######## design 1 ########
design_1/class_map.png
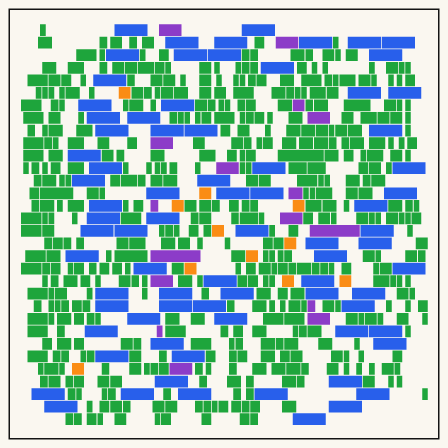

### config.mk
export PLATFORM = sky130hd
export DESIGN_NAME = coordinate_scheduler
export DESIGN_NICKNAME = d
export VERILOG_FILES = /design/src/rtl/coordinate_scheduler.sv
export SDC_FILE = /design/constraint.sdc
export NUM_CORES = 1
export LEC_CHECK = 0
export ABC_AREA = 0
export CAP_MARGIN = 10
export CORE_MARGIN = 2
export CORE_UTILIZATION = 60
export DETAILED_ROUTE_END_ITERATION = 7
export DONT_BUFFER_PORTS = 1
export PLACE_DENSITY = 0.74
export SLEW_MARGIN = 20
export SYNTH_ARGS = -nofsm -noshare
export SYNTH_HDL_FRONTEND = slang
export SYNTH_SLANG_ARGS = --single-unit
### constraint.sdc
create_clock -name clk -period 3.4 [get_ports clk]
set_input_delay 0.68 -clock clk [delete_from_list [all_inputs] [get_ports clk]]
set_output_delay 0.68 -clock clk [all_outputs]
set_load 0.01 [all_outputs]
### src/rtl/coordinate_scheduler.sv
`default_nettype none
// ============================================================================
// coordinate_scheduler : walks every (weight, activation) index-group pair of a
// tile and issues group numbers, lane count and running base indices.
// Revision: 1.0
// ============================================================================
module coordinate_scheduler (
   input  logic        clk,
   input  logic        reset_n,
   input  logic        start,
   input  logic        abort,
   input  logic [1:0]  bitwidth,
   input  logic [7:0]  num_w_groups,
   input  logic [11:0] num_a_groups,
   input  logic [7:0]  w_span,
   input  logic [7:0]  a_span,
   output logic        issue_valid,
   input  logic        issue_ready,
   output logic [7:0]  w_group,
   output logic [11:0] a_group,
   output logic [15:0] w_base,
   output logic [15:0] a_base,
   output logic [4:0]  lanes,
   output logic        first_a,
   output logic        busy,
   output logic        done,
   output logic        error
);

   typedef enum logic [1:0] {
      S_IDLE = 2'd0,
      S_RUN  = 2'd1,
      S_DONE = 2'd2
   } state_t;

   localparam logic [1:0] C_BW_ILLEGAL = 2'b11;

   state_t      r_state;
   state_t      w_state_nxt;
   logic [1:0]  r_bitwidth;
   logic [7:0]  r_num_w;
   logic [11:0] r_num_a;
   logic [7:0]  r_w_group;
   logic [11:0] r_a_group;
   logic [15:0] r_w_base;
   logic [15:0] r_a_base;
   logic        r_error;

   logic        w_handshake;
   logic        w_last_a;
   logic        w_last_w;
   logic        w_zero_cfg;
   logic [16:0] w_a_sum;
   logic [16:0] w_w_sum;

   assign w_handshake = (r_state == S_RUN) && issue_ready;
   assign w_last_a    = (r_a_group == (r_num_a - 12'd1));
   assign w_last_w    = (r_w_group == (r_num_w - 8'd1));
   assign w_zero_cfg  = (num_w_groups == 8'd0) || (num_a_groups == 12'd0);
   // Bit 16 of each sum is the carry out that flags base overflow.
   assign w_a_sum     = {1'b0, r_a_base} + {9'd0, a_span};
   assign w_w_sum     = {1'b0, r_w_base} + {9'd0, w_span};

   always_ff @(posedge clk) begin
      if (!reset_n) begin
         r_state <= S_IDLE;
      end else begin
         r_state <= w_state_nxt;
      end
   end

   always_comb begin
      w_state_nxt = r_state;
      case (r_state)
         S_IDLE: begin
            if (start) begin
               w_state_nxt = (w_zero_cfg || (bitwidth == C_BW_ILLEGAL)) ? S_DONE : S_RUN;
            end
         end
         S_RUN: begin
            if (w_handshake && w_last_a && w_last_w) begin
               w_state_nxt = S_DONE;
            end
         end
         S_DONE:  w_state_nxt = S_IDLE;
         default: w_state_nxt = S_IDLE;
      endcase
      if (abort) begin
         w_state_nxt = S_IDLE;
      end
   end

   always_ff @(posedge clk) begin
      if (!reset_n) begin
         r_bitwidth <= 2'd0;
         r_num_w    <= 8'd0;
         r_num_a    <= 12'd0;
         r_w_group  <= 8'd0;
         r_a_group  <= 12'd0;
         r_w_base   <= 16'd0;
         r_a_base   <= 16'd0;
         r_error    <= 1'b0;
      end else if (abort) begin
         r_w_group <= 8'd0;
         r_a_group <= 12'd0;
         r_w_base  <= 16'd0;
         r_a_base  <= 16'd0;
      end else if (r_state == S_IDLE) begin
         if (start) begin
            r_bitwidth <= bitwidth;
            r_num_w    <= num_w_groups;
            r_num_a    <= num_a_groups;
            r_w_group  <= 8'd0;
            r_a_group  <= 12'd0;
            r_w_base   <= 16'd0;
            r_a_base   <= 16'd0;
            r_error    <= (bitwidth == C_BW_ILLEGAL);
         end
      end else if (w_handshake) begin
         if (!w_last_a) begin
            r_a_group <= r_a_group + 12'd1;
            r_a_base  <= w_a_sum[15:0];
            if (w_a_sum[16]) begin
               r_error <= 1'b1;
            end
         end else if (!w_last_w) begin
            r_w_group <= r_w_group + 8'd1;
            r_w_base  <= w_w_sum[15:0];
            r_a_group <= 12'd0;
            r_a_base  <= 16'd0;
            if (w_w_sum[16]) begin
               r_error <= 1'b1;
            end
         end
      end
   end

   always_comb begin
      lanes = 5'd0;
      if (r_state != S_IDLE) begin
         case (r_bitwidth)
            2'b00:   lanes = 5'd16;
            2'b01:   lanes = 5'd8;
            2'b10:   lanes = 5'd4;
            default: lanes = 5'd0;
         endcase
      end
   end

   assign issue_valid = (r_state == S_RUN);
   assign busy        = (r_state != S_IDLE);
   assign done        = (r_state == S_DONE);
   assign w_group     = r_w_group;
   assign a_group     = r_a_group;
   assign w_base      = r_w_base;
   assign a_base      = r_a_base;
   // Gated by RUN so that a freshly reset block drives all outputs low.
   assign first_a     = (r_state == S_RUN) && (r_a_group == 12'd0);
   assign error       = r_error;

endmodule
`default_nettype wire

######## design 2 ########
[src/rtl/clock_switch_seq_if.sv]
// Request handshake between a switch controller and clock_switch_seq.
// The master issues source/enable requests; the slave raises ready while idle.
interface clock_switch_seq_if #(
  parameter int SEL_W = 1,
  parameter int N_OUT = 2
);
  logic             I_req_valid;
  logic [SEL_W-1:0] I_req_src;
  logic [N_OUT-1:0] I_req_oe;
  logic             O_req_ready;

  modport master (
    output I_req_valid,
    output I_req_src,
    output I_req_oe,
    input  O_req_ready
  );

  modport slave (
    input  I_req_valid,
    input  I_req_src,
    input  I_req_oe,
    output O_req_ready
  );
endinterface

[src/rtl/clock_switch_seq.sv]
// Safe switch sequencer for the crypto-clock source mux: gate the outputs, wait,
// move the select, let the new source settle, then re-enable the requested outputs.
module clock_switch_seq #(
  parameter int N_SRC      = 2,
  parameter int SEL_W      = 1,
  parameter int N_OUT      = 2,
  parameter int GUARD_CYC  = 4,
  parameter int SETTLE_CYC = 16
) (
  input  logic               usb_clk,
  input  logic               I_reset,
  clock_switch_seq_if.slave  req,
  input  logic [N_SRC-1:0]   I_src_ok,
  output logic [SEL_W-1:0]   O_src_sel,
  output logic [N_OUT-1:0]   O_clkout_en,
  output logic               O_busy,
  output logic               O_done,
  output logic               O_err,
  output logic [7:0]         O_switch_count
);

  localparam int MAX_CYC = (GUARD_CYC > SETTLE_CYC) ? GUARD_CYC : SETTLE_CYC;
  localparam int CNT_W   = $clog2(MAX_CYC + 1);
  localparam int N_IDX   = 1 << SEL_W;

  localparam logic [1:0] IDLE   = 2'd0;
  localparam logic [1:0] DRAIN  = 2'd1;
  localparam logic [1:0] SETTLE = 2'd2;

  logic [1:0]       state_q, state_d;
  logic [SEL_W-1:0] sel_q, sel_d;
  logic [SEL_W-1:0] tgt_q, tgt_d;
  logic [N_OUT-1:0] en_q, en_d;
  logic [N_OUT-1:0] mask_q, mask_d;
  logic [CNT_W-1:0] cnt_q, cnt_d;
  logic [7:0]       count_q, count_d;
  logic             busy_q, busy_d;
  logic             done_q, done_d;
  logic             err_q, err_d;
  logic [N_IDX-1:0] ok_ext;

  // Health flags padded to the full index range so an out-of-range source reads as unhealthy.
  always_comb begin
    ok_ext = '0;
    ok_ext[N_SRC-1:0] = I_src_ok;
  end

  always_comb begin
    state_d = state_q;
    sel_d   = sel_q;
    tgt_d   = tgt_q;
    en_d    = en_q;
    mask_d  = mask_q;
    cnt_d   = cnt_q;
    count_d = count_q;
    err_d   = err_q;
    done_d  = 1'b0;
    case (state_q)
      IDLE: begin
        if (req.I_req_valid) begin
          err_d  = 1'b0;
          tgt_d  = req.I_req_src;
          mask_d = req.I_req_oe;
          if (!ok_ext[req.I_req_src]) begin
            err_d = 1'b1;
          end else if (req.I_req_src == sel_q) begin
            en_d   = req.I_req_oe;
            done_d = 1'b1;
          end else begin
            en_d    = '0;
            cnt_d   = CNT_W'(GUARD_CYC - 1);
            state_d = DRAIN;
          end
        end
      end
      DRAIN: begin
        // A target that goes unhealthy aborts before any countdown transition.
        if (!ok_ext[tgt_q]) begin
          err_d   = 1'b1;
          state_d = IDLE;
        end else if (cnt_q == '0) begin
          sel_d   = tgt_q;
          cnt_d   = CNT_W'(SETTLE_CYC - 1);
          state_d = SETTLE;
        end else begin
          cnt_d = cnt_q - CNT_W'(1);
        end
      end
      SETTLE: begin
        if (!ok_ext[tgt_q]) begin
          err_d   = 1'b1;
          state_d = IDLE;
        end else if (cnt_q == '0) begin
          en_d    = mask_q;
          done_d  = 1'b1;
          count_d = count_q + 8'd1;
          state_d = IDLE;
        end else begin
          cnt_d = cnt_q - CNT_W'(1);
        end
      end
      default: state_d = IDLE;
    endcase
    busy_d = (state_d != IDLE);
  end

  always_ff @(posedge usb_clk) begin
    if (I_reset) begin
      state_q <= IDLE;
      sel_q   <= '0;
      tgt_q   <= '0;
      en_q    <= '0;
      mask_q  <= '0;
      cnt_q   <= '0;
      count_q <= '0;
      busy_q  <= 1'b0;
      done_q  <= 1'b0;
      err_q   <= 1'b0;
    end else begin
      state_q <= state_d;
      sel_q   <= sel_d;
      tgt_q   <= tgt_d;
      en_q    <= en_d;
      mask_q  <= mask_d;
      cnt_q   <= cnt_d;
      count_q <= count_d;
      busy_q  <= busy_d;
      done_q  <= done_d;
      err_q   <= err_d;
    end
  end

  assign req.O_req_ready = (state_q == IDLE);
  assign O_src_sel       = sel_q;
  assign O_clkout_en     = en_q;
  assign O_busy          = busy_q;
  assign O_done          = done_q;
  assign O_err           = err_q;
  assign O_switch_count  = count_q;

endmodule
[src/flat_wrapper.sv]
// flat-port wrapper written by rule: the top's interface ports become plain ports
module clock_switch_seq_flat 
#(
  parameter int N_SRC      = 2,
  parameter int SEL_W      = 1,
  parameter int N_OUT      = 2,
  parameter int GUARD_CYC  = 4,
  parameter int SETTLE_CYC = 16
)
  (usb_clk, I_reset, I_src_ok, O_src_sel, O_clkout_en, O_busy, O_done, O_err, O_switch_count, req_I_req_valid, req_I_req_src, req_I_req_oe, req_O_req_ready);
  clock_switch_seq_if #(.SEL_W(SEL_W), .N_OUT(N_OUT)) req_i ();
  input  logic usb_clk;
  input  logic I_reset;
  input  logic [N_SRC-1:0] I_src_ok;
  output logic [SEL_W-1:0] O_src_sel;
  output logic [N_OUT-1:0] O_clkout_en;
  output logic O_busy;
  output logic O_done;
  output logic O_err;
  output logic [7:0] O_switch_count;
  input wire logic [$bits(req_i.I_req_valid)-1:0] req_I_req_valid;
  input wire logic [$bits(req_i.I_req_src)-1:0] req_I_req_src;
  input wire logic [$bits(req_i.I_req_oe)-1:0] req_I_req_oe;
  output wire logic [$bits(req_i.O_req_ready)-1:0] req_O_req_ready;
  assign req_i.I_req_valid = req_I_req_valid;
  assign req_i.I_req_src = req_I_req_src;
  assign req_i.I_req_oe = req_I_req_oe;
  assign req_O_req_ready = req_i.O_req_ready;
  clock_switch_seq #(.N_SRC(N_SRC), .SEL_W(SEL_W), .N_OUT(N_OUT), .GUARD_CYC(GUARD_CYC), .SETTLE_CYC(SETTLE_CYC)) u_core (.usb_clk(usb_clk), .I_reset(I_reset), .req(req_i), .I_src_ok(I_src_ok), .O_src_sel(O_src_sel), .O_clkout_en(O_clkout_en), .O_busy(O_busy), .O_done(O_done), .O_err(O_err), .O_switch_count(O_switch_count));
endmodule
[config.mk]
export PLATFORM = sky130hd
export DESIGN_NAME = clock_switch_seq_flat
export DESIGN_NICKNAME = d
export VERILOG_FILES = /design/src/rtl/clock_switch_seq_if.sv /design/src/rtl/clock_switch_seq.sv /design/src/flat_wrapper.sv
export SDC_FILE = /design/constraint.sdc
export NUM_CORES = 1
export LEC_CHECK = 0
export CAP_MARGIN = 40
export CORE_MARGIN = 1.5
export CORE_UTILIZATION = 46
export DETAILED_ROUTE_END_ITERATION = 10
export HOLD_SLACK_MARGIN = 0.06
export PLACE_DENSITY = 0.78
export SYNTH_ARGS = -nofsm -noshare
export SYNTH_HDL_FRONTEND = slang
export SYNTH_SLANG_ARGS = --single-unit
[constraint.sdc]
create_clock -name usb_clk -period 1.95 [get_ports usb_clk]
set_clock_uncertainty 0.1 [all_clocks]
set_input_delay 0.195 -clock usb_clk [delete_from_list [all_inputs] [get_ports usb_clk]]
set_output_delay 0.195 -clock usb_clk [all_outputs]
set_load 0.01 [all_outputs]
######## design 3 ########
==> src/rtl/stream_demux_router.sv <==
// rtl/stream_demux_router.sv - packet-aware 1-to-N stream router with one registered output stage
// Routes each packet to m_*[id] (id taken from the header beat); out-of-range packets are dropped and counted.
module stream_demux_router #(
  parameter int T_DATA_WIDTH = 8,
  parameter int T_QOS__WIDTH = 4,
  parameter int STREAM_COUNT = 2,
  parameter int T_ID___WIDTH = $clog2(STREAM_COUNT),
  parameter int DROP_CNT_W   = 16
) (
  input  logic                                      clk_i,
  input  logic                                      rst,
  input  logic [T_DATA_WIDTH-1:0]                   s_data_i,
  input  logic [T_QOS__WIDTH-1:0]                   s_qos_i,
  input  logic [T_ID___WIDTH-1:0]                   s_id_i,
  input  logic                                      s_last_i,
  input  logic                                      s_valid_i,
  output logic                                      s_ready_o,
  output logic [STREAM_COUNT-1:0][T_DATA_WIDTH-1:0] m_data_o,
  output logic [STREAM_COUNT-1:0][T_QOS__WIDTH-1:0] m_qos_o,
  output logic [STREAM_COUNT-1:0]                   m_last_o,
  output logic [STREAM_COUNT-1:0]                   m_valid_o,
  input  logic [STREAM_COUNT-1:0]                   m_ready_i,
  output logic [DROP_CNT_W-1:0]                     drop_cnt_o
);

  typedef enum logic [1:0] {HEAD, BODY, DROP} state_t;

  localparam logic [T_ID___WIDTH:0] ID_LIMIT = (T_ID___WIDTH+1)'(STREAM_COUNT);

  state_t                  state_q;
  logic                    out_valid_q;
  logic [T_ID___WIDTH-1:0] out_sel_q;
  logic [T_ID___WIDTH-1:0] route_q;
  logic [T_DATA_WIDTH-1:0] data_q;
  logic [T_QOS__WIDTH-1:0] qos_q;
  logic                    last_q;
  logic [DROP_CNT_W-1:0]   drop_cnt_q;

  logic                    id_ok;
  logic                    free;
  logic                    accept;
  logic                    load;
  logic                    drop_head;
  logic [T_ID___WIDTH-1:0] sel_d;

  assign id_ok  = ({1'b0, s_id_i} < ID_LIMIT);
  // Only the selected port's ready can free the register; the others are don't-care.
  assign free   = !out_valid_q || m_ready_i[out_sel_q];

  always_comb begin
    s_ready_o = free;
    if (state_q == DROP || (state_q == HEAD && !id_ok)) begin
      s_ready_o = 1'b1;
    end
  end

  assign accept    = s_valid_i && s_ready_o;
  assign load      = accept && ((state_q == HEAD && id_ok) || state_q == BODY);
  assign drop_head = accept && state_q == HEAD && !id_ok;
  assign sel_d     = (state_q == HEAD) ? s_id_i : route_q;

  always_ff @(posedge clk_i or posedge rst) begin
    if (rst) begin
      state_q     <= HEAD;
      out_valid_q <= 1'b0;
      out_sel_q   <= '0;
      route_q     <= '0;
      data_q      <= '0;
      qos_q       <= '0;
      last_q      <= 1'b0;
      drop_cnt_q  <= '0;
    end else begin
      if (load) begin
        out_valid_q <= 1'b1;
        out_sel_q   <= sel_d;
        data_q      <= s_data_i;
        qos_q       <= s_qos_i;
        last_q      <= s_last_i;
      end else if (free) begin
        out_valid_q <= 1'b0;
      end

      if (drop_head && drop_cnt_q != '1) begin
        drop_cnt_q <= drop_cnt_q + DROP_CNT_W'(1);
      end

      if (accept) begin
        case (state_q)
          HEAD: begin
            route_q <= s_id_i;
            if (!s_last_i) begin
              state_q <= id_ok ? BODY : DROP;
            end
          end
          BODY, DROP: begin
            if (s_last_i) begin
              state_q <= HEAD;
            end
          end
          default: state_q <= HEAD;
        endcase
      end
    end
  end

  always_comb begin
    for (int i = 0; i < STREAM_COUNT; i++) begin
      m_data_o[i]  = data_q;
      m_qos_o[i]   = qos_q;
      m_last_o[i]  = last_q;
      m_valid_o[i] = out_valid_q && (out_sel_q == T_ID___WIDTH'(i));
    end
  end

  assign drop_cnt_o = drop_cnt_q;

endmodule

==> config.mk <==
export PLATFORM = sky130hd
export DESIGN_NAME = stream_demux_router
export DESIGN_NICKNAME = d
export VERILOG_FILES = /design/src/rtl/stream_demux_router.sv
export SDC_FILE = /design/constraint.sdc
export NUM_CORES = 1
export LEC_CHECK = 0
export CAP_MARGIN = 40
export CORE_MARGIN = 3
export CORE_UTILIZATION = 30
export CTS_CLUSTER_SIZE = 10
export DETAILED_ROUTE_END_ITERATION = 12
export HOLD_SLACK_MARGIN = 0.06
export PLACE_DENSITY = 0.72
export SLEW_MARGIN = 20
export SYNTH_ARGS = -nofsm -noshare
export SYNTH_HDL_FRONTEND = slang
export SYNTH_SLANG_ARGS = --single-unit
==> constraint.sdc <==
create_clock -name clk_i -period 1.9 [get_ports clk_i]
set_clock_uncertainty 0.15 [all_clocks]
set_input_delay 0.57 -clock clk_i [delete_from_list [all_inputs] [get_ports clk_i]]
set_output_delay 0.57 -clock clk_i [all_outputs]
set_load 0.03 [all_outputs]
######## design 4 ########
### config.mk
export PLATFORM = sky130hd
export DESIGN_NAME = memory_access_unit
export DESIGN_NICKNAME = d
export VERILOG_FILES = /design/src/rtl/memory_access_unit.sv
export SDC_FILE = /design/constraint.sdc
export NUM_CORES = 1
export LEC_CHECK = 0
export CORE_MARGIN = 2
export CORE_UTILIZATION = 30
export CTS_CLUSTER_SIZE = 8
export DETAILED_ROUTE_END_ITERATION = 7
export PLACE_DENSITY = 0.66
export SETUP_SLACK_MARGIN = 0.2
export SLEW_MARGIN = 25
export SYNTH_ARGS = -nofsm -noshare
export SYNTH_HDL_FRONTEND = slang
export SYNTH_SLANG_ARGS = --single-unit
export TNS_END_PERCENT = 20
### constraint.sdc
create_clock -name clock -period 2.6 [get_ports clock]
set_input_delay 0.52 -clock clock [delete_from_list [all_inputs] [get_ports clock]]
set_output_delay 0.52 -clock clock [all_outputs]
set_load 0.05 [all_outputs]
### src/rtl/memory_access_unit.sv
// Memory-stage access unit: turns EX/MEM load/store controls into a valid/ready
// data-memory transaction, stalls the pipeline until it completes, and formats load data.
// Optional feature: define MISALIGN_TRAP_EN to trap misaligned half/word accesses instead
// of silently aligning them down.
module memory_access_unit #(
    parameter int unsigned TIMEOUT_CYCLES = 16
) (
    input  logic        clock,
    input  logic        reset,
    input  logic [31:0] alu,
    input  logic [31:0] readData2,
    input  logic [2:0]  func3,
    input  logic        memoryReadEnable,
    input  logic        memoryWriteEnable,
    output logic        stall,
    output logic [31:0] loadData,
    output logic        loadValid,
    output logic        busError,
    output logic        misalignedTrap,
    output logic [31:0] busAddress,
    output logic [31:0] busWriteData,
    output logic [3:0]  busByteEnable,
    output logic        busWriteEnable,
    output logic        busValid,
    input  logic        busReady,
    input  logic [31:0] busReadData
);

    localparam int unsigned CountWidth = (TIMEOUT_CYCLES > 1) ? $clog2(TIMEOUT_CYCLES) : 1;
    localparam logic [CountWidth-1:0] CountLast = CountWidth'(TIMEOUT_CYCLES - 1);

    typedef enum logic [1:0] {StIdle, StRequest, StDone} state_e;
    typedef enum logic [1:0] {SizeByte, SizeHalf, SizeWord} size_e;

    state_e                state_q;
    logic [CountWidth-1:0] counter_q;
    logic [2:0]            op_func3_q;
    logic [1:0]            op_offset_q;
    logic                  op_store_q;

    logic        access;
    logic        is_store;
    logic        trap_hit;
    size_e       access_size;
    logic [1:0]  lane_offset;
    logic [3:0]  byte_enable;
    logic [31:0] write_data;
    logic [31:0] shifted_read;
    logic [31:0] formatted_load;

    // Store wins when both enables are set.
    assign access   = memoryReadEnable | memoryWriteEnable;
    assign is_store = memoryWriteEnable;

    // Decode access size; loads and stores use different func3 maps.
    always_comb begin
        access_size = SizeWord;
        if (is_store) begin
            case (func3)
                3'b000:  access_size = SizeByte;
                3'b001:  access_size = SizeHalf;
                default: access_size = SizeWord;
            endcase
        end else begin
            case (func3)
                3'b000, 3'b100: access_size = SizeByte;
                3'b001, 3'b101: access_size = SizeHalf;
                default:        access_size = SizeWord;
            endcase
        end
    end

    // Lane offset with sub-size address bits forced to zero, plus enables and lane data.
    always_comb begin
        lane_offset = 2'b00;
        byte_enable = 4'b1111;
        write_data  = readData2;
        case (access_size)
            SizeByte: begin
                lane_offset = alu[1:0];
                write_data  = {4{readData2[7:0]}};
            end
            SizeHalf: begin
                lane_offset = {alu[1], 1'b0};
                write_data  = {2{readData2[15:0]}};
            end
            default: begin
                lane_offset = 2'b00;
                write_data  = readData2;
            end
        endcase
        if (is_store) begin
            case (access_size)
                SizeByte: byte_enable = 4'b0001 << lane_offset;
                SizeHalf: byte_enable = 4'b0011 << lane_offset;
                default:  byte_enable = 4'b1111;
            endcase
        end
    end

`ifdef MISALIGN_TRAP_EN
    logic misaligned;

    // Half needs alu[0]==0, word needs alu[1:0]==0.
    always_comb begin
        misaligned = 1'b0;
        case (access_size)
            SizeHalf: misaligned = alu[0];
            SizeWord: misaligned = (alu[1:0] != 2'b00);
            default:  misaligned = 1'b0;
        endcase
    end

    assign trap_hit = misaligned;
`else
    assign trap_hit = 1'b0;
`endif

    // Extract and extend the addressed byte/half of the returned word.
    always_comb begin
        shifted_read   = busReadData >> {op_offset_q, 3'b000};
        formatted_load = busReadData;
        case (op_func3_q)
            3'b000:  formatted_load = {{24{shifted_read[7]}}, shifted_read[7:0]};
            3'b100:  formatted_load = {24'h0, shifted_read[7:0]};
            3'b001:  formatted_load = {{16{shifted_read[15]}}, shifted_read[15:0]};
            3'b101:  formatted_load = {16'h0, shifted_read[15:0]};
            default: formatted_load = busReadData;
        endcase
    end

    // Stall is combinational so the pipeline freezes in the same cycle the access appears.
    always_comb begin
        stall = 1'b0;
        if (reset) begin
            case (state_q)
                StIdle:    stall = access;
                StRequest: stall = 1'b1;
                default:   stall = 1'b0;
            endcase
        end
    end

    // Access FSM with registered bus fields and result pulses.
    always_ff @(posedge clock or negedge reset) begin
        if (!reset) begin
            state_q        <= StIdle;
            counter_q      <= '0;
            op_func3_q     <= 3'b000;
            op_offset_q    <= 2'b00;
            op_store_q     <= 1'b0;
            busValid       <= 1'b0;
            busAddress     <= 32'h0;
            busWriteData   <= 32'h0;
            busByteEnable  <= 4'h0;
            busWriteEnable <= 1'b0;
            loadData       <= 32'h0;
            loadValid      <= 1'b0;
            busError       <= 1'b0;
            misalignedTrap <= 1'b0;
        end else begin
            case (state_q)
                StIdle: begin
                    if (access) begin
                        if (trap_hit) begin
                            misalignedTrap <= 1'b1;
                            state_q        <= StDone;
                        end else begin
                            busAddress     <= {alu[31:2], 2'b00};
                            busWriteData   <= write_data;
                            busByteEnable  <= byte_enable;
                            busWriteEnable <= is_store;
                            busValid       <= 1'b1;
                            op_func3_q     <= func3;
                            op_offset_q    <= lane_offset;
                            op_store_q     <= is_store;
                            counter_q      <= '0;
                            state_q        <= StRequest;
                        end
                    end
                end
                StRequest: begin
                    if (busValid && busReady) begin
                        if (!op_store_q) begin
                            loadData  <= formatted_load;
                            loadValid <= 1'b1;
                        end
                        busValid  <= 1'b0;
                        counter_q <= '0;
                        state_q   <= StDone;
                    end else if (counter_q == CountLast) begin
                        busValid  <= 1'b0;
                        busError  <= 1'b1;
                        loadData  <= 32'h0;
                        loadValid <= 1'b0;
                        counter_q <= '0;
                        state_q   <= StDone;
                    end else begin
                        counter_q <= counter_q + 1'b1;
                    end
                end
                StDone: begin
                    // Pipeline advances this cycle; never re-issue the same access.
                    loadValid      <= 1'b0;
                    busError       <= 1'b0;
                    misalignedTrap <= 1'b0;
                    state_q        <= StIdle;
                end
                default: begin
                    state_q <= StIdle;
                end
            endcase
        end
    end

endmodule

######## design 5 ########
--- config.mk ---
export PLATFORM = sky130hd
export DESIGN_NAME = alu_issue_queue
export DESIGN_NICKNAME = d
export VERILOG_FILES = /design/src/rtl/alu_issue_queue.sv
export SDC_FILE = /design/constraint.sdc
export NUM_CORES = 1
export LEC_CHECK = 0
export CORE_ASPECT_RATIO = 1.1
export CORE_UTILIZATION = 40
export CTS_CLUSTER_SIZE = 40
export DETAILED_ROUTE_END_ITERATION = 8
export PLACE_DENSITY = 0.58
export RECOVER_POWER = 50
export SYNTH_ARGS = -nofsm -noshare
export SYNTH_HDL_FRONTEND = slang
export SYNTH_SLANG_ARGS = --single-unit
--- constraint.sdc ---
create_clock -name clk -period 4.3 [get_ports clk]
set_input_delay 0.86 -clock clk [delete_from_list [all_inputs] [get_ports clk]]
set_output_delay 0.86 -clock clk [all_outputs]
set_load 0.05 [all_outputs]
--- src/rtl/alu_issue_queue.sv ---
// Issue queue in front of the 12-bit-instruction ALU: buffers host instructions in a small FIFO,
// issues them one at a time with a start pulse, and returns {cb, result} or a timeout error.
module alu_issue_queue #(
    parameter int INSTR_LENGTH = 12,
    parameter int DEPTH        = 4,
    parameter int TIMEOUT      = 15
) (
    input  logic                      clk,
    input  logic                      reset_n,
    input  logic                      in_valid,
    output logic                      in_ready,
    input  logic [INSTR_LENGTH-1:0]   in_instr,
    output logic                      start,
    output logic [INSTR_LENGTH-1:0]   instruction,
    input  logic                      rvalid,
    input  logic [3:0]                result,
    input  logic                      cb,
    output logic                      out_valid,
    input  logic                      out_ready,
    output logic [4:0]                out_data,
    output logic                      out_err,
    output logic [$clog2(DEPTH):0]    count
);

    localparam int PW = $clog2(DEPTH);
    localparam int CW = PW + 1;
    localparam int TW = $clog2(TIMEOUT + 1);

    typedef enum logic [1:0] {IDLE, ISSUE, WAIT, HOLD} state_t;

    state_t                  state_reg, state_next;
    logic [PW-1:0]           wr_ptr_reg, rd_ptr_reg;
    logic [CW-1:0]           count_reg, count_next;
    logic [INSTR_LENGTH-1:0] instr_reg, instr_next;
    logic                    start_reg, start_next;
    logic                    out_valid_reg, out_valid_next;
    logic [4:0]              out_data_reg, out_data_next;
    logic                    out_err_reg, out_err_next;
    logic [TW-1:0]           timer_reg, timer_next;

    logic                    push, pop;
    logic [INSTR_LENGTH-1:0] entries [DEPTH];

    // in_ready is held low while reset is asserted so nothing is offered during reset.
    assign in_ready = reset_n && (count_reg != CW'(DEPTH));
    assign push     = in_valid && in_ready;
    assign pop      = (state_reg == IDLE) && (count_reg != '0);

    // Storage has no reset: only the pointers and count define what is valid.
    generate
        for (genvar gi = 0; gi < DEPTH; gi++) begin : g_entry
            logic [INSTR_LENGTH-1:0] entry_reg;
            always_ff @(posedge clk) begin
                if (push && (wr_ptr_reg == PW'(gi)))
                    entry_reg <= in_instr;
            end
            assign entries[gi] = entry_reg;
        end
    endgenerate

    always_comb begin
        count_next = count_reg;
        case ({push, pop})
            2'b10:   count_next = count_reg + CW'(1);
            2'b01:   count_next = count_reg - CW'(1);
            default: count_next = count_reg;
        endcase
    end

    always_comb begin
        state_next     = state_reg;
        instr_next     = instr_reg;
        start_next     = 1'b0;
        out_valid_next = out_valid_reg;
        out_data_next  = out_data_reg;
        out_err_next   = out_err_reg;
        timer_next     = timer_reg;
        case (state_reg)
            IDLE: begin
                if (pop) begin
                    instr_next = entries[rd_ptr_reg];
                    start_next = 1'b1;
                    state_next = ISSUE;
                end
            end
            ISSUE: begin
                timer_next = '0;
                state_next = WAIT;
            end
            WAIT: begin
                // rvalid takes priority over an expiring timer in the same cycle.
                if (rvalid) begin
                    out_data_next  = {cb, result};
                    out_err_next   = 1'b0;
                    out_valid_next = 1'b1;
                    state_next     = HOLD;
                end else if (timer_reg == TW'(TIMEOUT - 1)) begin
                    out_data_next  = '0;
                    out_err_next   = 1'b1;
                    out_valid_next = 1'b1;
                    state_next     = HOLD;
                end else begin
                    timer_next = timer_reg + TW'(1);
                end
            end
            HOLD: begin
                if (out_ready) begin
                    out_valid_next = 1'b0;
                    state_next     = IDLE;
                end
            end
            default: state_next = IDLE;
        endcase
    end

    always_ff @(posedge clk or negedge reset_n) begin
        if (!reset_n) begin
            state_reg     <= IDLE;
            wr_ptr_reg    <= '0;
            rd_ptr_reg    <= '0;
            count_reg     <= '0;
            instr_reg     <= '0;
            start_reg     <= 1'b0;
            out_valid_reg <= 1'b0;
            out_data_reg  <= '0;
            out_err_reg   <= 1'b0;
            timer_reg     <= '0;
        end else begin
            state_reg     <= state_next;
            count_reg     <= count_next;
            instr_reg     <= instr_next;
            start_reg     <= start_next;
            out_valid_reg <= out_valid_next;
            out_data_reg  <= out_data_next;
            out_err_reg   <= out_err_next;
            timer_reg     <= timer_next;
            if (push)
                wr_ptr_reg <= wr_ptr_reg + PW'(1);
            if (pop)
                rd_ptr_reg <= rd_ptr_reg + PW'(1);
        end
    end

    assign start       = start_reg;
    assign instruction = instr_reg;
    assign out_valid   = out_valid_reg;
    assign out_data    = out_data_reg;
    assign out_err     = out_err_reg;
    assign count       = count_reg;

endmodule
design_5/class_map.png
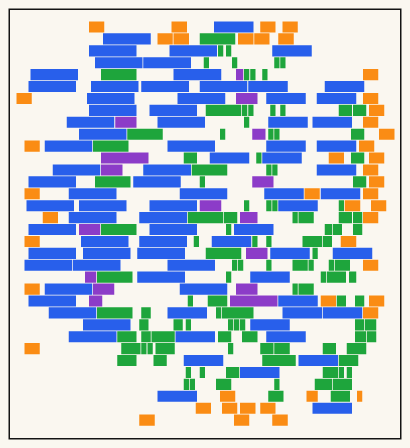
registers -> blue  # cells 81
clock drivers and dummy loads -> purple  # cells 16
remaining buffers and delay cells -> orange  # cells 46
remaining logic cells -> green  # cells 120

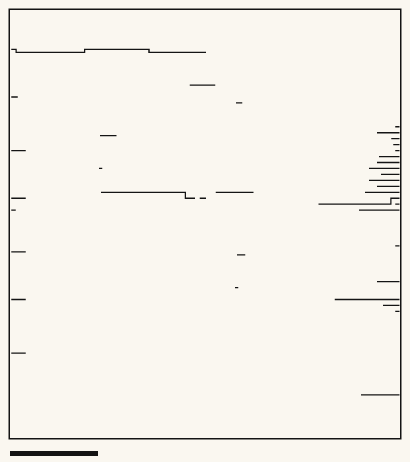
design_5/m3.png
Scale bar: 20 um.
main direction = horizontal
nets with wire on the layer = 31

==> impl_metrics.tcl, design 5 <==
# collected from the flow reports
set metrics [dict create \
    power.share.clock_pct 20.2 \
    use_met2_pct 22.0 \
    cpPeakStageDelay_ps 700 \
    worst_setup_path_end_kind "output port" \
    worst_pin_slew_ps 844 \
    r2r_cells 6 \
    cts_root_buf "clkbuf_8" \
    tritoncts "done" \
    cp-start-kind "flip-flop" \
    cts_hold_buf 0 \
    die_h_um 97.7 \
    topCombFamilyByArea "multiplexers" \
    ant_nets 0 \
    power.total_w 0.00303 \
    hold_viol_final 0 \
    simple_gate_share_pct 7.85 \
    syn_area_mm2 0.00333 \
    status "complete, no violations" \
    wirelength_um 5340 \
    nWellTaps 108 \
]
-- design 5: cell usage after synthesis (3+ instances only) --
cell and number:
inv_1 8, and2_1 5, mux2i_1 5, dfrtp_1 33
mux4_2 12, a22o_1 5, xnor2_1 5, ha_1 11
edfxtp_1 48, nand2_1 42, buf_2 4, inv_2 3
-- design 5: layer usage --
metal / share of wire [%] / wire, um
met1: 47 / 2530
met2: 47 / 2510
met3: 4.0 / 216
met4: 1.6 / 83
met5: 0 / 0
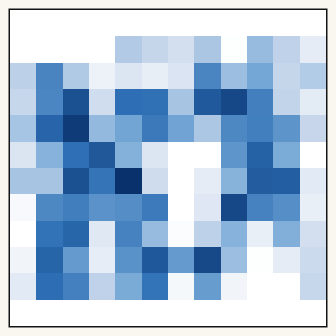
design_3/util_map.png
12 x 12 tiles, from white (low) to dark blue (high), 0 to 100% covered.
mean over tiles = 34%
nearly empty tiles = 26%
tiles over 75% full = 12%
fullest tile = 99%

==> impl_metrics.tcl, design 3 <==
# collected from the flow reports
set metrics [dict create \
    fp.dieW_um 59.9 \
    layout_setup_ws_ps -26.3 \
    drc 0 \
    gp_congestion 0.651 \
    critPathBufInv 1 \
    finalSetupViolCount 1 \
    regToRegStartpoint "out_sel_q" \
    ys_area_um2 872 \
    yosysWarnings 0 \
    cpPeakStageDelay_ps 400 \
    status "complete, but fails checks" \
    swShare_pct 45.7 \
    violations "negative setup slack" \
    power.share.clock_pct 13.2 \
    p_sw_w 0.000784 \
    startpoint "out_sel_q" \
    top_cell_area_share_pct 45.9 \
    grt.met1_usage_pct 12.4 \
    p_seq_share_pct 30.3 \
    async_flop_share_pct 100 \
    regMostFlops "data_q" \
    clk_share_pct 2.89 \
]
## design 3: metrics by stage
stage	std cells	cell area, um^2	util, %	hold WS, ps
after floorplan	89	928	-	334
after global placement	137	1220	46.7	359
after detailed placement	137	1220	46.7	368
after CTS	143	1240	47.6	386
after global routing	145	1260	48.1	412
final	145	1260	48.1	385
## design 3: timing repair
action                                  in CTS  in global routing
endpoints found under the setup margin      27                  1
pin swaps                                    1                  1
resized                                     31                  0
setup buffers                                2                  2
## design 3: worst reg2reg max path: stages (launching register included)
cell and delay (ps):
dfrtp_1 420, mux2i_1 150, buf_4 140, buf_4 120, a21boi_2 170, buf_12 160, mux2_2 340
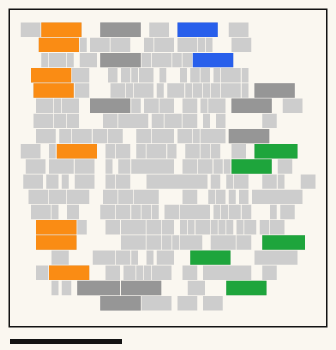
design_2/ff_map.png
Scale bar: 20 um.
u_core.mask_q -> blue  # flops 2
u_core.O_switch_count -> orange  # flops 8
u_core.cnt_q -> green  # flops 5

==> impl_metrics.tcl, design 2 <==
# collected from the flow reports
set metrics [dict create \
    power.share.clock_pct 29.9 \
    highest_layer "met4" \
    nWellTaps 31 \
    holdPathStages 3 \
    worst_pin_slew_ps 422 \
    status "complete, no violations" \
    chip_area_mm2 0.00320 \
    power.total_w 0.00126 \
    gp_congestion 0.837 \
    dpl-instance-area_mm2 0.00170 \
    edf_count 0 \
    cap_violations 0 \
    busiest_layer "met2" \
    syn_area_per_cell_um2 8.15 \
    drc 0 \
    pre_cts_slack_ps -142 \
    cts_hold_buf 0 \
    max-clock-path-buffers 2 \
    seq_share_pct 25.9 \
]
## design 2: tightest hold or removal path, stage by stage
cell             delay, ps
clkdlybuf4s50_1        420
nand3_1                 70
a21oi_1                 50
## design 2: cell families after synthesis
| group | after synthesis | share of synthesized area [%] |
|---|---|---|
| adders and majority gates | 6 | 5.69 |
| muxes | 7 | 5.50 |
| xor gates and xnor gates | 7 | 4.64 |
| DFF | 24 | 36.4 |
| AOI/OAI and AO/OA | 37 | 17.0 |
| and+or+nand+nor | 67 | 26.3 |
| buffers and inverters | 14 | 4.55 |
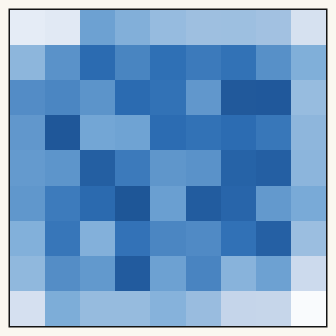
design_1/util_map.png
9 x 9 tiles, from white (low) to dark blue (high), 0 to 100% covered.
mean over tiles = 57%
emptiest ninth of the die = lower right
fullest tile = 85%
tiles over 75% full = 20%

Notes on design_1/class_map.png above:
remaining buffers and delay cells -> orange  # cells 11
clock drivers and dummy loads -> purple  # cells 16
registers -> blue  # cells 77
remaining logic cells -> green  # cells 482

==> impl_metrics.tcl, design 1 <==
# collected from the flow reports
set metrics [dict create \
    ys_types 56 \
    worst-path-max-fanout 38 \
    grt_max_degree 39 \
    path_clk_slew_ps 90 \
    fin_crit_ps 3160 \
    simple_gate_share_pct 27.1 \
    timing.slew.headroom_pct 29.2 \
    arrival_ps 3450 \
    cp.required_ps 3690 \
    comb_area_mm2 0.00296 \
    startpoint "r_num_a[0]" \
    status "complete, no violations" \
    post_synth_ao_oa_area_fraction_pct 18.7 \
    overflow 0 \
    maxPowerGroup "registers" \
    worstPathCellList "inv_1 -> ha_1 -> xor2_1 -> o21ai_0 -> a21oi_1 -> nand4b_1 -> a2111oi_4 -> a21oi_2 -> buf_4 -> or4_1 -> a21oi_1" \
    grt_pass1_vias 3783 \
    lay_top_count "nand2_1" \
    hpwl_um 8230 \
]
[design 1: metrics by stage]
step / hold WS (ps) / instance area, um^2 / total power [W]
6_report: 453 / 5000 / 0.00196
5_1_grt: 436 / 5000 / 0.00205
4_1_cts: 439 / 5000 / 0.00197
3_5_place_dp: 478 / 4790 / 0.00121
3_3_place_gp: 476 / 4790 / 0.00120
2_1_floorplan: 455 / 4730 / 0.00117
[design 1: metal layers]
metal | vias to the layer above | global-route usage [%]
met5 | - | 0
met4 | 0 | 6.25
met3 | 12 | 8.14
met2 | 138 | 42.9
met1 | 1932 | 33.0
li1 | 2079 | -
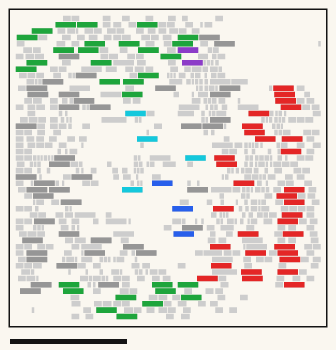
design_4/ff_map.png
Scale bar: 50 um.
loadData -> red  # flops 32
busAddress -> green  # flops 30
busByteEnable -> cyan  # flops 4, where centre
state_q -> purple  # flops 2
op_func3_q -> blue  # flops 3
not coloured = 42

==> impl_metrics.tcl, design 4 <==
# collected from the flow reports
set metrics [dict create \
    r2r_cells 6 \
    worst_setup_path_end_kind "output port" \
    overflow 0 \
    fa_ha_area_share_pct 0.964 \
    area_leaders "dfrtp_1, mux2_2, o21ai_0, mux2i_1, nand2_1" \
    ys_types 45 \
    drt-initial-drc-count 192 \
    ys_seq_share_pct 54.5 \
    worst-path-max-fanout 7 \
    drc 0 \
    arrival_ps 1760 \
    async_flop_share_pct 100 \
    skew_ps 6.80 \
    fmax_ghz 0.439 \
    status "complete, no violations" \
    hold_class "input port to async pin" \
    endpoint "stall" \
    synth_flops 113 \
    drive_gt1_share_pct 13.9 \
    drt_pass1_iterations 5 \
    slowest_stage "clkdlybuf4s50_1" \
]
## design 4: through the flow
step,cells,power [W],setup WS [ps],instance area [um^2],hold slack [ps]
2_1_floorplan,473,0.00751,467,5200,224
3_3_place_gp,885,0.00974,222,7520,463
3_5_place_dp,885,0.00987,162,7520,471
4_1_cts,917,0.0122,287,8110,262
5_1_grt,917,0.0127,227,8110,298
6_report,917,0.0121,320,8110,244
## design 4: final cells by class
class,instances,share of cell area [%]
Sequential cell,113,34.9
Multi-Input combinational cell,317,27.0
Timing Repair Buffer,219,26.9
Clock buffer,23,5.90
Tap cell,225,3.47
Clock inverter,9,1.31
Inverter,11,0.509

==> screenshots <==
Placement view.
shot_01.png
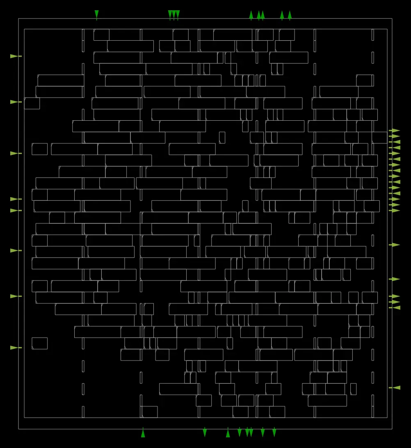
shot_02.png
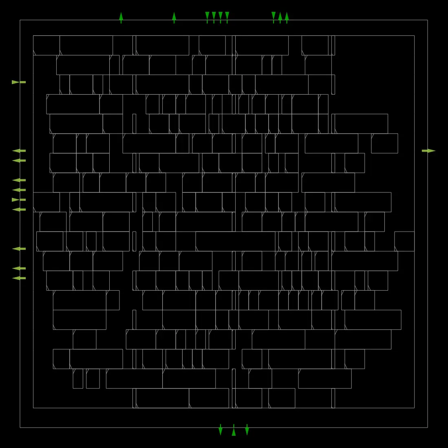
shot_03.png
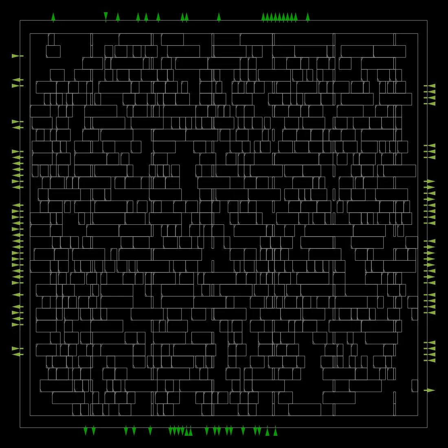
shot_04.png
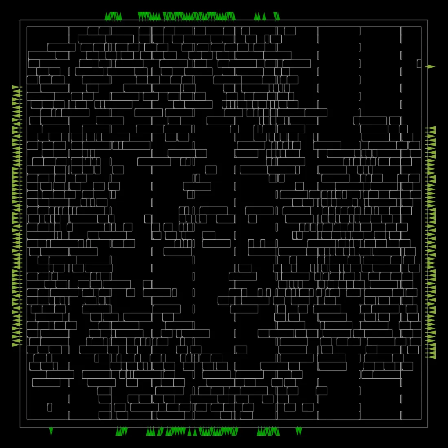
shot_05.png
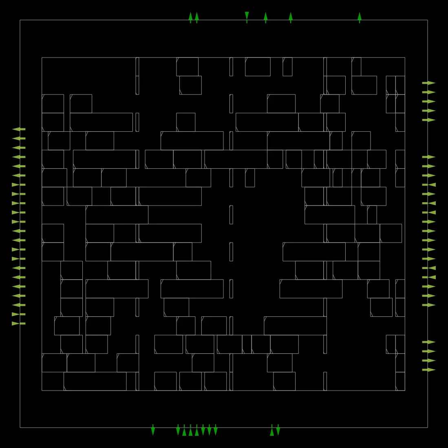
shot_04.png: design 4
shot_01.png: design 5
shot_05.png: design 3
shot_03.png: design 1
shot_02.png: design 2
Of these, fewest cells: shot_05.png
Of these, most cells: shot_04.png


######## design 6 ########
$ cat src/rtl/delay_sched_pkg.sv
// Shared types and widths for the delay event scheduler.
package delay_sched_pkg;

   localparam int unsigned SCHED_DW = 8;
   localparam int unsigned TBW      = SCHED_DW + 1;

   typedef enum logic {
      MODE_INERTIAL  = 1'b0,
      MODE_TRANSPORT = 1'b1
   } mode_e;

   typedef struct packed {
      logic           val;
      logic [TBW-1:0] ts;
   } event_t;

endpackage

$ cat src/rtl/delay_channel.sv
// One scheduler channel: change detection, inertial pending slot, transport
// event FIFO, and the per-channel mode/delay configuration.
module delay_channel
   import delay_sched_pkg::*;
#(
   parameter int unsigned DW = SCHED_DW,
   parameter int unsigned QD = 4
) (
   input  logic           clk,
   input  logic           rst,
   input  logic [TBW-1:0] tb_next,
   input  logic           cfg_we,
   input  logic [DW-1:0]  cfg_delay,
   input  logic           cfg_mode,
   input  logic           inp,
   output logic           outp,
   output logic           drop_pulse,
   output logic           q_overflow,
   output logic           busy
);

   localparam int unsigned PW = (QD > 1) ? $clog2(QD) : 1;
   localparam int unsigned CW = $clog2(QD + 1);

   mode_e         mode_q, mode_d;
   logic [DW-1:0] delay_q, delay_d;
   logic          last_in_q, last_in_d;
   logic          outp_d, drop_d, ovf_d, busy_d;

   logic          slot_valid_q, slot_valid_d;
   logic          slot_val_q, slot_val_d;
   logic [DW-1:0] slot_cnt_q, slot_cnt_d;

   event_t        fifo_q [QD];
   event_t        fifo_d [QD];
   logic [PW-1:0] rd_q, rd_d, wr_q, wr_d;
   logic [CW-1:0] cnt_q, cnt_d;

   logic          change, fire, out_now, pop, push;
   event_t        head;

   // Next-state for slot, FIFO and flags; a config write overrides everything.
   always_comb begin
      mode_d       = mode_q;
      delay_d      = delay_q;
      last_in_d    = last_in_q;
      outp_d       = outp;
      drop_d       = 1'b0;
      ovf_d        = q_overflow;
      slot_valid_d = slot_valid_q;
      slot_val_d   = slot_val_q;
      slot_cnt_d   = slot_cnt_q;
      fifo_d       = fifo_q;
      rd_d         = rd_q;
      wr_d         = wr_q;
      cnt_d        = cnt_q;
      fire         = 1'b0;
      out_now      = outp;
      pop          = 1'b0;
      push         = 1'b0;
      head         = fifo_q[rd_q];
      change       = (inp != last_in_q);

      if (cfg_we) begin
         mode_d       = mode_e'(cfg_mode);
         delay_d      = (cfg_delay == '0) ? DW'(1) : cfg_delay;
         slot_valid_d = 1'b0;
         rd_d         = '0;
         wr_d         = '0;
         cnt_d        = '0;
         last_in_d    = outp;
         ovf_d        = 1'b0;
      end else if (mode_q == MODE_INERTIAL) begin
         last_in_d = inp;
         fire      = slot_valid_q && (slot_cnt_q == '0);
         if (fire) begin
            outp_d       = slot_val_q;
            out_now      = slot_val_q;
            slot_valid_d = 1'b0;
         end else if (slot_valid_q) begin
            slot_cnt_d = slot_cnt_q - DW'(1);
         end
         // A change compares against the level the output holds after this edge.
         if (change) begin
            if (inp == out_now) begin
               slot_valid_d = 1'b0;
               drop_d       = slot_valid_q && !fire;
            end else begin
               slot_valid_d = 1'b1;
               slot_val_d   = inp;
               slot_cnt_d   = delay_q - DW'(1);
            end
         end
      end else begin
         last_in_d = inp;
         pop  = (cnt_q != '0) && (head.ts == tb_next);
         push = change && ((cnt_q != CW'(QD)) || pop);
         if (pop) begin
            outp_d = head.val;
            rd_d   = (rd_q == PW'(QD - 1)) ? '0 : rd_q + PW'(1);
         end
         if (push) begin
            fifo_d[wr_q] = '{val: inp, ts: tb_next + TBW'(delay_q)};
            wr_d         = (wr_q == PW'(QD - 1)) ? '0 : wr_q + PW'(1);
         end
         if (change && !push) begin
            ovf_d = 1'b1;
         end
         cnt_d = cnt_q + CW'(push) - CW'(pop);
      end

      busy_d = slot_valid_d | (cnt_d != '0);
   end

   always_ff @(posedge clk) begin
      if (rst) begin
         mode_q       <= MODE_INERTIAL;
         delay_q      <= DW'(1);
         last_in_q    <= 1'b0;
         outp         <= 1'b0;
         drop_pulse   <= 1'b0;
         q_overflow   <= 1'b0;
         busy         <= 1'b0;
         slot_valid_q <= 1'b0;
         slot_val_q   <= 1'b0;
         slot_cnt_q   <= '0;
         rd_q         <= '0;
         wr_q         <= '0;
         cnt_q        <= '0;
         for (int i = 0; i < QD; i++) begin
            fifo_q[i] <= '0;
         end
      end else begin
         mode_q       <= mode_d;
         delay_q      <= delay_d;
         last_in_q    <= last_in_d;
         outp         <= outp_d;
         drop_pulse   <= drop_d;
         q_overflow   <= ovf_d;
         busy         <= busy_d;
         slot_valid_q <= slot_valid_d;
         slot_val_q   <= slot_val_d;
         slot_cnt_q   <= slot_cnt_d;
         rd_q         <= rd_d;
         wr_q         <= wr_d;
         cnt_q        <= cnt_d;
         fifo_q       <= fifo_d;
      end
   end

endmodule

$ cat src/rtl/delay_event_scheduler.sv
// Multi-channel delay scheduler: shared timebase, config decode and one
// delay_channel per input bit.
module delay_event_scheduler
   import delay_sched_pkg::*;
#(
   parameter  int unsigned NCH = 4,
   parameter  int unsigned DW  = SCHED_DW,
   parameter  int unsigned QD  = 4,
   localparam int unsigned CHW = (NCH > 1) ? $clog2(NCH) : 1
) (
   input  logic            clk,
   input  logic            rst,
   input  logic            cfg_we,
   input  logic [CHW-1:0]  cfg_ch,
   input  logic [DW-1:0]   cfg_delay,
   input  logic            cfg_mode,
   input  logic [NCH-1:0]  inp,
   output logic [NCH-1:0]  outp,
   output logic [NCH-1:0]  drop_pulse,
   output logic [NCH-1:0]  q_overflow,
   output logic [NCH-1:0]  busy
);

   logic [TBW-1:0] tb_q;
   logic [TBW-1:0] tb_next;

   assign tb_next = tb_q + TBW'(1);

   // Free-running, wrapping timebase; events are stamped against its next value.
   always_ff @(posedge clk) begin
      if (rst) begin
         tb_q <= '0;
      end else begin
         tb_q <= tb_next;
      end
   end

   for (genvar i = 0; i < NCH; i++) begin : g_ch
      logic ch_we;
      assign ch_we = cfg_we && (cfg_ch == CHW'(i));

      delay_channel #(
         .DW (DW),
         .QD (QD)
      ) u_ch (
         .clk        (clk),
         .rst        (rst),
         .tb_next    (tb_next),
         .cfg_we     (ch_we),
         .cfg_delay  (cfg_delay),
         .cfg_mode   (cfg_mode),
         .inp        (inp[i]),
         .outp       (outp[i]),
         .drop_pulse (drop_pulse[i]),
         .q_overflow (q_overflow[i]),
         .busy       (busy[i])
      );
   end

endmodule

$ cat config.mk
export PLATFORM = sky130hd
export DESIGN_NAME = delay_event_scheduler
export DESIGN_NICKNAME = d
export VERILOG_FILES = /design/src/rtl/delay_sched_pkg.sv /design/src/rtl/delay_channel.sv /design/src/rtl/delay_event_scheduler.sv
export SDC_FILE = /design/constraint.sdc
export NUM_CORES = 1
export LEC_CHECK = 0
export ABC_AREA = 1
export CORE_AREA = 2 2 172 174
export DETAILED_ROUTE_END_ITERATION = 8
export DIE_AREA = 0 0 174 176
export PLACE_DENSITY = 0.88
export SYNTH_ARGS = -nofsm -noshare
export SYNTH_HDL_FRONTEND = slang
export SYNTH_HIERARCHICAL = 1
export SYNTH_SLANG_ARGS = --single-unit
$ cat constraint.sdc
create_clock -name clk -period 4.7 [get_ports clk]
set_clock_uncertainty 0.15 [all_clocks]
set_input_delay 0.705 -clock clk [delete_from_list [all_inputs] [get_ports clk]]
set_output_delay 0.705 -clock clk [all_outputs]
set_load 0.01 [all_outputs]
######## design 7 ########
===== src/rtl/i8088_bus_ctrl_if.sv =====
// Processor-side request/response and 8088 minimum-mode pin bundle.
// The master modport is the bus controller; slave is its environment.
interface i8088_bus_ctrl_if #(
    parameter int unsigned ADDR_W = 20,
    parameter int unsigned DATA_W = 8
);
    logic              req_valid;
    logic              req_rdy;
    logic              req_wr;
    logic              req_io;
    logic [ADDR_W-1:0] req_addr;
    logic [DATA_W-1:0] req_wdata;
    logic              ack;
    logic              timeout;
    logic [DATA_W-1:0] rdata;
    logic              ale;
    logic              rd_n;
    logic              wr_n;
    logic              iom;
    logic              dtr;
    logic              den;
    logic [ADDR_W-9:0] addr_hi;
    logic [DATA_W-1:0] ad_out;
    logic              ad_oe;
    logic [DATA_W-1:0] ad_in;
    logic              bus_oe;
    logic              ready;
    logic              hold;
    logic              hlda;

    modport master (
        input  req_valid, req_wr, req_io, req_addr, req_wdata, ad_in, ready, hold,
        output req_rdy, ack, timeout, rdata, ale, rd_n, wr_n, iom, dtr, den,
               addr_hi, ad_out, ad_oe, bus_oe, hlda
    );

    modport slave (
        output req_valid, req_wr, req_io, req_addr, req_wdata, ad_in, ready, hold,
        input  req_rdy, ack, timeout, rdata, ale, rd_n, wr_n, iom, dtr, den,
               addr_hi, ad_out, ad_oe, bus_oe, hlda
    );
endinterface


===== src/rtl/i8088_bus_ctrl.sv =====
// Minimum-mode 8088 bus-cycle sequencer: turns single-byte requests into
// T1..T4 cycles with READY wait states and HOLD/HLDA bus hand-over.
module i8088_bus_ctrl #(
    parameter int unsigned ADDR_W   = 20,
    parameter int unsigned DATA_W   = 8,
    parameter int unsigned MAX_WAIT = 15
) (
    input logic            clk,
    input logic            reset,
    i8088_bus_ctrl_if.master bus
);
    localparam int unsigned HI_W  = ADDR_W - 8;
    localparam int unsigned CNT_W = (MAX_WAIT == 0) ? 1 : $clog2(MAX_WAIT + 1);

    localparam logic [2:0] S_IDLE = 3'd0;
    localparam logic [2:0] S_T1   = 3'd1;
    localparam logic [2:0] S_T2   = 3'd2;
    localparam logic [2:0] S_T3   = 3'd3;
    localparam logic [2:0] S_TW   = 3'd4;
    localparam logic [2:0] S_T4   = 3'd5;
    localparam logic [2:0] S_HLD  = 3'd6;

    logic [2:0]        state, state_nx;
    logic [CNT_W-1:0]  wcnt, wcnt_nx;
    logic              tmo, tmo_nx;
    logic              wr_q, wr_nx, io_q, io_nx;
    logic [ADDR_W-1:0] addr_q, addr_nx;
    logic [DATA_W-1:0] wdata_q, wdata_nx;
    logic [DATA_W-1:0] rdata_q, rdata_nx;

    logic              ale_q, ale_nx, rd_n_q, rd_n_nx, wr_n_q, wr_n_nx;
    logic              den_q, den_nx, ad_oe_q, ad_oe_nx, iom_q, iom_nx, dtr_q, dtr_nx;
    logic              ack_q, ack_nx, timeout_q, timeout_nx;
    logic              hlda_q, hlda_nx, bus_oe_q, bus_oe_nx;
    logic [HI_W-1:0]   addr_hi_q, addr_hi_nx;
    logic [DATA_W-1:0] ad_out_q, ad_out_nx;

    logic              req_rdy_c, accept_c;

    // Ready must follow HOLD in the same cycle so a request is never taken while the bus is being surrendered.
    assign req_rdy_c = !reset && !bus.hold && (state == S_IDLE || state == S_T4);
    assign accept_c  = bus.req_valid && req_rdy_c;

    always_comb begin
        state_nx = state;
        wcnt_nx  = wcnt;
        tmo_nx   = tmo;
        wr_nx    = wr_q;
        io_nx    = io_q;
        addr_nx  = addr_q;
        wdata_nx = wdata_q;
        rdata_nx = rdata_q;

        if (accept_c) begin
            wr_nx    = bus.req_wr;
            io_nx    = bus.req_io;
            addr_nx  = bus.req_addr;
            wdata_nx = bus.req_wdata;
            tmo_nx   = 1'b0;
        end

        case (state)
            S_IDLE: begin
                if (bus.hold)    state_nx = S_HLD;
                else if (accept_c) state_nx = S_T1;
            end
            S_T1: state_nx = S_T2;
            S_T2: state_nx = S_T3;
            S_T3, S_TW: begin
                if (bus.ready) begin
                    state_nx = S_T4;
                    if (!wr_q) rdata_nx = bus.ad_in;
                end else if (wcnt == CNT_W'(MAX_WAIT)) begin
                    state_nx = S_T4;
                    tmo_nx   = 1'b1;
                    if (!wr_q) rdata_nx = {DATA_W{1'b1}};
                end else begin
                    state_nx = S_TW;
                    wcnt_nx  = wcnt + CNT_W'(1);
                end
            end
            S_T4: begin
                wcnt_nx = '0;
                if (bus.hold)      state_nx = S_HLD;
                else if (accept_c) state_nx = S_T1;
                else               state_nx = S_IDLE;
            end
            S_HLD: if (!bus.hold) state_nx = S_IDLE;
            default: state_nx = S_IDLE;
        endcase

        // Pin values for the cycle about to start, so every pin leaves a flop.
        ale_nx     = 1'b0;
        rd_n_nx    = 1'b1;
        wr_n_nx    = 1'b1;
        den_nx     = 1'b1;
        ad_oe_nx   = 1'b0;
        ack_nx     = 1'b0;
        timeout_nx = 1'b0;
        hlda_nx    = 1'b0;
        bus_oe_nx  = 1'b1;
        iom_nx     = iom_q;
        dtr_nx     = dtr_q;
        addr_hi_nx = addr_hi_q;
        ad_out_nx  = ad_out_q;

        case (state_nx)
            S_T1: begin
                ale_nx     = 1'b1;
                addr_hi_nx = addr_nx[ADDR_W-1:8];
                ad_out_nx  = DATA_W'(addr_nx[7:0]);
                ad_oe_nx   = 1'b1;
                iom_nx     = io_nx;
                dtr_nx     = wr_nx;
            end
            S_T2, S_T3, S_TW: begin
                den_nx = 1'b0;
                if (wr_nx) begin
                    ad_out_nx = wdata_nx;
                    ad_oe_nx  = 1'b1;
                    wr_n_nx   = 1'b0;
                end else begin
                    rd_n_nx = 1'b0;
                end
            end
            S_T4: begin
                ack_nx     = 1'b1;
                timeout_nx = tmo_nx;
            end
            S_HLD: begin
                hlda_nx   = 1'b1;
                bus_oe_nx = 1'b0;
            end
            default: ;
        endcase
    end

    always_ff @(posedge clk) begin
        if (reset) begin
            state     <= S_IDLE;
            wcnt      <= '0;
            tmo       <= 1'b0;
            wr_q      <= 1'b0;
            io_q      <= 1'b0;
            addr_q    <= '0;
            wdata_q   <= '0;
            rdata_q   <= '0;
            ale_q     <= 1'b0;
            rd_n_q    <= 1'b1;
            wr_n_q    <= 1'b1;
            den_q     <= 1'b1;
            ad_oe_q   <= 1'b0;
            iom_q     <= 1'b0;
            dtr_q     <= 1'b0;
            ack_q     <= 1'b0;
            timeout_q <= 1'b0;
            hlda_q    <= 1'b0;
            bus_oe_q  <= 1'b1;
            addr_hi_q <= '0;
            ad_out_q  <= '0;
        end else begin
            state     <= state_nx;
            wcnt      <= wcnt_nx;
            tmo       <= tmo_nx;
            wr_q      <= wr_nx;
            io_q      <= io_nx;
            addr_q    <= addr_nx;
            wdata_q   <= wdata_nx;
            rdata_q   <= rdata_nx;
            ale_q     <= ale_nx;
            rd_n_q    <= rd_n_nx;
            wr_n_q    <= wr_n_nx;
            den_q     <= den_nx;
            ad_oe_q   <= ad_oe_nx;
            iom_q     <= iom_nx;
            dtr_q     <= dtr_nx;
            ack_q     <= ack_nx;
            timeout_q <= timeout_nx;
            hlda_q    <= hlda_nx;
            bus_oe_q  <= bus_oe_nx;
            addr_hi_q <= addr_hi_nx;
            ad_out_q  <= ad_out_nx;
        end
    end

    assign bus.req_rdy = req_rdy_c;
    assign bus.ack     = ack_q;
    assign bus.timeout = timeout_q;
    assign bus.rdata   = rdata_q;
    assign bus.ale     = ale_q;
    assign bus.rd_n    = rd_n_q;
    assign bus.wr_n    = wr_n_q;
    assign bus.iom     = iom_q;
    assign bus.dtr     = dtr_q;
    assign bus.den     = den_q;
    assign bus.addr_hi = addr_hi_q;
    assign bus.ad_out  = ad_out_q;
    assign bus.ad_oe   = ad_oe_q;
    assign bus.bus_oe  = bus_oe_q;
    assign bus.hlda    = hlda_q;
endmodule


===== src/flat_wrapper.sv =====
// flat-port wrapper written by rule: the top's interface ports become plain ports
module i8088_bus_ctrl_flat 
#(
    parameter int unsigned ADDR_W   = 20,
    parameter int unsigned DATA_W   = 8,
    parameter int unsigned MAX_WAIT = 15
)
  (clk, reset, bus_req_valid, bus_req_wr, bus_req_io, bus_req_addr, bus_req_wdata, bus_ad_in, bus_ready, bus_hold, bus_req_rdy, bus_ack, bus_timeout, bus_rdata, bus_ale, bus_rd_n, bus_wr_n, bus_iom, bus_dtr, bus_den, bus_addr_hi, bus_ad_out, bus_ad_oe, bus_bus_oe, bus_hlda);
  i8088_bus_ctrl_if #(.ADDR_W(ADDR_W), .DATA_W(DATA_W)) bus_i ();
  input logic clk;
  input logic reset;
  input wire logic [$bits(bus_i.req_valid)-1:0] bus_req_valid;
  input wire logic [$bits(bus_i.req_wr)-1:0] bus_req_wr;
  input wire logic [$bits(bus_i.req_io)-1:0] bus_req_io;
  input wire logic [$bits(bus_i.req_addr)-1:0] bus_req_addr;
  input wire logic [$bits(bus_i.req_wdata)-1:0] bus_req_wdata;
  input wire logic [$bits(bus_i.ad_in)-1:0] bus_ad_in;
  input wire logic [$bits(bus_i.ready)-1:0] bus_ready;
  input wire logic [$bits(bus_i.hold)-1:0] bus_hold;
  output wire logic [$bits(bus_i.req_rdy)-1:0] bus_req_rdy;
  output wire logic [$bits(bus_i.ack)-1:0] bus_ack;
  output wire logic [$bits(bus_i.timeout)-1:0] bus_timeout;
  output wire logic [$bits(bus_i.rdata)-1:0] bus_rdata;
  output wire logic [$bits(bus_i.ale)-1:0] bus_ale;
  output wire logic [$bits(bus_i.rd_n)-1:0] bus_rd_n;
  output wire logic [$bits(bus_i.wr_n)-1:0] bus_wr_n;
  output wire logic [$bits(bus_i.iom)-1:0] bus_iom;
  output wire logic [$bits(bus_i.dtr)-1:0] bus_dtr;
  output wire logic [$bits(bus_i.den)-1:0] bus_den;
  output wire logic [$bits(bus_i.addr_hi)-1:0] bus_addr_hi;
  output wire logic [$bits(bus_i.ad_out)-1:0] bus_ad_out;
  output wire logic [$bits(bus_i.ad_oe)-1:0] bus_ad_oe;
  output wire logic [$bits(bus_i.bus_oe)-1:0] bus_bus_oe;
  output wire logic [$bits(bus_i.hlda)-1:0] bus_hlda;
  assign bus_i.req_valid = bus_req_valid;
  assign bus_i.req_wr = bus_req_wr;
  assign bus_i.req_io = bus_req_io;
  assign bus_i.req_addr = bus_req_addr;
  assign bus_i.req_wdata = bus_req_wdata;
  assign bus_i.ad_in = bus_ad_in;
  assign bus_i.ready = bus_ready;
  assign bus_i.hold = bus_hold;
  assign bus_req_rdy = bus_i.req_rdy;
  assign bus_ack = bus_i.ack;
  assign bus_timeout = bus_i.timeout;
  assign bus_rdata = bus_i.rdata;
  assign bus_ale = bus_i.ale;
  assign bus_rd_n = bus_i.rd_n;
  assign bus_wr_n = bus_i.wr_n;
  assign bus_iom = bus_i.iom;
  assign bus_dtr = bus_i.dtr;
  assign bus_den = bus_i.den;
  assign bus_addr_hi = bus_i.addr_hi;
  assign bus_ad_out = bus_i.ad_out;
  assign bus_ad_oe = bus_i.ad_oe;
  assign bus_bus_oe = bus_i.bus_oe;
  assign bus_hlda = bus_i.hlda;
  i8088_bus_ctrl #(.ADDR_W(ADDR_W), .DATA_W(DATA_W), .MAX_WAIT(MAX_WAIT)) u_core (.clk(clk), .reset(reset), .bus(bus_i));
endmodule

===== config.mk =====
export PLATFORM = sky130hd
export DESIGN_NAME = i8088_bus_ctrl_flat
export DESIGN_NICKNAME = d
export VERILOG_FILES = /design/src/rtl/i8088_bus_ctrl_if.sv /design/src/rtl/i8088_bus_ctrl.sv /design/src/flat_wrapper.sv
export SDC_FILE = /design/constraint.sdc
export NUM_CORES = 1
export LEC_CHECK = 0
export ABC_AREA = 1
export CAP_MARGIN = 10
export CORE_ASPECT_RATIO = 1.2
export CORE_MARGIN = 1
export CORE_UTILIZATION = 49
export CTS_CLUSTER_SIZE = 30
export DETAILED_ROUTE_END_ITERATION = 10
export PLACE_DENSITY = 0.83
export SLEW_MARGIN = 20
export SYNTH_ARGS = -nofsm -noshare
export SYNTH_HDL_FRONTEND = slang
export SYNTH_SLANG_ARGS = --single-unit

===== constraint.sdc =====
create_clock -name clk -period 3.9 [get_ports clk]
set_input_delay 1.17 -clock clk [delete_from_list [all_inputs] [get_ports clk]]
set_output_delay 1.17 -clock clk [all_outputs]
set_load 0.05 [all_outputs]

######## design 8 ########
## src/rtl/ext_pkg.sv

```systemverilog
// ext_pkg: shared constants for the stream width extender.
//   EXT_MODE_ZERO / EXT_MODE_SIGN : encodings of the per-word in_sign input.
//   ext_width_ok()                : elaboration-time width sanity check.
package ext_pkg;

  localparam logic EXT_MODE_ZERO = 1'b0;
  localparam logic EXT_MODE_SIGN = 1'b1;

  // The output must be at least as wide as the input and the input non-empty.
  function automatic bit ext_width_ok(input int in_w, input int out_w);
    return (in_w >= 1) && (out_w >= in_w);
  endfunction

endpackage

```

## src/rtl/ext_skid_buf.sv

```systemverilog
// ext_skid_buf: two-entry registered skid buffer (main M + skid S).
// Handshake: a transfer happens on a rising clk edge when valid & ready are
// both high on that side; valid never depends on ready, and in_ready_o is a
// pure register output (no combinational path from out_ready_i).
// Ports:
//   clk, rst      clock, asynchronous active-high reset
//   in_valid_i    upstream word valid
//   in_ready_o    buffer can accept (skid entry empty)
//   in_data_i     upstream word (W bits)
//   out_valid_o   main entry holds a word
//   out_ready_i   downstream accepts
//   out_data_o    main entry contents, held when not valid
module ext_skid_buf #(
  parameter int W = 3
) (
  input  logic         clk,
  input  logic         rst,
  input  logic         in_valid_i,
  output logic         in_ready_o,
  input  logic [W-1:0] in_data_i,
  output logic         out_valid_o,
  input  logic         out_ready_i,
  output logic [W-1:0] out_data_o
);

  logic [W-1:0] m_q, m_d, s_q, s_d;
  logic         m_v_q, m_v_d, s_v_q, s_v_d;
  logic         in_xfer, out_xfer;

  assign in_ready_o  = !s_v_q;
  assign out_valid_o = m_v_q;
  assign out_data_o  = m_q;

  assign in_xfer  = in_valid_i && !s_v_q;
  assign out_xfer = m_v_q && out_ready_i;

  always_comb begin
    m_d   = m_q;
    s_d   = s_q;
    m_v_d = m_v_q;
    s_v_d = s_v_q;
    if (s_v_q) begin
      // Full: input is blocked, a drain promotes the skid word.
      if (out_xfer) begin
        m_d   = s_q;
        s_v_d = 1'b0;
      end
    end else if (in_xfer) begin
      if (!m_v_q || out_xfer) begin
        // M empty or being drained this edge: new word replaces it.
        m_d   = in_data_i;
        m_v_d = 1'b1;
      end else begin
        s_d   = in_data_i;
        s_v_d = 1'b1;
      end
    end else if (out_xfer) begin
      // m_q keeps its value so out_data stays defined while idle.
      m_v_d = 1'b0;
    end
  end

  always_ff @(posedge clk or posedge rst) begin
    if (rst) begin
      m_q   <= '0;
      s_q   <= '0;
      m_v_q <= 1'b0;
      s_v_q <= 1'b0;
    end else begin
      m_q   <= m_d;
      s_q   <= s_d;
      m_v_q <= m_v_d;
      s_v_q <= s_v_d;
    end
  end

endmodule

```

## src/rtl/ext_stream_unit.sv

```systemverilog
// ext_stream_unit: valid/ready stream width extender IN_W -> OUT_W with
// per-word zero or sign extension, registered through a 2-entry skid buffer
// (1 word/cycle under backpressure, one cycle latency).
// Handshake: transfer on a rising clk edge when valid & ready are both high;
// valid is never a function of ready on the same side.
// Optional macro EXT_CNT_EN: out_cnt counts output transfers (wraps at
// 2^CNT_W); without it out_cnt is tied to 0.
// Ports:
//   clk, rst            clock, asynchronous active-high reset
//   in_valid/in_ready   input handshake
//   in_data [IN_W]      input word
//   in_sign             0 = zero-extend, 1 = sign-extend (sampled with in_data)
//   out_valid/out_ready output handshake
//   out_data [OUT_W]    extended word
//   out_cnt [CNT_W]     accepted-output count
module ext_stream_unit
  import ext_pkg::*;
#(
  parameter int IN_W  = 2,
  parameter int OUT_W = 3,
  parameter int CNT_W = 16
) (
  input  logic             clk,
  input  logic             rst,
  input  logic             in_valid,
  output logic             in_ready,
  input  logic [IN_W-1:0]  in_data,
  input  logic             in_sign,
  output logic             out_valid,
  input  logic             out_ready,
  output logic [OUT_W-1:0] out_data,
  output logic [CNT_W-1:0] out_cnt
);

  if (!ext_width_ok(IN_W, OUT_W)) begin : g_bad_width
    $error("ext_stream_unit: need IN_W >= 1 and OUT_W >= IN_W");
  end

  logic [OUT_W-1:0] ext_word;
  logic             fill_bit;

  // Bits above IN_W are all the fill bit; zero loop iterations when
  // OUT_W == IN_W, which makes the unit a plain register stage.
  always_comb begin
    fill_bit = (in_sign == EXT_MODE_SIGN) && in_data[IN_W-1];
    ext_word = '0;
    ext_word[IN_W-1:0] = in_data;
    for (int i = IN_W; i < OUT_W; i++) begin
      ext_word[i] = fill_bit;
    end
  end

  ext_skid_buf #(
    .W (OUT_W)
  ) u_skid (
    .clk         (clk),
    .rst         (rst),
    .in_valid_i  (in_valid),
    .in_ready_o  (in_ready),
    .in_data_i   (ext_word),
    .out_valid_o (out_valid),
    .out_ready_i (out_ready),
    .out_data_o  (out_data)
  );

`ifdef EXT_CNT_EN
  logic [CNT_W-1:0] cnt_q, cnt_d;

  always_comb begin
    cnt_d = cnt_q;
    if (out_valid && out_ready) begin
      cnt_d = cnt_q + CNT_W'(1);
    end
  end

  always_ff @(posedge clk or posedge rst) begin
    if (rst) begin
      cnt_q <= '0;
    end else begin
      cnt_q <= cnt_d;
    end
  end

  assign out_cnt = cnt_q;
`else
  assign out_cnt = '0;
`endif

endmodule

```

## config.mk

```make
export PLATFORM = sky130hd
export DESIGN_NAME = ext_stream_unit
export DESIGN_NICKNAME = d
export VERILOG_FILES = /design/src/rtl/ext_pkg.sv /design/src/rtl/ext_skid_buf.sv /design/src/rtl/ext_stream_unit.sv
export SDC_FILE = /design/constraint.sdc
export NUM_CORES = 1
export LEC_CHECK = 0
export ABC_CLOCK_PERIOD_IN_PS = 1800
export CORE_MARGIN = 10
export CORE_UTILIZATION = 37
export DETAILED_ROUTE_END_ITERATION = 8
export PLACE_DENSITY = 0.85
export SYNTH_ARGS = -nofsm -noshare
export SYNTH_HDL_FRONTEND = slang
export SYNTH_HIERARCHICAL = 1
export SYNTH_SLANG_ARGS = --single-unit
```

## constraint.sdc

```tcl
create_clock -name clk -period 1.8 [get_ports clk]
set_clock_uncertainty 0.15 [all_clocks]
set_input_delay 0.36 -clock clk [delete_from_list [all_inputs] [get_ports clk]]
set_output_delay 0.36 -clock clk [all_outputs]
set_load 0.01 [all_outputs]
```

design_6/ff_map.png
Scale bar: 50 um.
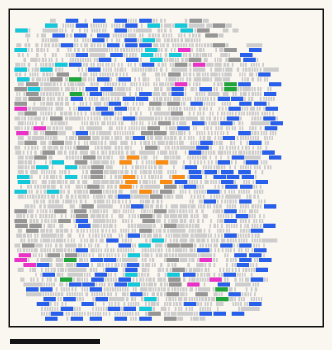
g_ch.u_ch/slot_cnt_q -> cyan  # flops 32
tb_q -> orange  # flops 9, where centre
g_ch.u_ch/fifo_q -> blue  # flops 160
g_ch.u_ch/cnt_q -> magenta  # flops 12
g_ch.u_ch/rd_q -> green  # flops 8

==> impl_metrics.tcl, design 6 <==
# collected from the flow reports
set metrics [dict create \
    status "complete, no violations" \
    power_frac_comb_pct 15.1 \
    tool_warnings 38 \
    path_delay_family "simple AND/OR/NAND/NOR gates" \
    num-multi-input-gates 1901 \
    pre_cts_slack_ps 658 \
    critPathBufInv 3 \
    largestRegisters "g_ch.u_ch/fifo_q x160, g_ch.u_ch/delay_q x32, g_ch.u_ch/slot_cnt_q x32" \
    clkbuf_count 40 \
    r2r_cells 21 \
    worst-path-max-fanout 13 \
    largest_register_ffs 160 \
    worst_setup_path_end_kind "flip-flop" \
    port_buffers 33 \
    fp.dieW_um 174 \
    regToRegStartpoint "tb_q[0]" \
    busiest_layer "met2" \
    lay_top_count "nand2_1" \
    rsz0062_at_grt "false" \
    hold_viol_final 0 \
    fmax_ghz 0.242 \
    overflow 0 \
    wl_met1_um 17700 \
    hp-start "g_ch[1].u_ch/slot_val_q" \
    drt-initial-drc-count 1401 \
    area_leaders "dfxtp_1, nand2_1, nor2_1, inv_1, nand3_1" \
    layout_setup_ws_ps 565 \
    seq_area_mm2 0.00587 \
]
-- design 6: synth_stat cells, drive strengths merged --
library cell	n
buf	53
a31oi	7
fa	8
o211a	1
o21ai	100
o211ai	5
nor3	26
a211oi	6
nand2	754
nand3b	26
or2	3
a21oi	77
xnor2	17
nor2	475
nor4	4
clkbuf	30
inv	382
and2	1
o21bai	18
a22oi	12
a41oi	4
nand4	34
o21a	4
ha	69
clkinv	1
dfxtp	293
nand3	182
o22ai	8
xor2	60
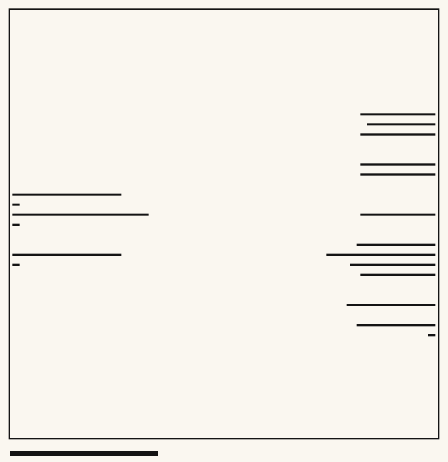
design_8/m3.png
Scale bar: 20 um.
wire length on this layer = 176 um
longest straight run = 18.2 um
nets with wire on the layer = 19

==> impl_metrics.tcl, design 8 <==
# collected from the flow reports
set metrics [dict create \
    final_cells 76 \
    seq_share_pct 32.4 \
    antennaDiodeCount 0 \
    top_cells_by_count "buf_4, mux2_2, dfrtp_1, inv_1" \
    fin_area_um2 618 \
    place_inst 73 \
    async_flop_share_pct 100 \
    p_seq_share_pct 35.0 \
    maxPowerGroup "combinational cells" \
    dpl-instance-area_um2 596 \
    arrival_ps 1220 \
    hold_viol_final 0 \
    layout_setup_ws_ps 68.9 \
    rsz0062_at_grt "false" \
    drt_pass1_iterations 2 \
    r2r_end "u_skid/out_data_o[2]" \
    status "complete, no violations" \
    ys_sh_mux_pct 19.0 \
    worstPathCellList "clkdlybuf4s50_1" \
    path_delay_family "buffers and inverters" \
    path_clk_slew_ps 50 \
    overflow 0 \
]
design 8: how the worst max path moves through the flow:
stage / startpoint / to / cells after the start
2_1_floorplan: u_skid/out_valid_o / u_skid/s_q[0] / 3
3_3_place_gp: out_ready / u_skid/s_q[1] / 4
3_5_place_dp: out_ready / u_skid/s_q[0] / 4
4_1_cts: u_skid/out_valid_o / out_valid / 1
5_1_grt: u_skid/out_valid_o / out_valid / 1
6_report: u_skid/out_valid_o / out_valid / 1
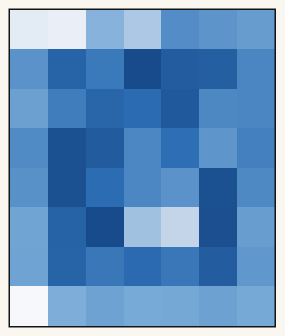
design_7/util_map.png
7 x 8 tiles, from white (low) to dark blue (high), 0 to 100% covered.
fullest tile = 89%
mean over tiles = 63%
tiles over 75% full = 32%

==> impl_metrics.tcl, design 7 <==
# collected from the flow reports
set metrics [dict create \
    tns_ps 0 \
    worstPathCellList "clkdlybuf4s50_1 -> nor2_1 -> nand2_1 -> inv_1 -> buf_4" \
    dpl-instance-area_mm2 0.00341 \
    die_h_um 81.7 \
    insertion_delay_ps 330 \
    post_synth_ao_oa_area_fraction_pct 13.4 \
    hold_viol_final 0 \
    top_cell "dfxtp_1" \
    port_buffers 82 \
    final_util_pct 71.7 \
    finalSetupViolCount 0 \
    ant_nets 0 \
    cp.depth 5 \
    endpoint "bus_req_rdy" \
    timing.slew.headroom_pct 63.2 \
    area_leaders "dfxtp_1, nor2_1, nand2_1, inv_1, a21oi_1" \
    status "complete, no violations" \
    topCombFamilyByArea "simple AND/OR/NAND/NOR gates" \
    num-nonclk-inverters 37 \
]
[design 7: routing by layer]
metal  global-route usage [%]  up-vias  part of all wire [%]
met5                        0        -                     0
met3                     6.53       10                   5.5
met4                     12.5        0                   2.0
met2                     38.4       66                    50
met1                     24.8     1047                    42
li1                         -     1185                     -
[design 7: registers in the layout, indices dropped and copies added, names as in the netlist, 3 cells and up]
name                cells
u_core.bus.addr_hi     12
u_core.bus.ad_out       8
u_core.bus.rdata        8
u_core.wdata_q          8
u_core.state            3
u_core.wcnt             4
u_core.addr_q           8

==> layout pictures side by side <==
Cells coloured by class.
image #1
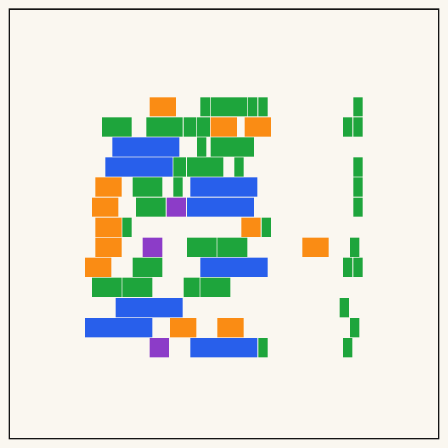
image #2
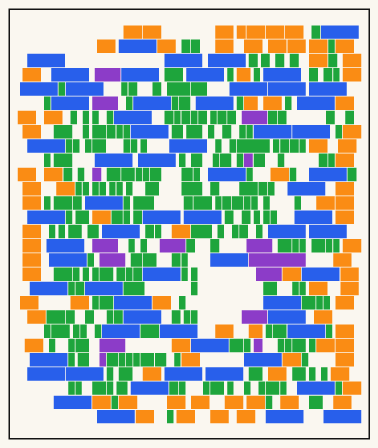
image #3
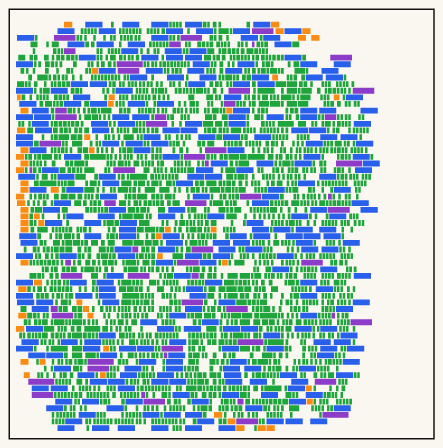
- fewest cells: image #1
- most sequential cells: image #3
Image #1 is design 8.
Image #3 is design 6.
Image #2 is design 7.


######## design 9 ########
design_9/ff_map.png
Scale bar: 20 um.
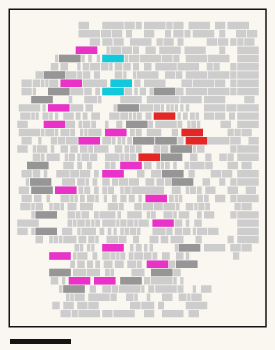

**src/rtl/cvp14_pkg.sv**
```systemverilog
// cvp14_pkg: shared vector-memory sizes, sequencer states and opcodes
package cvp14_pkg;
  localparam int VLEN = 16;
  localparam int DW = 16;
  localparam int AW = 16;
  typedef enum logic [2:0] {IDLE, LOAD, DRAIN, STORE, DONE} state_t;
  localparam logic OP_LOAD = 1'b0;
  localparam logic OP_STORE = 1'b1;
endpackage

```
**src/rtl/vseq_lat_pipe.sv**
```systemverilog
// vseq_lat_pipe: MEM_LAT-deep valid/index delay line tracking reads in flight
module vseq_lat_pipe #(
  parameter int MEM_LAT = 1
) (
  input  logic       clk,
  input  logic       rst_n,
  input  logic       in_valid,
  input  logic [3:0] in_idx,
  output logic       out_valid,
  output logic [3:0] out_idx,
  output logic       pending
);
  localparam int IW = 4 * MEM_LAT;
  logic [MEM_LAT-1:0] v, v_nxt;
  logic [MEM_LAT-1:0][3:0] ix, ix_nxt;
  assign v_nxt = MEM_LAT'({v, in_valid});
  assign ix_nxt = IW'({ix, in_idx});
  assign out_valid = v[MEM_LAT-1];
  assign out_idx = ix[MEM_LAT-1];
  // reads still travelling behind the one currently leaving the line
  assign pending = |v_nxt;
  always_ff @(posedge clk) begin
    if (!rst_n) begin
      v <= '0;
      ix <= '0;
    end else begin
      v <= v_nxt;
      ix <= ix_nxt;
    end
  end
endmodule

```
**src/rtl/vector_mem_seq.sv**
```systemverilog
// vector_mem_seq: strided vector load/store sequencer between DRAM and the VRF
module vector_mem_seq
  import cvp14_pkg::*;
#(
  parameter int MEM_LAT = 1
) (
  input  logic          Clk1,
  input  logic          Reset,
  input  logic          Start,
  input  logic          Op,
  input  logic [AW-1:0] BaseAddr,
  input  logic [AW-1:0] Stride,
  input  logic [2:0]    VReg,
  output logic          Busy,
  output logic          Done,
  output logic [AW-1:0] Addr,
  output logic          RD,
  output logic          WR,
  output logic [DW-1:0] DataOut,
  input  logic [DW-1:0] DataIn,
  output logic [2:0]    vAddr,
  output logic [3:0]    vElem,
  output logic          vWrEn,
  output logic [DW-1:0] vWrData,
  input  logic [DW-1:0] vRdData
);
  state_t state;
  logic [AW-1:0] addr, stride;
  logic [2:0] vreg;
  logic [3:0] cnt, pix;
  logic pv, pend, last;
  assign last = cnt == 4'(VLEN - 1);
  vseq_lat_pipe #(.MEM_LAT(MEM_LAT)) u_pipe (
    .clk(Clk1), .rst_n(Reset), .in_valid(RD), .in_idx(cnt),
    .out_valid(pv), .out_idx(pix), .pending(pend)
  );
  always_ff @(posedge Clk1) begin
    if (!Reset) begin
      state <= IDLE;
      addr <= '0;
      stride <= '0;
      vreg <= '0;
      cnt <= '0;
    end else begin
      case (state)
        IDLE: if (Start) begin
          state <= Op == OP_STORE ? STORE : LOAD;
          addr <= BaseAddr;
          stride <= Stride;
          vreg <= VReg;
          cnt <= '0;
        end
        LOAD, STORE: begin
          addr <= addr + stride;
          cnt <= cnt + 4'd1;
          if (last) state <= state == LOAD ? DRAIN : DONE;
        end
        DRAIN: if (!pend) state <= DONE;
        default: state <= IDLE;
      endcase
    end
  end
  assign RD = state == LOAD;
  assign WR = state == STORE;
  assign Busy = state != IDLE;
  assign Done = state == DONE;
  assign Addr = RD | WR ? addr : '0;
  assign DataOut = WR ? vRdData : '0;
  assign vWrEn = pv;
  assign vWrData = pv ? DataIn : '0;
  assign vAddr = WR | pv ? vreg : '0;
  assign vElem = WR ? cnt : pv ? pix : '0;
endmodule

```
**config.mk**
```make
export PLATFORM = sky130hd
export DESIGN_NAME = vector_mem_seq
export DESIGN_NICKNAME = d
export VERILOG_FILES = /design/src/rtl/cvp14_pkg.sv /design/src/rtl/vseq_lat_pipe.sv /design/src/rtl/vector_mem_seq.sv
export SDC_FILE = /design/constraint.sdc
export NUM_CORES = 1
export LEC_CHECK = 0
export ABC_AREA = 0
export CAP_MARGIN = 5
export CORE_ASPECT_RATIO = 1.25
export CORE_MARGIN = 2
export CORE_UTILIZATION = 39
export CTS_CLUSTER_SIZE = 24
export DETAILED_ROUTE_END_ITERATION = 6
export GPL_ROUTABILITY_DRIVEN = 0
export MAX_ROUTING_LAYER = met4
export PLACE_DENSITY = 0.77
export SYNTH_ARGS = -nofsm -noshare
export SYNTH_HDL_FRONTEND = slang
export SYNTH_SLANG_ARGS = --single-unit
```
**constraint.sdc**
```tcl
create_clock -name Clk1 -period 2.3 [get_ports Clk1]
set_input_delay 0.46 -clock Clk1 [delete_from_list [all_inputs] [get_ports Clk1]]
set_output_delay 0.46 -clock Clk1 [all_outputs]
set_load 0.05 [all_outputs]
```
######## design 10 ########
$ cat src/rtl/fetch_stage_pkg.sv
// Shared pipeline definitions for fetch_stage and decode_stage.
// Holds the word and opcode field widths, the NOP and HALT encodings,
// the fetch FSM state encoding and the IF/ID register layout.
package fetch_stage_pkg;

  localparam int WORD_W = 32;
  localparam int OP_W   = 6;

  localparam logic [WORD_W-1:0] NOP_WORD  = 32'h0000_0000;
  localparam logic [WORD_W-1:0] HALT_WORD = 32'hFFFF_FFFF;

  typedef enum logic {
    ST_RUN  = 1'b0,
    ST_HALT = 1'b1
  } fetch_state_t;

  // IF/ID pipeline register contents
  typedef struct packed {
    logic [WORD_W-1:0] instr;
    logic [WORD_W-1:0] pc_plus4;
    logic              valid;
  } ifid_t;

  // Bubble entry: carries the given NOP word and no PC
  function automatic ifid_t ifid_bubble(input logic [WORD_W-1:0] nop);
    ifid_t b;
    b.instr    = nop;
    b.pc_plus4 = '0;
    b.valid    = 1'b0;
    return b;
  endfunction

endpackage

$ cat src/rtl/instr_mem.sv
// Instruction memory: MEM_DEPTH 32-bit words, combinational read.
// Contents are written into the array by the environment; INIT_FILE names
// the intended image.
// Ports:
//   addr  in  word address
//   data  out word at addr (combinational)
module instr_mem
  import fetch_stage_pkg::*;
#(
  parameter int    MEM_DEPTH = 64,
  parameter string INIT_FILE = "instr.mem",
  localparam int   AW        = $clog2(MEM_DEPTH)
) (
  input  logic [AW-1:0]     addr,
  output logic [WORD_W-1:0] data
);

  logic [WORD_W-1:0] mem [MEM_DEPTH];

  assign data = mem[addr];

endmodule

$ cat src/rtl/fetch_stage.sv
// Instruction fetch stage: PC register, IF/ID register and a RUN/HALT FSM.
// Ports:
//   clk, rst       rising-edge clock, synchronous active-high reset
//   stall          hold PC and IF/ID (decode hazard), ignored in HALT
//   branch_taken   redirect to branch_target and flush IF/ID; beats stall
//   branch_target  redirect address, bits [1:0] ignored
//   instruccion    IF/ID instruction
//   pc_plus4       IF/ID PC+4 of the held instruction
//   valid          IF/ID holds a real fetched word
//   halted         FSM is in HALT
module fetch_stage
  import fetch_stage_pkg::*;
#(
  parameter int                MEM_DEPTH = 64,
  parameter string             INIT_FILE = "instr.mem",
  parameter logic [WORD_W-1:0] NOP       = NOP_WORD,
  parameter logic [WORD_W-1:0] HALT      = HALT_WORD,
  localparam int               AW        = $clog2(MEM_DEPTH)
) (
  input  logic              clk,
  input  logic              rst,
  input  logic              stall,
  input  logic              branch_taken,
  input  logic [WORD_W-1:0] branch_target,
  output logic [WORD_W-1:0] instruccion,
  output logic [WORD_W-1:0] pc_plus4,
  output logic              valid,
  output logic              halted
);

  fetch_state_t      state_q, state_d;
  logic [WORD_W-1:0] pc_q, pc_d;
  ifid_t             ifid_q, ifid_d;
  logic [WORD_W-1:0] fetch_word;
  logic [WORD_W-1:0] pc_inc;
  logic              unused_tgt_lsb;

  assign unused_tgt_lsb = ^branch_target[1:0];
  assign pc_inc         = pc_q + 32'd4;

  // Upper PC bits beyond the memory are dropped, so fetch wraps modulo depth
  instr_mem #(
    .MEM_DEPTH (MEM_DEPTH),
    .INIT_FILE (INIT_FILE)
  ) u_mem (
    .addr (pc_q[AW+1:2]),
    .data (fetch_word)
  );

  always_comb begin
    state_d = state_q;
    pc_d    = pc_q;
    ifid_d  = ifid_q;
    if (branch_taken) begin
      pc_d    = {branch_target[WORD_W-1:2], 2'b00};
      ifid_d  = ifid_bubble(NOP);
      state_d = ST_RUN;
    end else if (state_q == ST_HALT) begin
      ifid_d = ifid_bubble(NOP);
    end else if (!stall) begin
      ifid_d.instr    = fetch_word;
      ifid_d.pc_plus4 = pc_inc;
      ifid_d.valid    = 1'b1;
      // The HALT word itself goes down the pipe; PC parks on it
      if (fetch_word == HALT) state_d = ST_HALT;
      else                    pc_d    = pc_inc;
    end
  end

  always_ff @(posedge clk) begin
    if (rst) begin
      state_q <= ST_RUN;
      pc_q    <= '0;
      ifid_q  <= ifid_bubble(NOP);
    end else begin
      state_q <= state_d;
      pc_q    <= pc_d;
      ifid_q  <= ifid_d;
    end
  end

  assign instruccion = ifid_q.instr;
  assign pc_plus4    = ifid_q.pc_plus4;
  assign valid       = ifid_q.valid;
  assign halted      = (state_q == ST_HALT);

endmodule

$ cat config.mk
export PLATFORM = sky130hd
export DESIGN_NAME = fetch_stage
export DESIGN_NICKNAME = d
export VERILOG_FILES = /design/src/rtl/fetch_stage_pkg.sv /design/src/rtl/instr_mem.sv /design/src/rtl/fetch_stage.sv
export SDC_FILE = /design/constraint.sdc
export NUM_CORES = 1
export LEC_CHECK = 0
export CAP_MARGIN = 10
export CORE_AREA = 2 2 84 86
export DETAILED_ROUTE_END_ITERATION = 10
export DIE_AREA = 0 0 86 88
export GPL_TIMING_DRIVEN = 0
export HOLD_SLACK_MARGIN = 0.1
export PLACE_DENSITY = 0.79
export SETUP_SLACK_MARGIN = 0.3
export SLEW_MARGIN = 20
export SYNTH_ARGS = -nofsm -noshare
export SYNTH_HDL_FRONTEND = slang
export SYNTH_SLANG_ARGS = --single-unit
$ cat constraint.sdc
create_clock -name clk -period 2.46 [get_ports clk]
set_input_delay 0.246 -clock clk [delete_from_list [all_inputs] [get_ports clk]]
set_output_delay 0.246 -clock clk [all_outputs]
set_load 0.05 [all_outputs]
######## design 11 ########
File: src/rtl/serial_ip_unit.sv
// Bit-serial inner product: MSB-first neuron bits against latched weights.
// Define SIP_SIGNED_NEURON_EN for two's complement neurons (MSB subtracts).
module serial_ip_unit #(
  parameter int WL        = 16,
  parameter int LANES     = 16,
  parameter int PREC_BITS = 5,
  parameter int ACC_W     = 36
) (
  input  logic                   clk,
  input  logic                   rst,
  input  logic                   i_start,
  input  logic [PREC_BITS-1:0]   i_prec,
  input  logic [LANES*WL-1:0]    i_weights,
  input  logic [LANES-1:0]       i_bits,
  input  logic                   i_bit_valid,
  output logic                   o_busy,
  output logic                   o_valid,
  output logic [ACC_W-1:0]       o_sum
);

  localparam int PW = WL + $clog2(LANES);
  localparam int CW = PREC_BITS + 1;

  typedef enum logic [1:0] {IDLE, RUN, DONE} state_t;

  state_t                   state;
  state_t                   state_nx;
  logic [LANES*WL-1:0]      w_q;
  logic [CW-1:0]            p_q;
  logic [CW-1:0]            cnt_q;
  logic signed [ACC_W-1:0]  acc_q;
  logic signed [ACC_W-1:0]  sum_q;
  logic signed [PW-1:0]     partial;
  logic signed [ACC_W-1:0]  part_ext;
  logic signed [ACC_W-1:0]  acc_nx;
  logic signed [WL-1:0]     wk;
  logic                     take;
  logic                     last;
  logic                     first;

  always_comb begin
    partial = '0;
    wk      = '0;
    for (int k = 0; k < LANES; k++) begin
      wk = w_q[k*WL +: WL];
      if (i_bits[k]) partial = partial + PW'(wk);
    end
  end

  assign part_ext = ACC_W'(partial);
  assign take     = (state == RUN) && i_bit_valid;
  assign last     = take && ((cnt_q + CW'(1)) == p_q);
  assign first    = (cnt_q == '0);

`ifdef SIP_SIGNED_NEURON_EN
  assign acc_nx = first ? (acc_q <<< 1) - part_ext
                        : (acc_q <<< 1) + part_ext;
`else
  assign acc_nx = (acc_q <<< 1) + part_ext;
`endif

  always_comb begin
    state_nx = state;
    unique case (state)
      IDLE:    if (i_start) state_nx = RUN;
      RUN:     if (last) state_nx = DONE;
      DONE:    state_nx = IDLE;
      default: state_nx = IDLE;
    endcase
  end

  always_ff @(posedge clk) begin
    if (rst) begin
      state <= IDLE;
      w_q   <= '0;
      p_q   <= '0;
      cnt_q <= '0;
      acc_q <= '0;
      sum_q <= '0;
    end else begin
      state <= state_nx;
      if (state == IDLE && i_start) begin
        w_q   <= i_weights;
        p_q   <= (i_prec == '0) ? CW'(16) : CW'(i_prec);
        cnt_q <= '0;
        acc_q <= '0;
      end else if (take) begin
        acc_q <= acc_nx;
        cnt_q <= cnt_q + CW'(1);
        if (last) sum_q <= acc_nx;
      end
    end
  end

  assign o_busy  = (state == RUN);
  assign o_valid = (state == DONE);
  assign o_sum   = sum_q;

endmodule

File: config.mk
export PLATFORM = sky130hd
export DESIGN_NAME = serial_ip_unit
export DESIGN_NICKNAME = d
export VERILOG_FILES = /design/src/rtl/serial_ip_unit.sv
export SDC_FILE = /design/constraint.sdc
export NUM_CORES = 1
export LEC_CHECK = 0
export CORE_MARGIN = 5
export CORE_UTILIZATION = 40
export CTS_CLUSTER_SIZE = 14
export DETAILED_ROUTE_END_ITERATION = 10
export MAX_ROUTING_LAYER = met4
export PLACE_DENSITY_LB_ADDON = 0.12
export RECOVER_POWER = 50
export SYNTH_ARGS = -nofsm -noshare
export SYNTH_HDL_FRONTEND = slang
export SYNTH_SLANG_ARGS = --single-unit
File: constraint.sdc
create_clock -name clk -period 50.6 [get_ports clk]
set_clock_uncertainty 0.15 [all_clocks]
set_input_delay 7.59 -clock clk [delete_from_list [all_inputs] [get_ports clk]]
set_output_delay 7.59 -clock clk [all_outputs]
set_load 0.02 [all_outputs]
######## design 12 ########
--- src/rtl/cpu_pkg.sv ---
// Shared CPU definitions: control-unit opcodes and loader/run-control state codes.
package cpu_pkg;

  localparam logic [3:0] OP_NOP   = 4'h0;
  localparam logic [3:0] OP_LOAD  = 4'h1;
  localparam logic [3:0] OP_STORE = 4'h2;
  localparam logic [3:0] OP_ADD   = 4'h3;
  localparam logic [3:0] OP_SUB   = 4'h4;
  localparam logic [3:0] OP_JMP   = 4'h5;
  localparam logic [3:0] OP_JZ    = 4'h6;
  localparam logic [3:0] OP_HALT  = 4'hF;

  // Codes are visible on the LEDs, so their values are fixed.
  typedef enum logic [3:0] {
    ST_IDLE   = 4'd0,
    ST_LEN_HI = 4'd1,
    ST_LEN_LO = 4'd2,
    ST_DAT_HI = 4'd3,
    ST_DAT_LO = 4'd4,
    ST_WRITE  = 4'd5,
    ST_READY  = 4'd6,
    ST_RUN    = 4'd7,
    ST_STEP   = 4'd8,
    ST_HALTED = 4'd9
  } ld_state_e;

  // States in which the CPU is held in reset and the loader owns memory.
  function automatic logic is_loader_state(input ld_state_e s);
    return (s == ST_IDLE)   || (s == ST_LEN_HI) || (s == ST_LEN_LO) ||
           (s == ST_DAT_HI) || (s == ST_DAT_LO) || (s == ST_WRITE);
  endfunction

endpackage

--- src/rtl/prog_load_ctrl_word_assembler.sv ---
// Packs a big-endian byte pair into a 16-bit word; word_vld_o strobes for one
// cycle after the low byte is captured.
module word_assembler (
  input  logic        clk,
  input  logic        reset,
  input  logic        hi_vld_i,
  input  logic        lo_vld_i,
  input  logic [7:0]  byte_i,
  output logic [15:0] word_o,
  output logic        word_vld_o
);

  logic [15:0] word_q, word_d;
  logic        vld_q, vld_d;

  always_comb begin
    word_d = word_q;
    vld_d  = lo_vld_i;
    if (hi_vld_i) word_d[15:8] = byte_i;
    if (lo_vld_i) word_d[7:0]  = byte_i;
  end

  always_ff @(posedge clk or posedge reset) begin
    if (reset) begin
      word_q <= '0;
      vld_q  <= 1'b0;
    end else begin
      word_q <= word_d;
      vld_q  <= vld_d;
    end
  end

  assign word_o     = word_q;
  assign word_vld_o = vld_q;

endmodule

--- src/rtl/prog_load_ctrl.sv ---
// Program download over a byte stream into CPU memory, then run/step/stop
// control of the CPU. Moore machine: every output comes from registered state.
module prog_load_ctrl
  import cpu_pkg::*;
(
  input  logic        clk,
  input  logic        reset,
  input  logic        rx_valid,
  input  logic [7:0]  rx_data,
  input  logic        load_start,
  input  logic        run,
  input  logic        step,
  input  logic        stop,
  input  logic        cpu_halted,
  output logic        cpu_reset,
  output logic        cpu_ce,
  output logic        mem_sel,
  output logic        ld_mw_en,
  output logic [15:0] ld_addr,
  output logic [15:0] ld_wdata,
  output logic [3:0]  state
);

  ld_state_e   state_q, state_d;
  logic [15:0] len_q, len_d;
  logic [15:0] addr_q, addr_d;
  logic        word_vld;

  word_assembler u_word_asm (
    .clk        (clk),
    .reset      (reset),
    .hi_vld_i   (rx_valid && (state_q == ST_DAT_HI)),
    .lo_vld_i   (rx_valid && (state_q == ST_DAT_LO)),
    .byte_i     (rx_data),
    .word_o     (ld_wdata),
    .word_vld_o (word_vld)
  );

  always_comb begin
    state_d = state_q;
    len_d   = len_q;
    addr_d  = addr_q;
    unique case (state_q)
      ST_IDLE: begin
        if (load_start)  state_d = ST_LEN_HI;
        else if (run)    state_d = ST_RUN;
        else if (step)   state_d = ST_STEP;
      end
      ST_LEN_HI: if (rx_valid) begin
        len_d[15:8] = rx_data;
        state_d     = ST_LEN_LO;
      end
      ST_LEN_LO: if (rx_valid) begin
        len_d[7:0] = rx_data;
        addr_d     = '0;
        // Decide on the freshly assembled length, not the stale register.
        state_d    = ({len_q[15:8], rx_data} == 16'd0) ? ST_READY : ST_DAT_HI;
      end
      ST_DAT_HI: if (rx_valid) state_d = ST_DAT_LO;
      ST_DAT_LO: if (rx_valid) state_d = ST_WRITE;
      ST_WRITE: begin
        addr_d  = addr_q + 16'd1;
        state_d = (addr_q == len_q - 16'd1) ? ST_READY : ST_DAT_HI;
      end
      ST_READY: begin
        if (run)             state_d = ST_RUN;
        else if (step)       state_d = ST_STEP;
        else if (load_start) state_d = ST_LEN_HI;
      end
      ST_RUN: begin
        if (cpu_halted)  state_d = ST_HALTED;
        else if (stop)   state_d = ST_READY;
      end
      ST_STEP:   state_d = cpu_halted ? ST_HALTED : ST_READY;
      ST_HALTED: if (load_start) state_d = ST_LEN_HI;
      default:   state_d = ST_IDLE;
    endcase
  end

  always_ff @(posedge clk or posedge reset) begin
    if (reset) begin
      state_q <= ST_IDLE;
      len_q   <= '0;
      addr_q  <= '0;
    end else begin
      state_q <= state_d;
      len_q   <= len_d;
      addr_q  <= addr_d;
    end
  end

  assign cpu_reset = is_loader_state(state_q);
  assign mem_sel   = is_loader_state(state_q);
  assign cpu_ce    = (state_q == ST_RUN) || (state_q == ST_STEP);
  assign ld_mw_en  = word_vld && (state_q == ST_WRITE);
  assign ld_addr   = addr_q;
  assign state     = state_q;

endmodule

--- config.mk ---
export PLATFORM = sky130hd
export DESIGN_NAME = prog_load_ctrl
export DESIGN_NICKNAME = d
export VERILOG_FILES = /design/src/rtl/cpu_pkg.sv /design/src/rtl/prog_load_ctrl_word_assembler.sv /design/src/rtl/prog_load_ctrl.sv
export SDC_FILE = /design/constraint.sdc
export NUM_CORES = 1
export LEC_CHECK = 0
export ABC_AREA = 1
export ABC_CLOCK_PERIOD_IN_PS = 4450
export CORE_ASPECT_RATIO = 1.1
export CORE_MARGIN = 2
export CORE_UTILIZATION = 50
export CTS_BUF_LIST = sky130_fd_sc_hd__clkbuf_4 sky130_fd_sc_hd__clkbuf_8
export CTS_CLUSTER_SIZE = 24
export DETAILED_ROUTE_END_ITERATION = 10
export GPL_TIMING_DRIVEN = 0
export PLACE_DENSITY = 0.76
export SLEW_MARGIN = 10
export SYNTH_ARGS = -nofsm -noshare
export SYNTH_HDL_FRONTEND = slang
export SYNTH_SLANG_ARGS = --single-unit
--- constraint.sdc ---
create_clock -name clk -period 4.45 [get_ports clk]
set_clock_uncertainty 0.05 [all_clocks]
set_input_delay 1.1125 -clock clk [delete_from_list [all_inputs] [get_ports clk]]
set_output_delay 1.1125 -clock clk [all_outputs]
set_load 0.05 [all_outputs]

==> layout pictures side by side <==
Placement view.
panel A
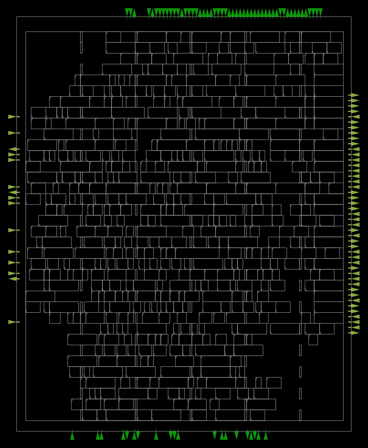
panel B
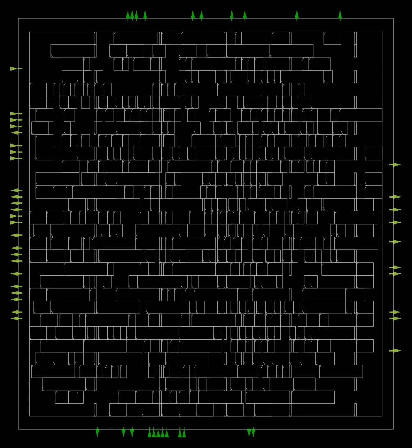
panel C
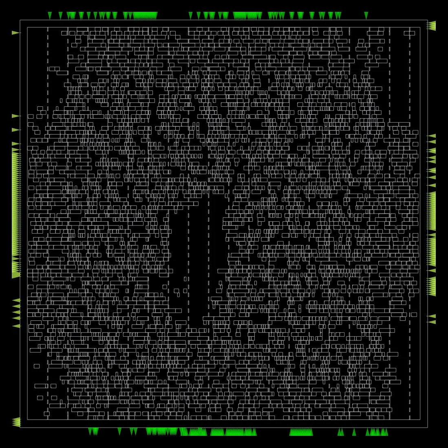
panel D
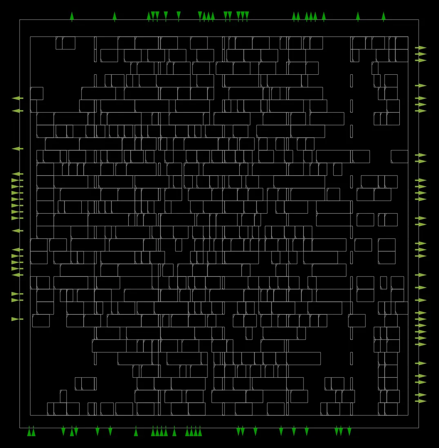
- panel A = design 9
- panel D = design 10
- panel B = design 12
- panel C = design 11

design_11/util_map.png
28 x 28 tiles, from white (low) to dark blue (high), 0 to 100% covered.
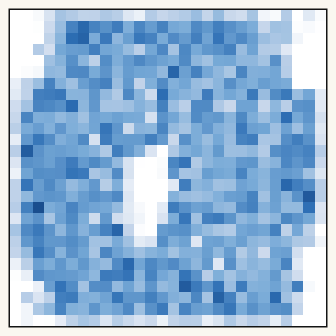
mean over tiles = 43%
tiles over 75% full = 2.0%
fullest tile = 88%

==> impl_metrics.tcl, design 11 <==
# collected from the flow reports
set metrics [dict create \
    status "complete, but fails checks" \
    buffers 349 \
    swShare_pct 43.9 \
    ios 319 \
    power_frac_comb_pct 61.0 \
    fa_ha_area_share_pct 14.8 \
    rsz0062_at_grt "false" \
    final_max_slew_viol_count 272 \
    syn_area_per_cell_um2 8.06 \
    fp.dieW_um 280 \
    drc 0 \
    grt_pass1_wl_um 145000 \
    worst_pin_slew_ps 8210 \
    ys_area_mm2 0.0291 \
    wl_per_cell_um 19.6 \
    p_seq_share_pct 18.8 \
    p_seq_w 0.000308 \
    lay_top_count "nand2_1" \
    cap_violations 3 \
    ys_sh_mux_pct 4.09 \
    pre_cts_slack_ps 19270 \
    violations "max-capacitance violations, max-slew violations" \
    flop-count 340 \
    criticalPathCategory "input port to flip-flop" \
    drive_gt1_share_pct 5.54 \
    critPathBufInv 6 \
    synthXorXnorAreaFrac_pct 7.23 \
    cts_hold_buf 0 \
    fmax_ghz 0.0323 \
    comb_area_mm2 0.0211 \
]
==> design 11: metal layers <==
metal	GRT usage, %	share of wire [%]	vias up
li1	-	-	13900
met1	32.5	47	12700
met2	36.8	45	664
met3	3.23	5.3	112
met4	6.07	2.7	0
met5	-	0	-
==> design 11: synthesized netlist by cell type (76+ instances only) <==
library cell	count	share of area, %
a21o_1	97	2.5
a21oi_1	206	3.5
a22o_1	245	7.4
clkbuf_1	130	1.7
dfxtp_1	340	23
ha_1	318	14
inv_1	182	2.3
nand2_1	346	4.5
nor2_1	294	3.8
o21ai_0	221	3.8
xnor2_1	150	4.5
xor2_1	76	2.3
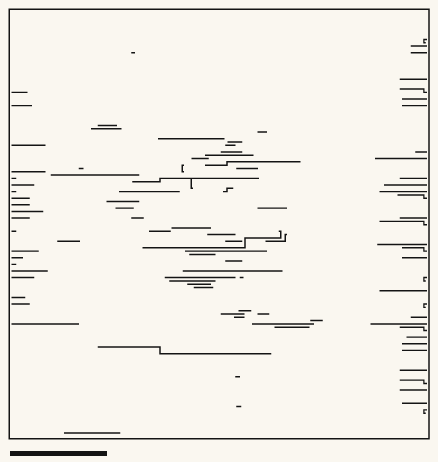
design_10/m3.png
Scale bar: 20 um.
longest straight run = 22.8 um
main direction = horizontal
wire length on this layer = 632 um
share of all routed wire = 8.5%
nets with wire on the layer = 89

==> impl_metrics.tcl, design 10 <==
# collected from the flow reports
set metrics [dict create \
    status "complete, no violations" \
    grtUsageTotal_pct 19.8 \
    grt.met1_usage_pct 24.5 \
    critPathBufInv 1 \
    power.total_w 0.00243 \
    r2r_cells 6 \
    wirelength_um 7460 \
    p_seq_share_pct 44.9 \
    use_met2_pct 31.2 \
    cp-start-kind "flip-flop" \
    final_cells 542 \
    overflow 0 \
    hp-start "valid" \
    drc 0 \
    arrival_ps 2350 \
    hpwl_um 5420 \
    synth_cells 339 \
    tns_ps 0 \
    fillerInstances 570 \
    final_util_pct 62.0 \
    ios 102 \
    initCoreUtil_pct 44.4 \
    antenna_found_initial 0 \
    post_cts_resized 5 \
    cts_root_buf "clkbuf_8" \
    layout_setup_ws_ps 375 \
    dpl-instance-area_mm2 0.00381 \
]
-- design 10: power groups by stage --
stage	combinational [W]	clock [W]	sequential (W)
after floorplan	0.000276	0	0.00115
after global placement	0.000448	0	0.00111
after CTS	0.000456	0.000891	0.00109
after global routing	0.000493	0.000930	0.00110
final	0.000464	0.000875	0.00109
after detailed placement	0.000454	0	0.00111
-- design 10: cells by family after synthesis --
group	after synthesis
AND-OR/OR-AND	67
XOR/XNOR	11
adder cells (fa/ha/maj)	1
buffers and inverters	60
flip-flops	61
multiplexers	31
other	1
AND/OR/NAND/NOR	107
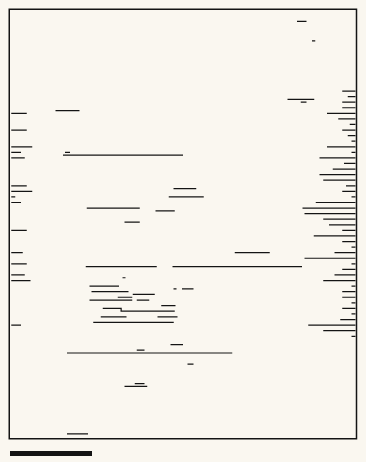
design_9/m3.png
Scale bar: 20 um.
nets with wire on the layer = 82
longest straight run = 40.0 um

Notes on design_9/ff_map.png above:
vreg -> cyan  # flops 3
addr -> magenta  # flops 16
u_pipe.out_idx -> red  # flops 4
not coloured = 24

==> impl_metrics.tcl, design 9 <==
# collected from the flow reports
set metrics [dict create \
    cp.depth 7 \
    wl_per_cell_um 14.9 \
    fillerInstances 611 \
    timing.slew.headroom_pct 54.2 \
    p_int_w 0.00190 \
    initCoreUtil_pct 40.2 \
    grtUsageTotal_pct 22.1 \
    edf_count 0 \
    comb_power_w 0.00122 \
    hold_viol_final 0 \
    drc 0 \
    hpwl_um 7370 \
    grt_pass1_vias 3393 \
    final_util_pct 68.0 \
    swShare_pct 35.2 \
    clk_share_pct 2.56 \
    fp.dieW_um 84.3 \
    lay_top_count "nand2_1" \
    flop-count 47 \
    post_cts_resized 2 \
    core_mm2 0.00784 \
    finalClockPeriodUsage_pct 99.5 \
    status "complete, no violations" \
    chip_area_mm2 0.00881 \
    p_seq_share_pct 33.4 \
    cts_inserted_buffers 5 \
    topCombFamilyByArea "simple AND/OR/NAND/NOR gates" \
    synthXorXnorAreaFrac_pct 1.67 \
    ant_nets 0 \
]
-- design 9: registers in the layout, indices dropped and copies added (netlist names) --
| signal | flops |
|---|---|
| u_pipe.out_idx | 4 |
| stride | 16 |
| u_pipe.out_valid | 1 |
| vreg | 3 |
| addr | 16 |
| cnt | 4 |
| state | 3 |
-- design 9: worst reg2reg max path, cell delays in order, from the launching register on --
cell       delay [ps]
dfxtp_1           320
ha_1              220
fa_2              350
a21o_1            200
a221o_1           350
o2111ai_2         190
mux2_2            360
a211oi_1          210
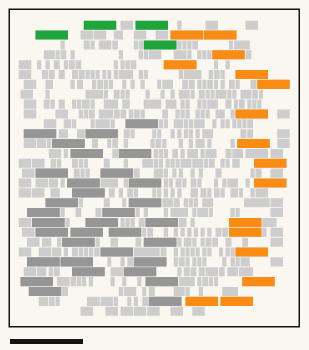
design_12/ff_map.png
Scale bar: 20 um.
ld_addr -> orange  # flops 16
state -> green  # flops 4
not coloured = 33

==> impl_metrics.tcl, design 12 <==
# collected from the flow reports
set metrics [dict create \
    ios 56 \
    buffers 62 \
    whs_ps 448 \
    regToRegSetupSlack_ps 2340 \
    hpwl_um 5980 \
    maxPowerGroup "combinational cells" \
    cts_inserted_buffers 5 \
    insertion_delay_ps 320 \
    slowest_stage "clkdlybuf4s50_1" \
    worstPathCellList "nor2_1 -> inv_1 -> o21ai_0 -> clkdlybuf4s50_1" \
    dpl-instance-area_mm2 0.00381 \
    status "complete, no violations" \
    antenna_found_initial 0 \
    tool_warnings 26 \
    worst_setup_path_end_kind "output port" \
    p_per_area_mw_per_mm2 726 \
    tns_ps 0 \
]
design 12: layer usage:
metal  up-vias  global-route usage (%)
li1       1502                       -
met1      1354                    30.5
met2        75                    41.9
met3         9                    4.15
met4         0                    5.80
met5         -                       0
design 12: logic make-up after synthesis:
family          Yosys count  share of synthesized area (%)
compound gates           70                           12.5
xor+xnor                 14                           3.90
fa+ha+maj                 2                          0.796
buf+inv                  68                           8.48
flops                    53                           42.2
mux                       1                          0.318
simple gates            225                           31.8


==> notes/layouts.md <==
Pictures saved along the way, in no particular order.

Cells coloured by class.
(a)
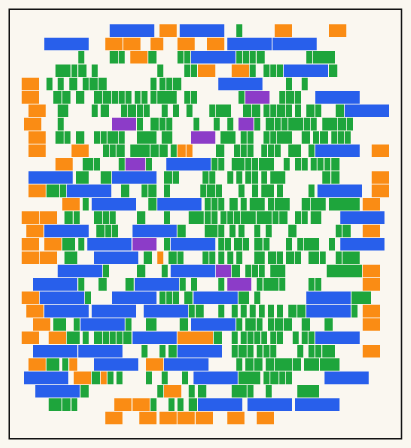
(b)
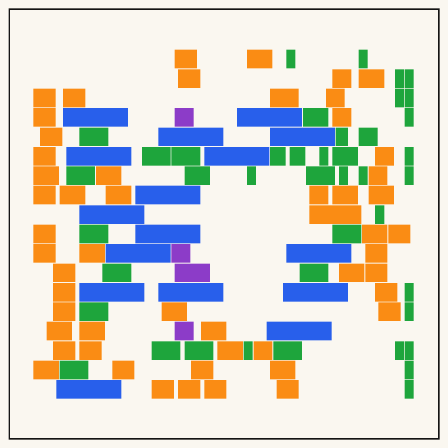
(c)
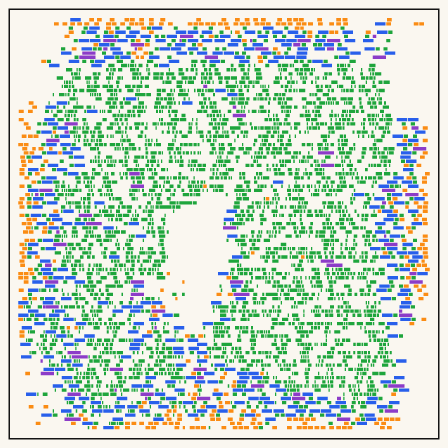
(d)
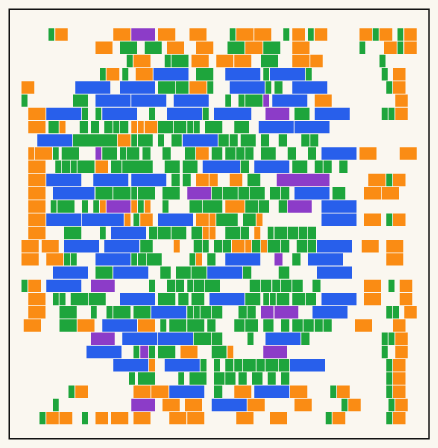
(e)
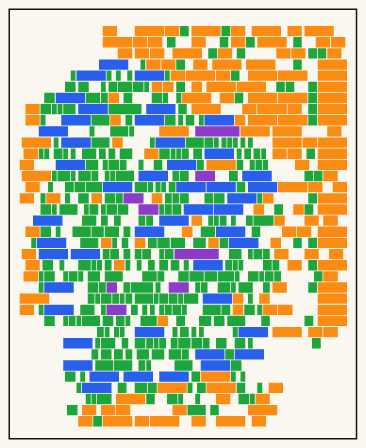
(f)
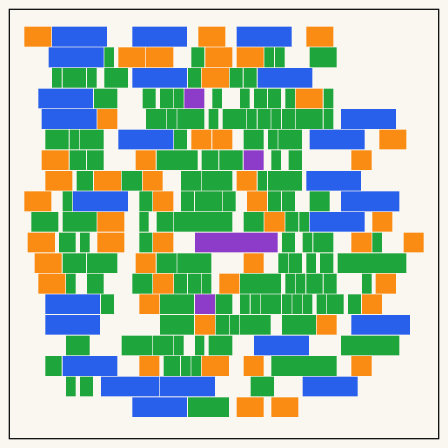
| picture | from |
|---|---|
| (e) | design 9 |
| (d) | design 10 |
| (f) | design 2 |
| (b) | design 3 |
| (c) | design 11 |
| (a) | design 12 |


==> screenshots <==
Metal 3.
Plate I
Scale bar: 50 um.
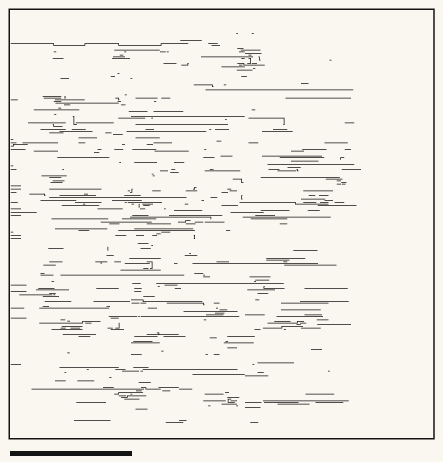
Plate II
Scale bar: 20 um.
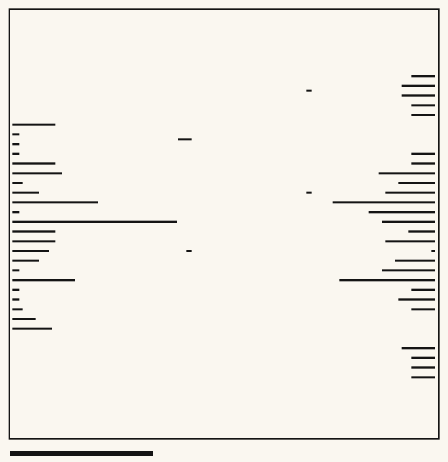
Plate III
Scale bar: 20 um.
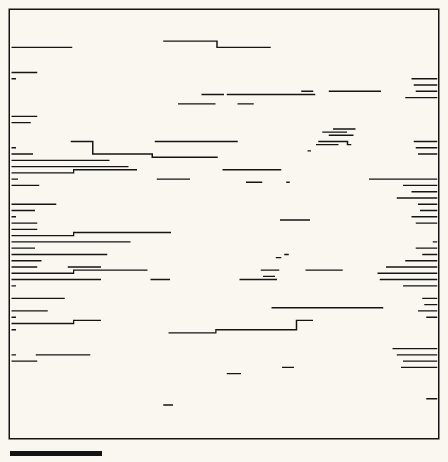
Plate IV
Scale bar: 20 um.
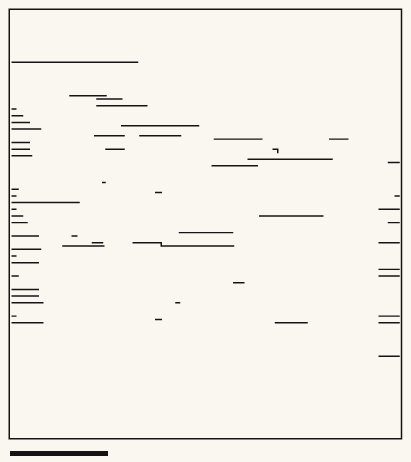
Plate V
Scale bar: 100 um.
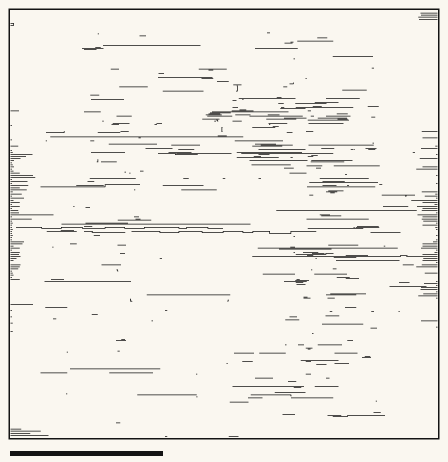
Plate VI
Scale bar: 20 um.
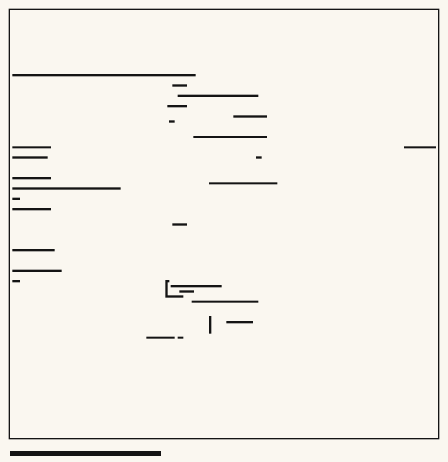
design 12 -> Plate IV
design 1 -> Plate III
design 3 -> Plate II
design 11 -> Plate V
design 2 -> Plate VI
design 6 -> Plate I

Key to Plate I:
longest straight run = 60.5 um
main direction = horizontal
share of all routed wire = 7.4%
wire length on this layer = 3250 um

Power is estimated from default activity; no workload was simulated.
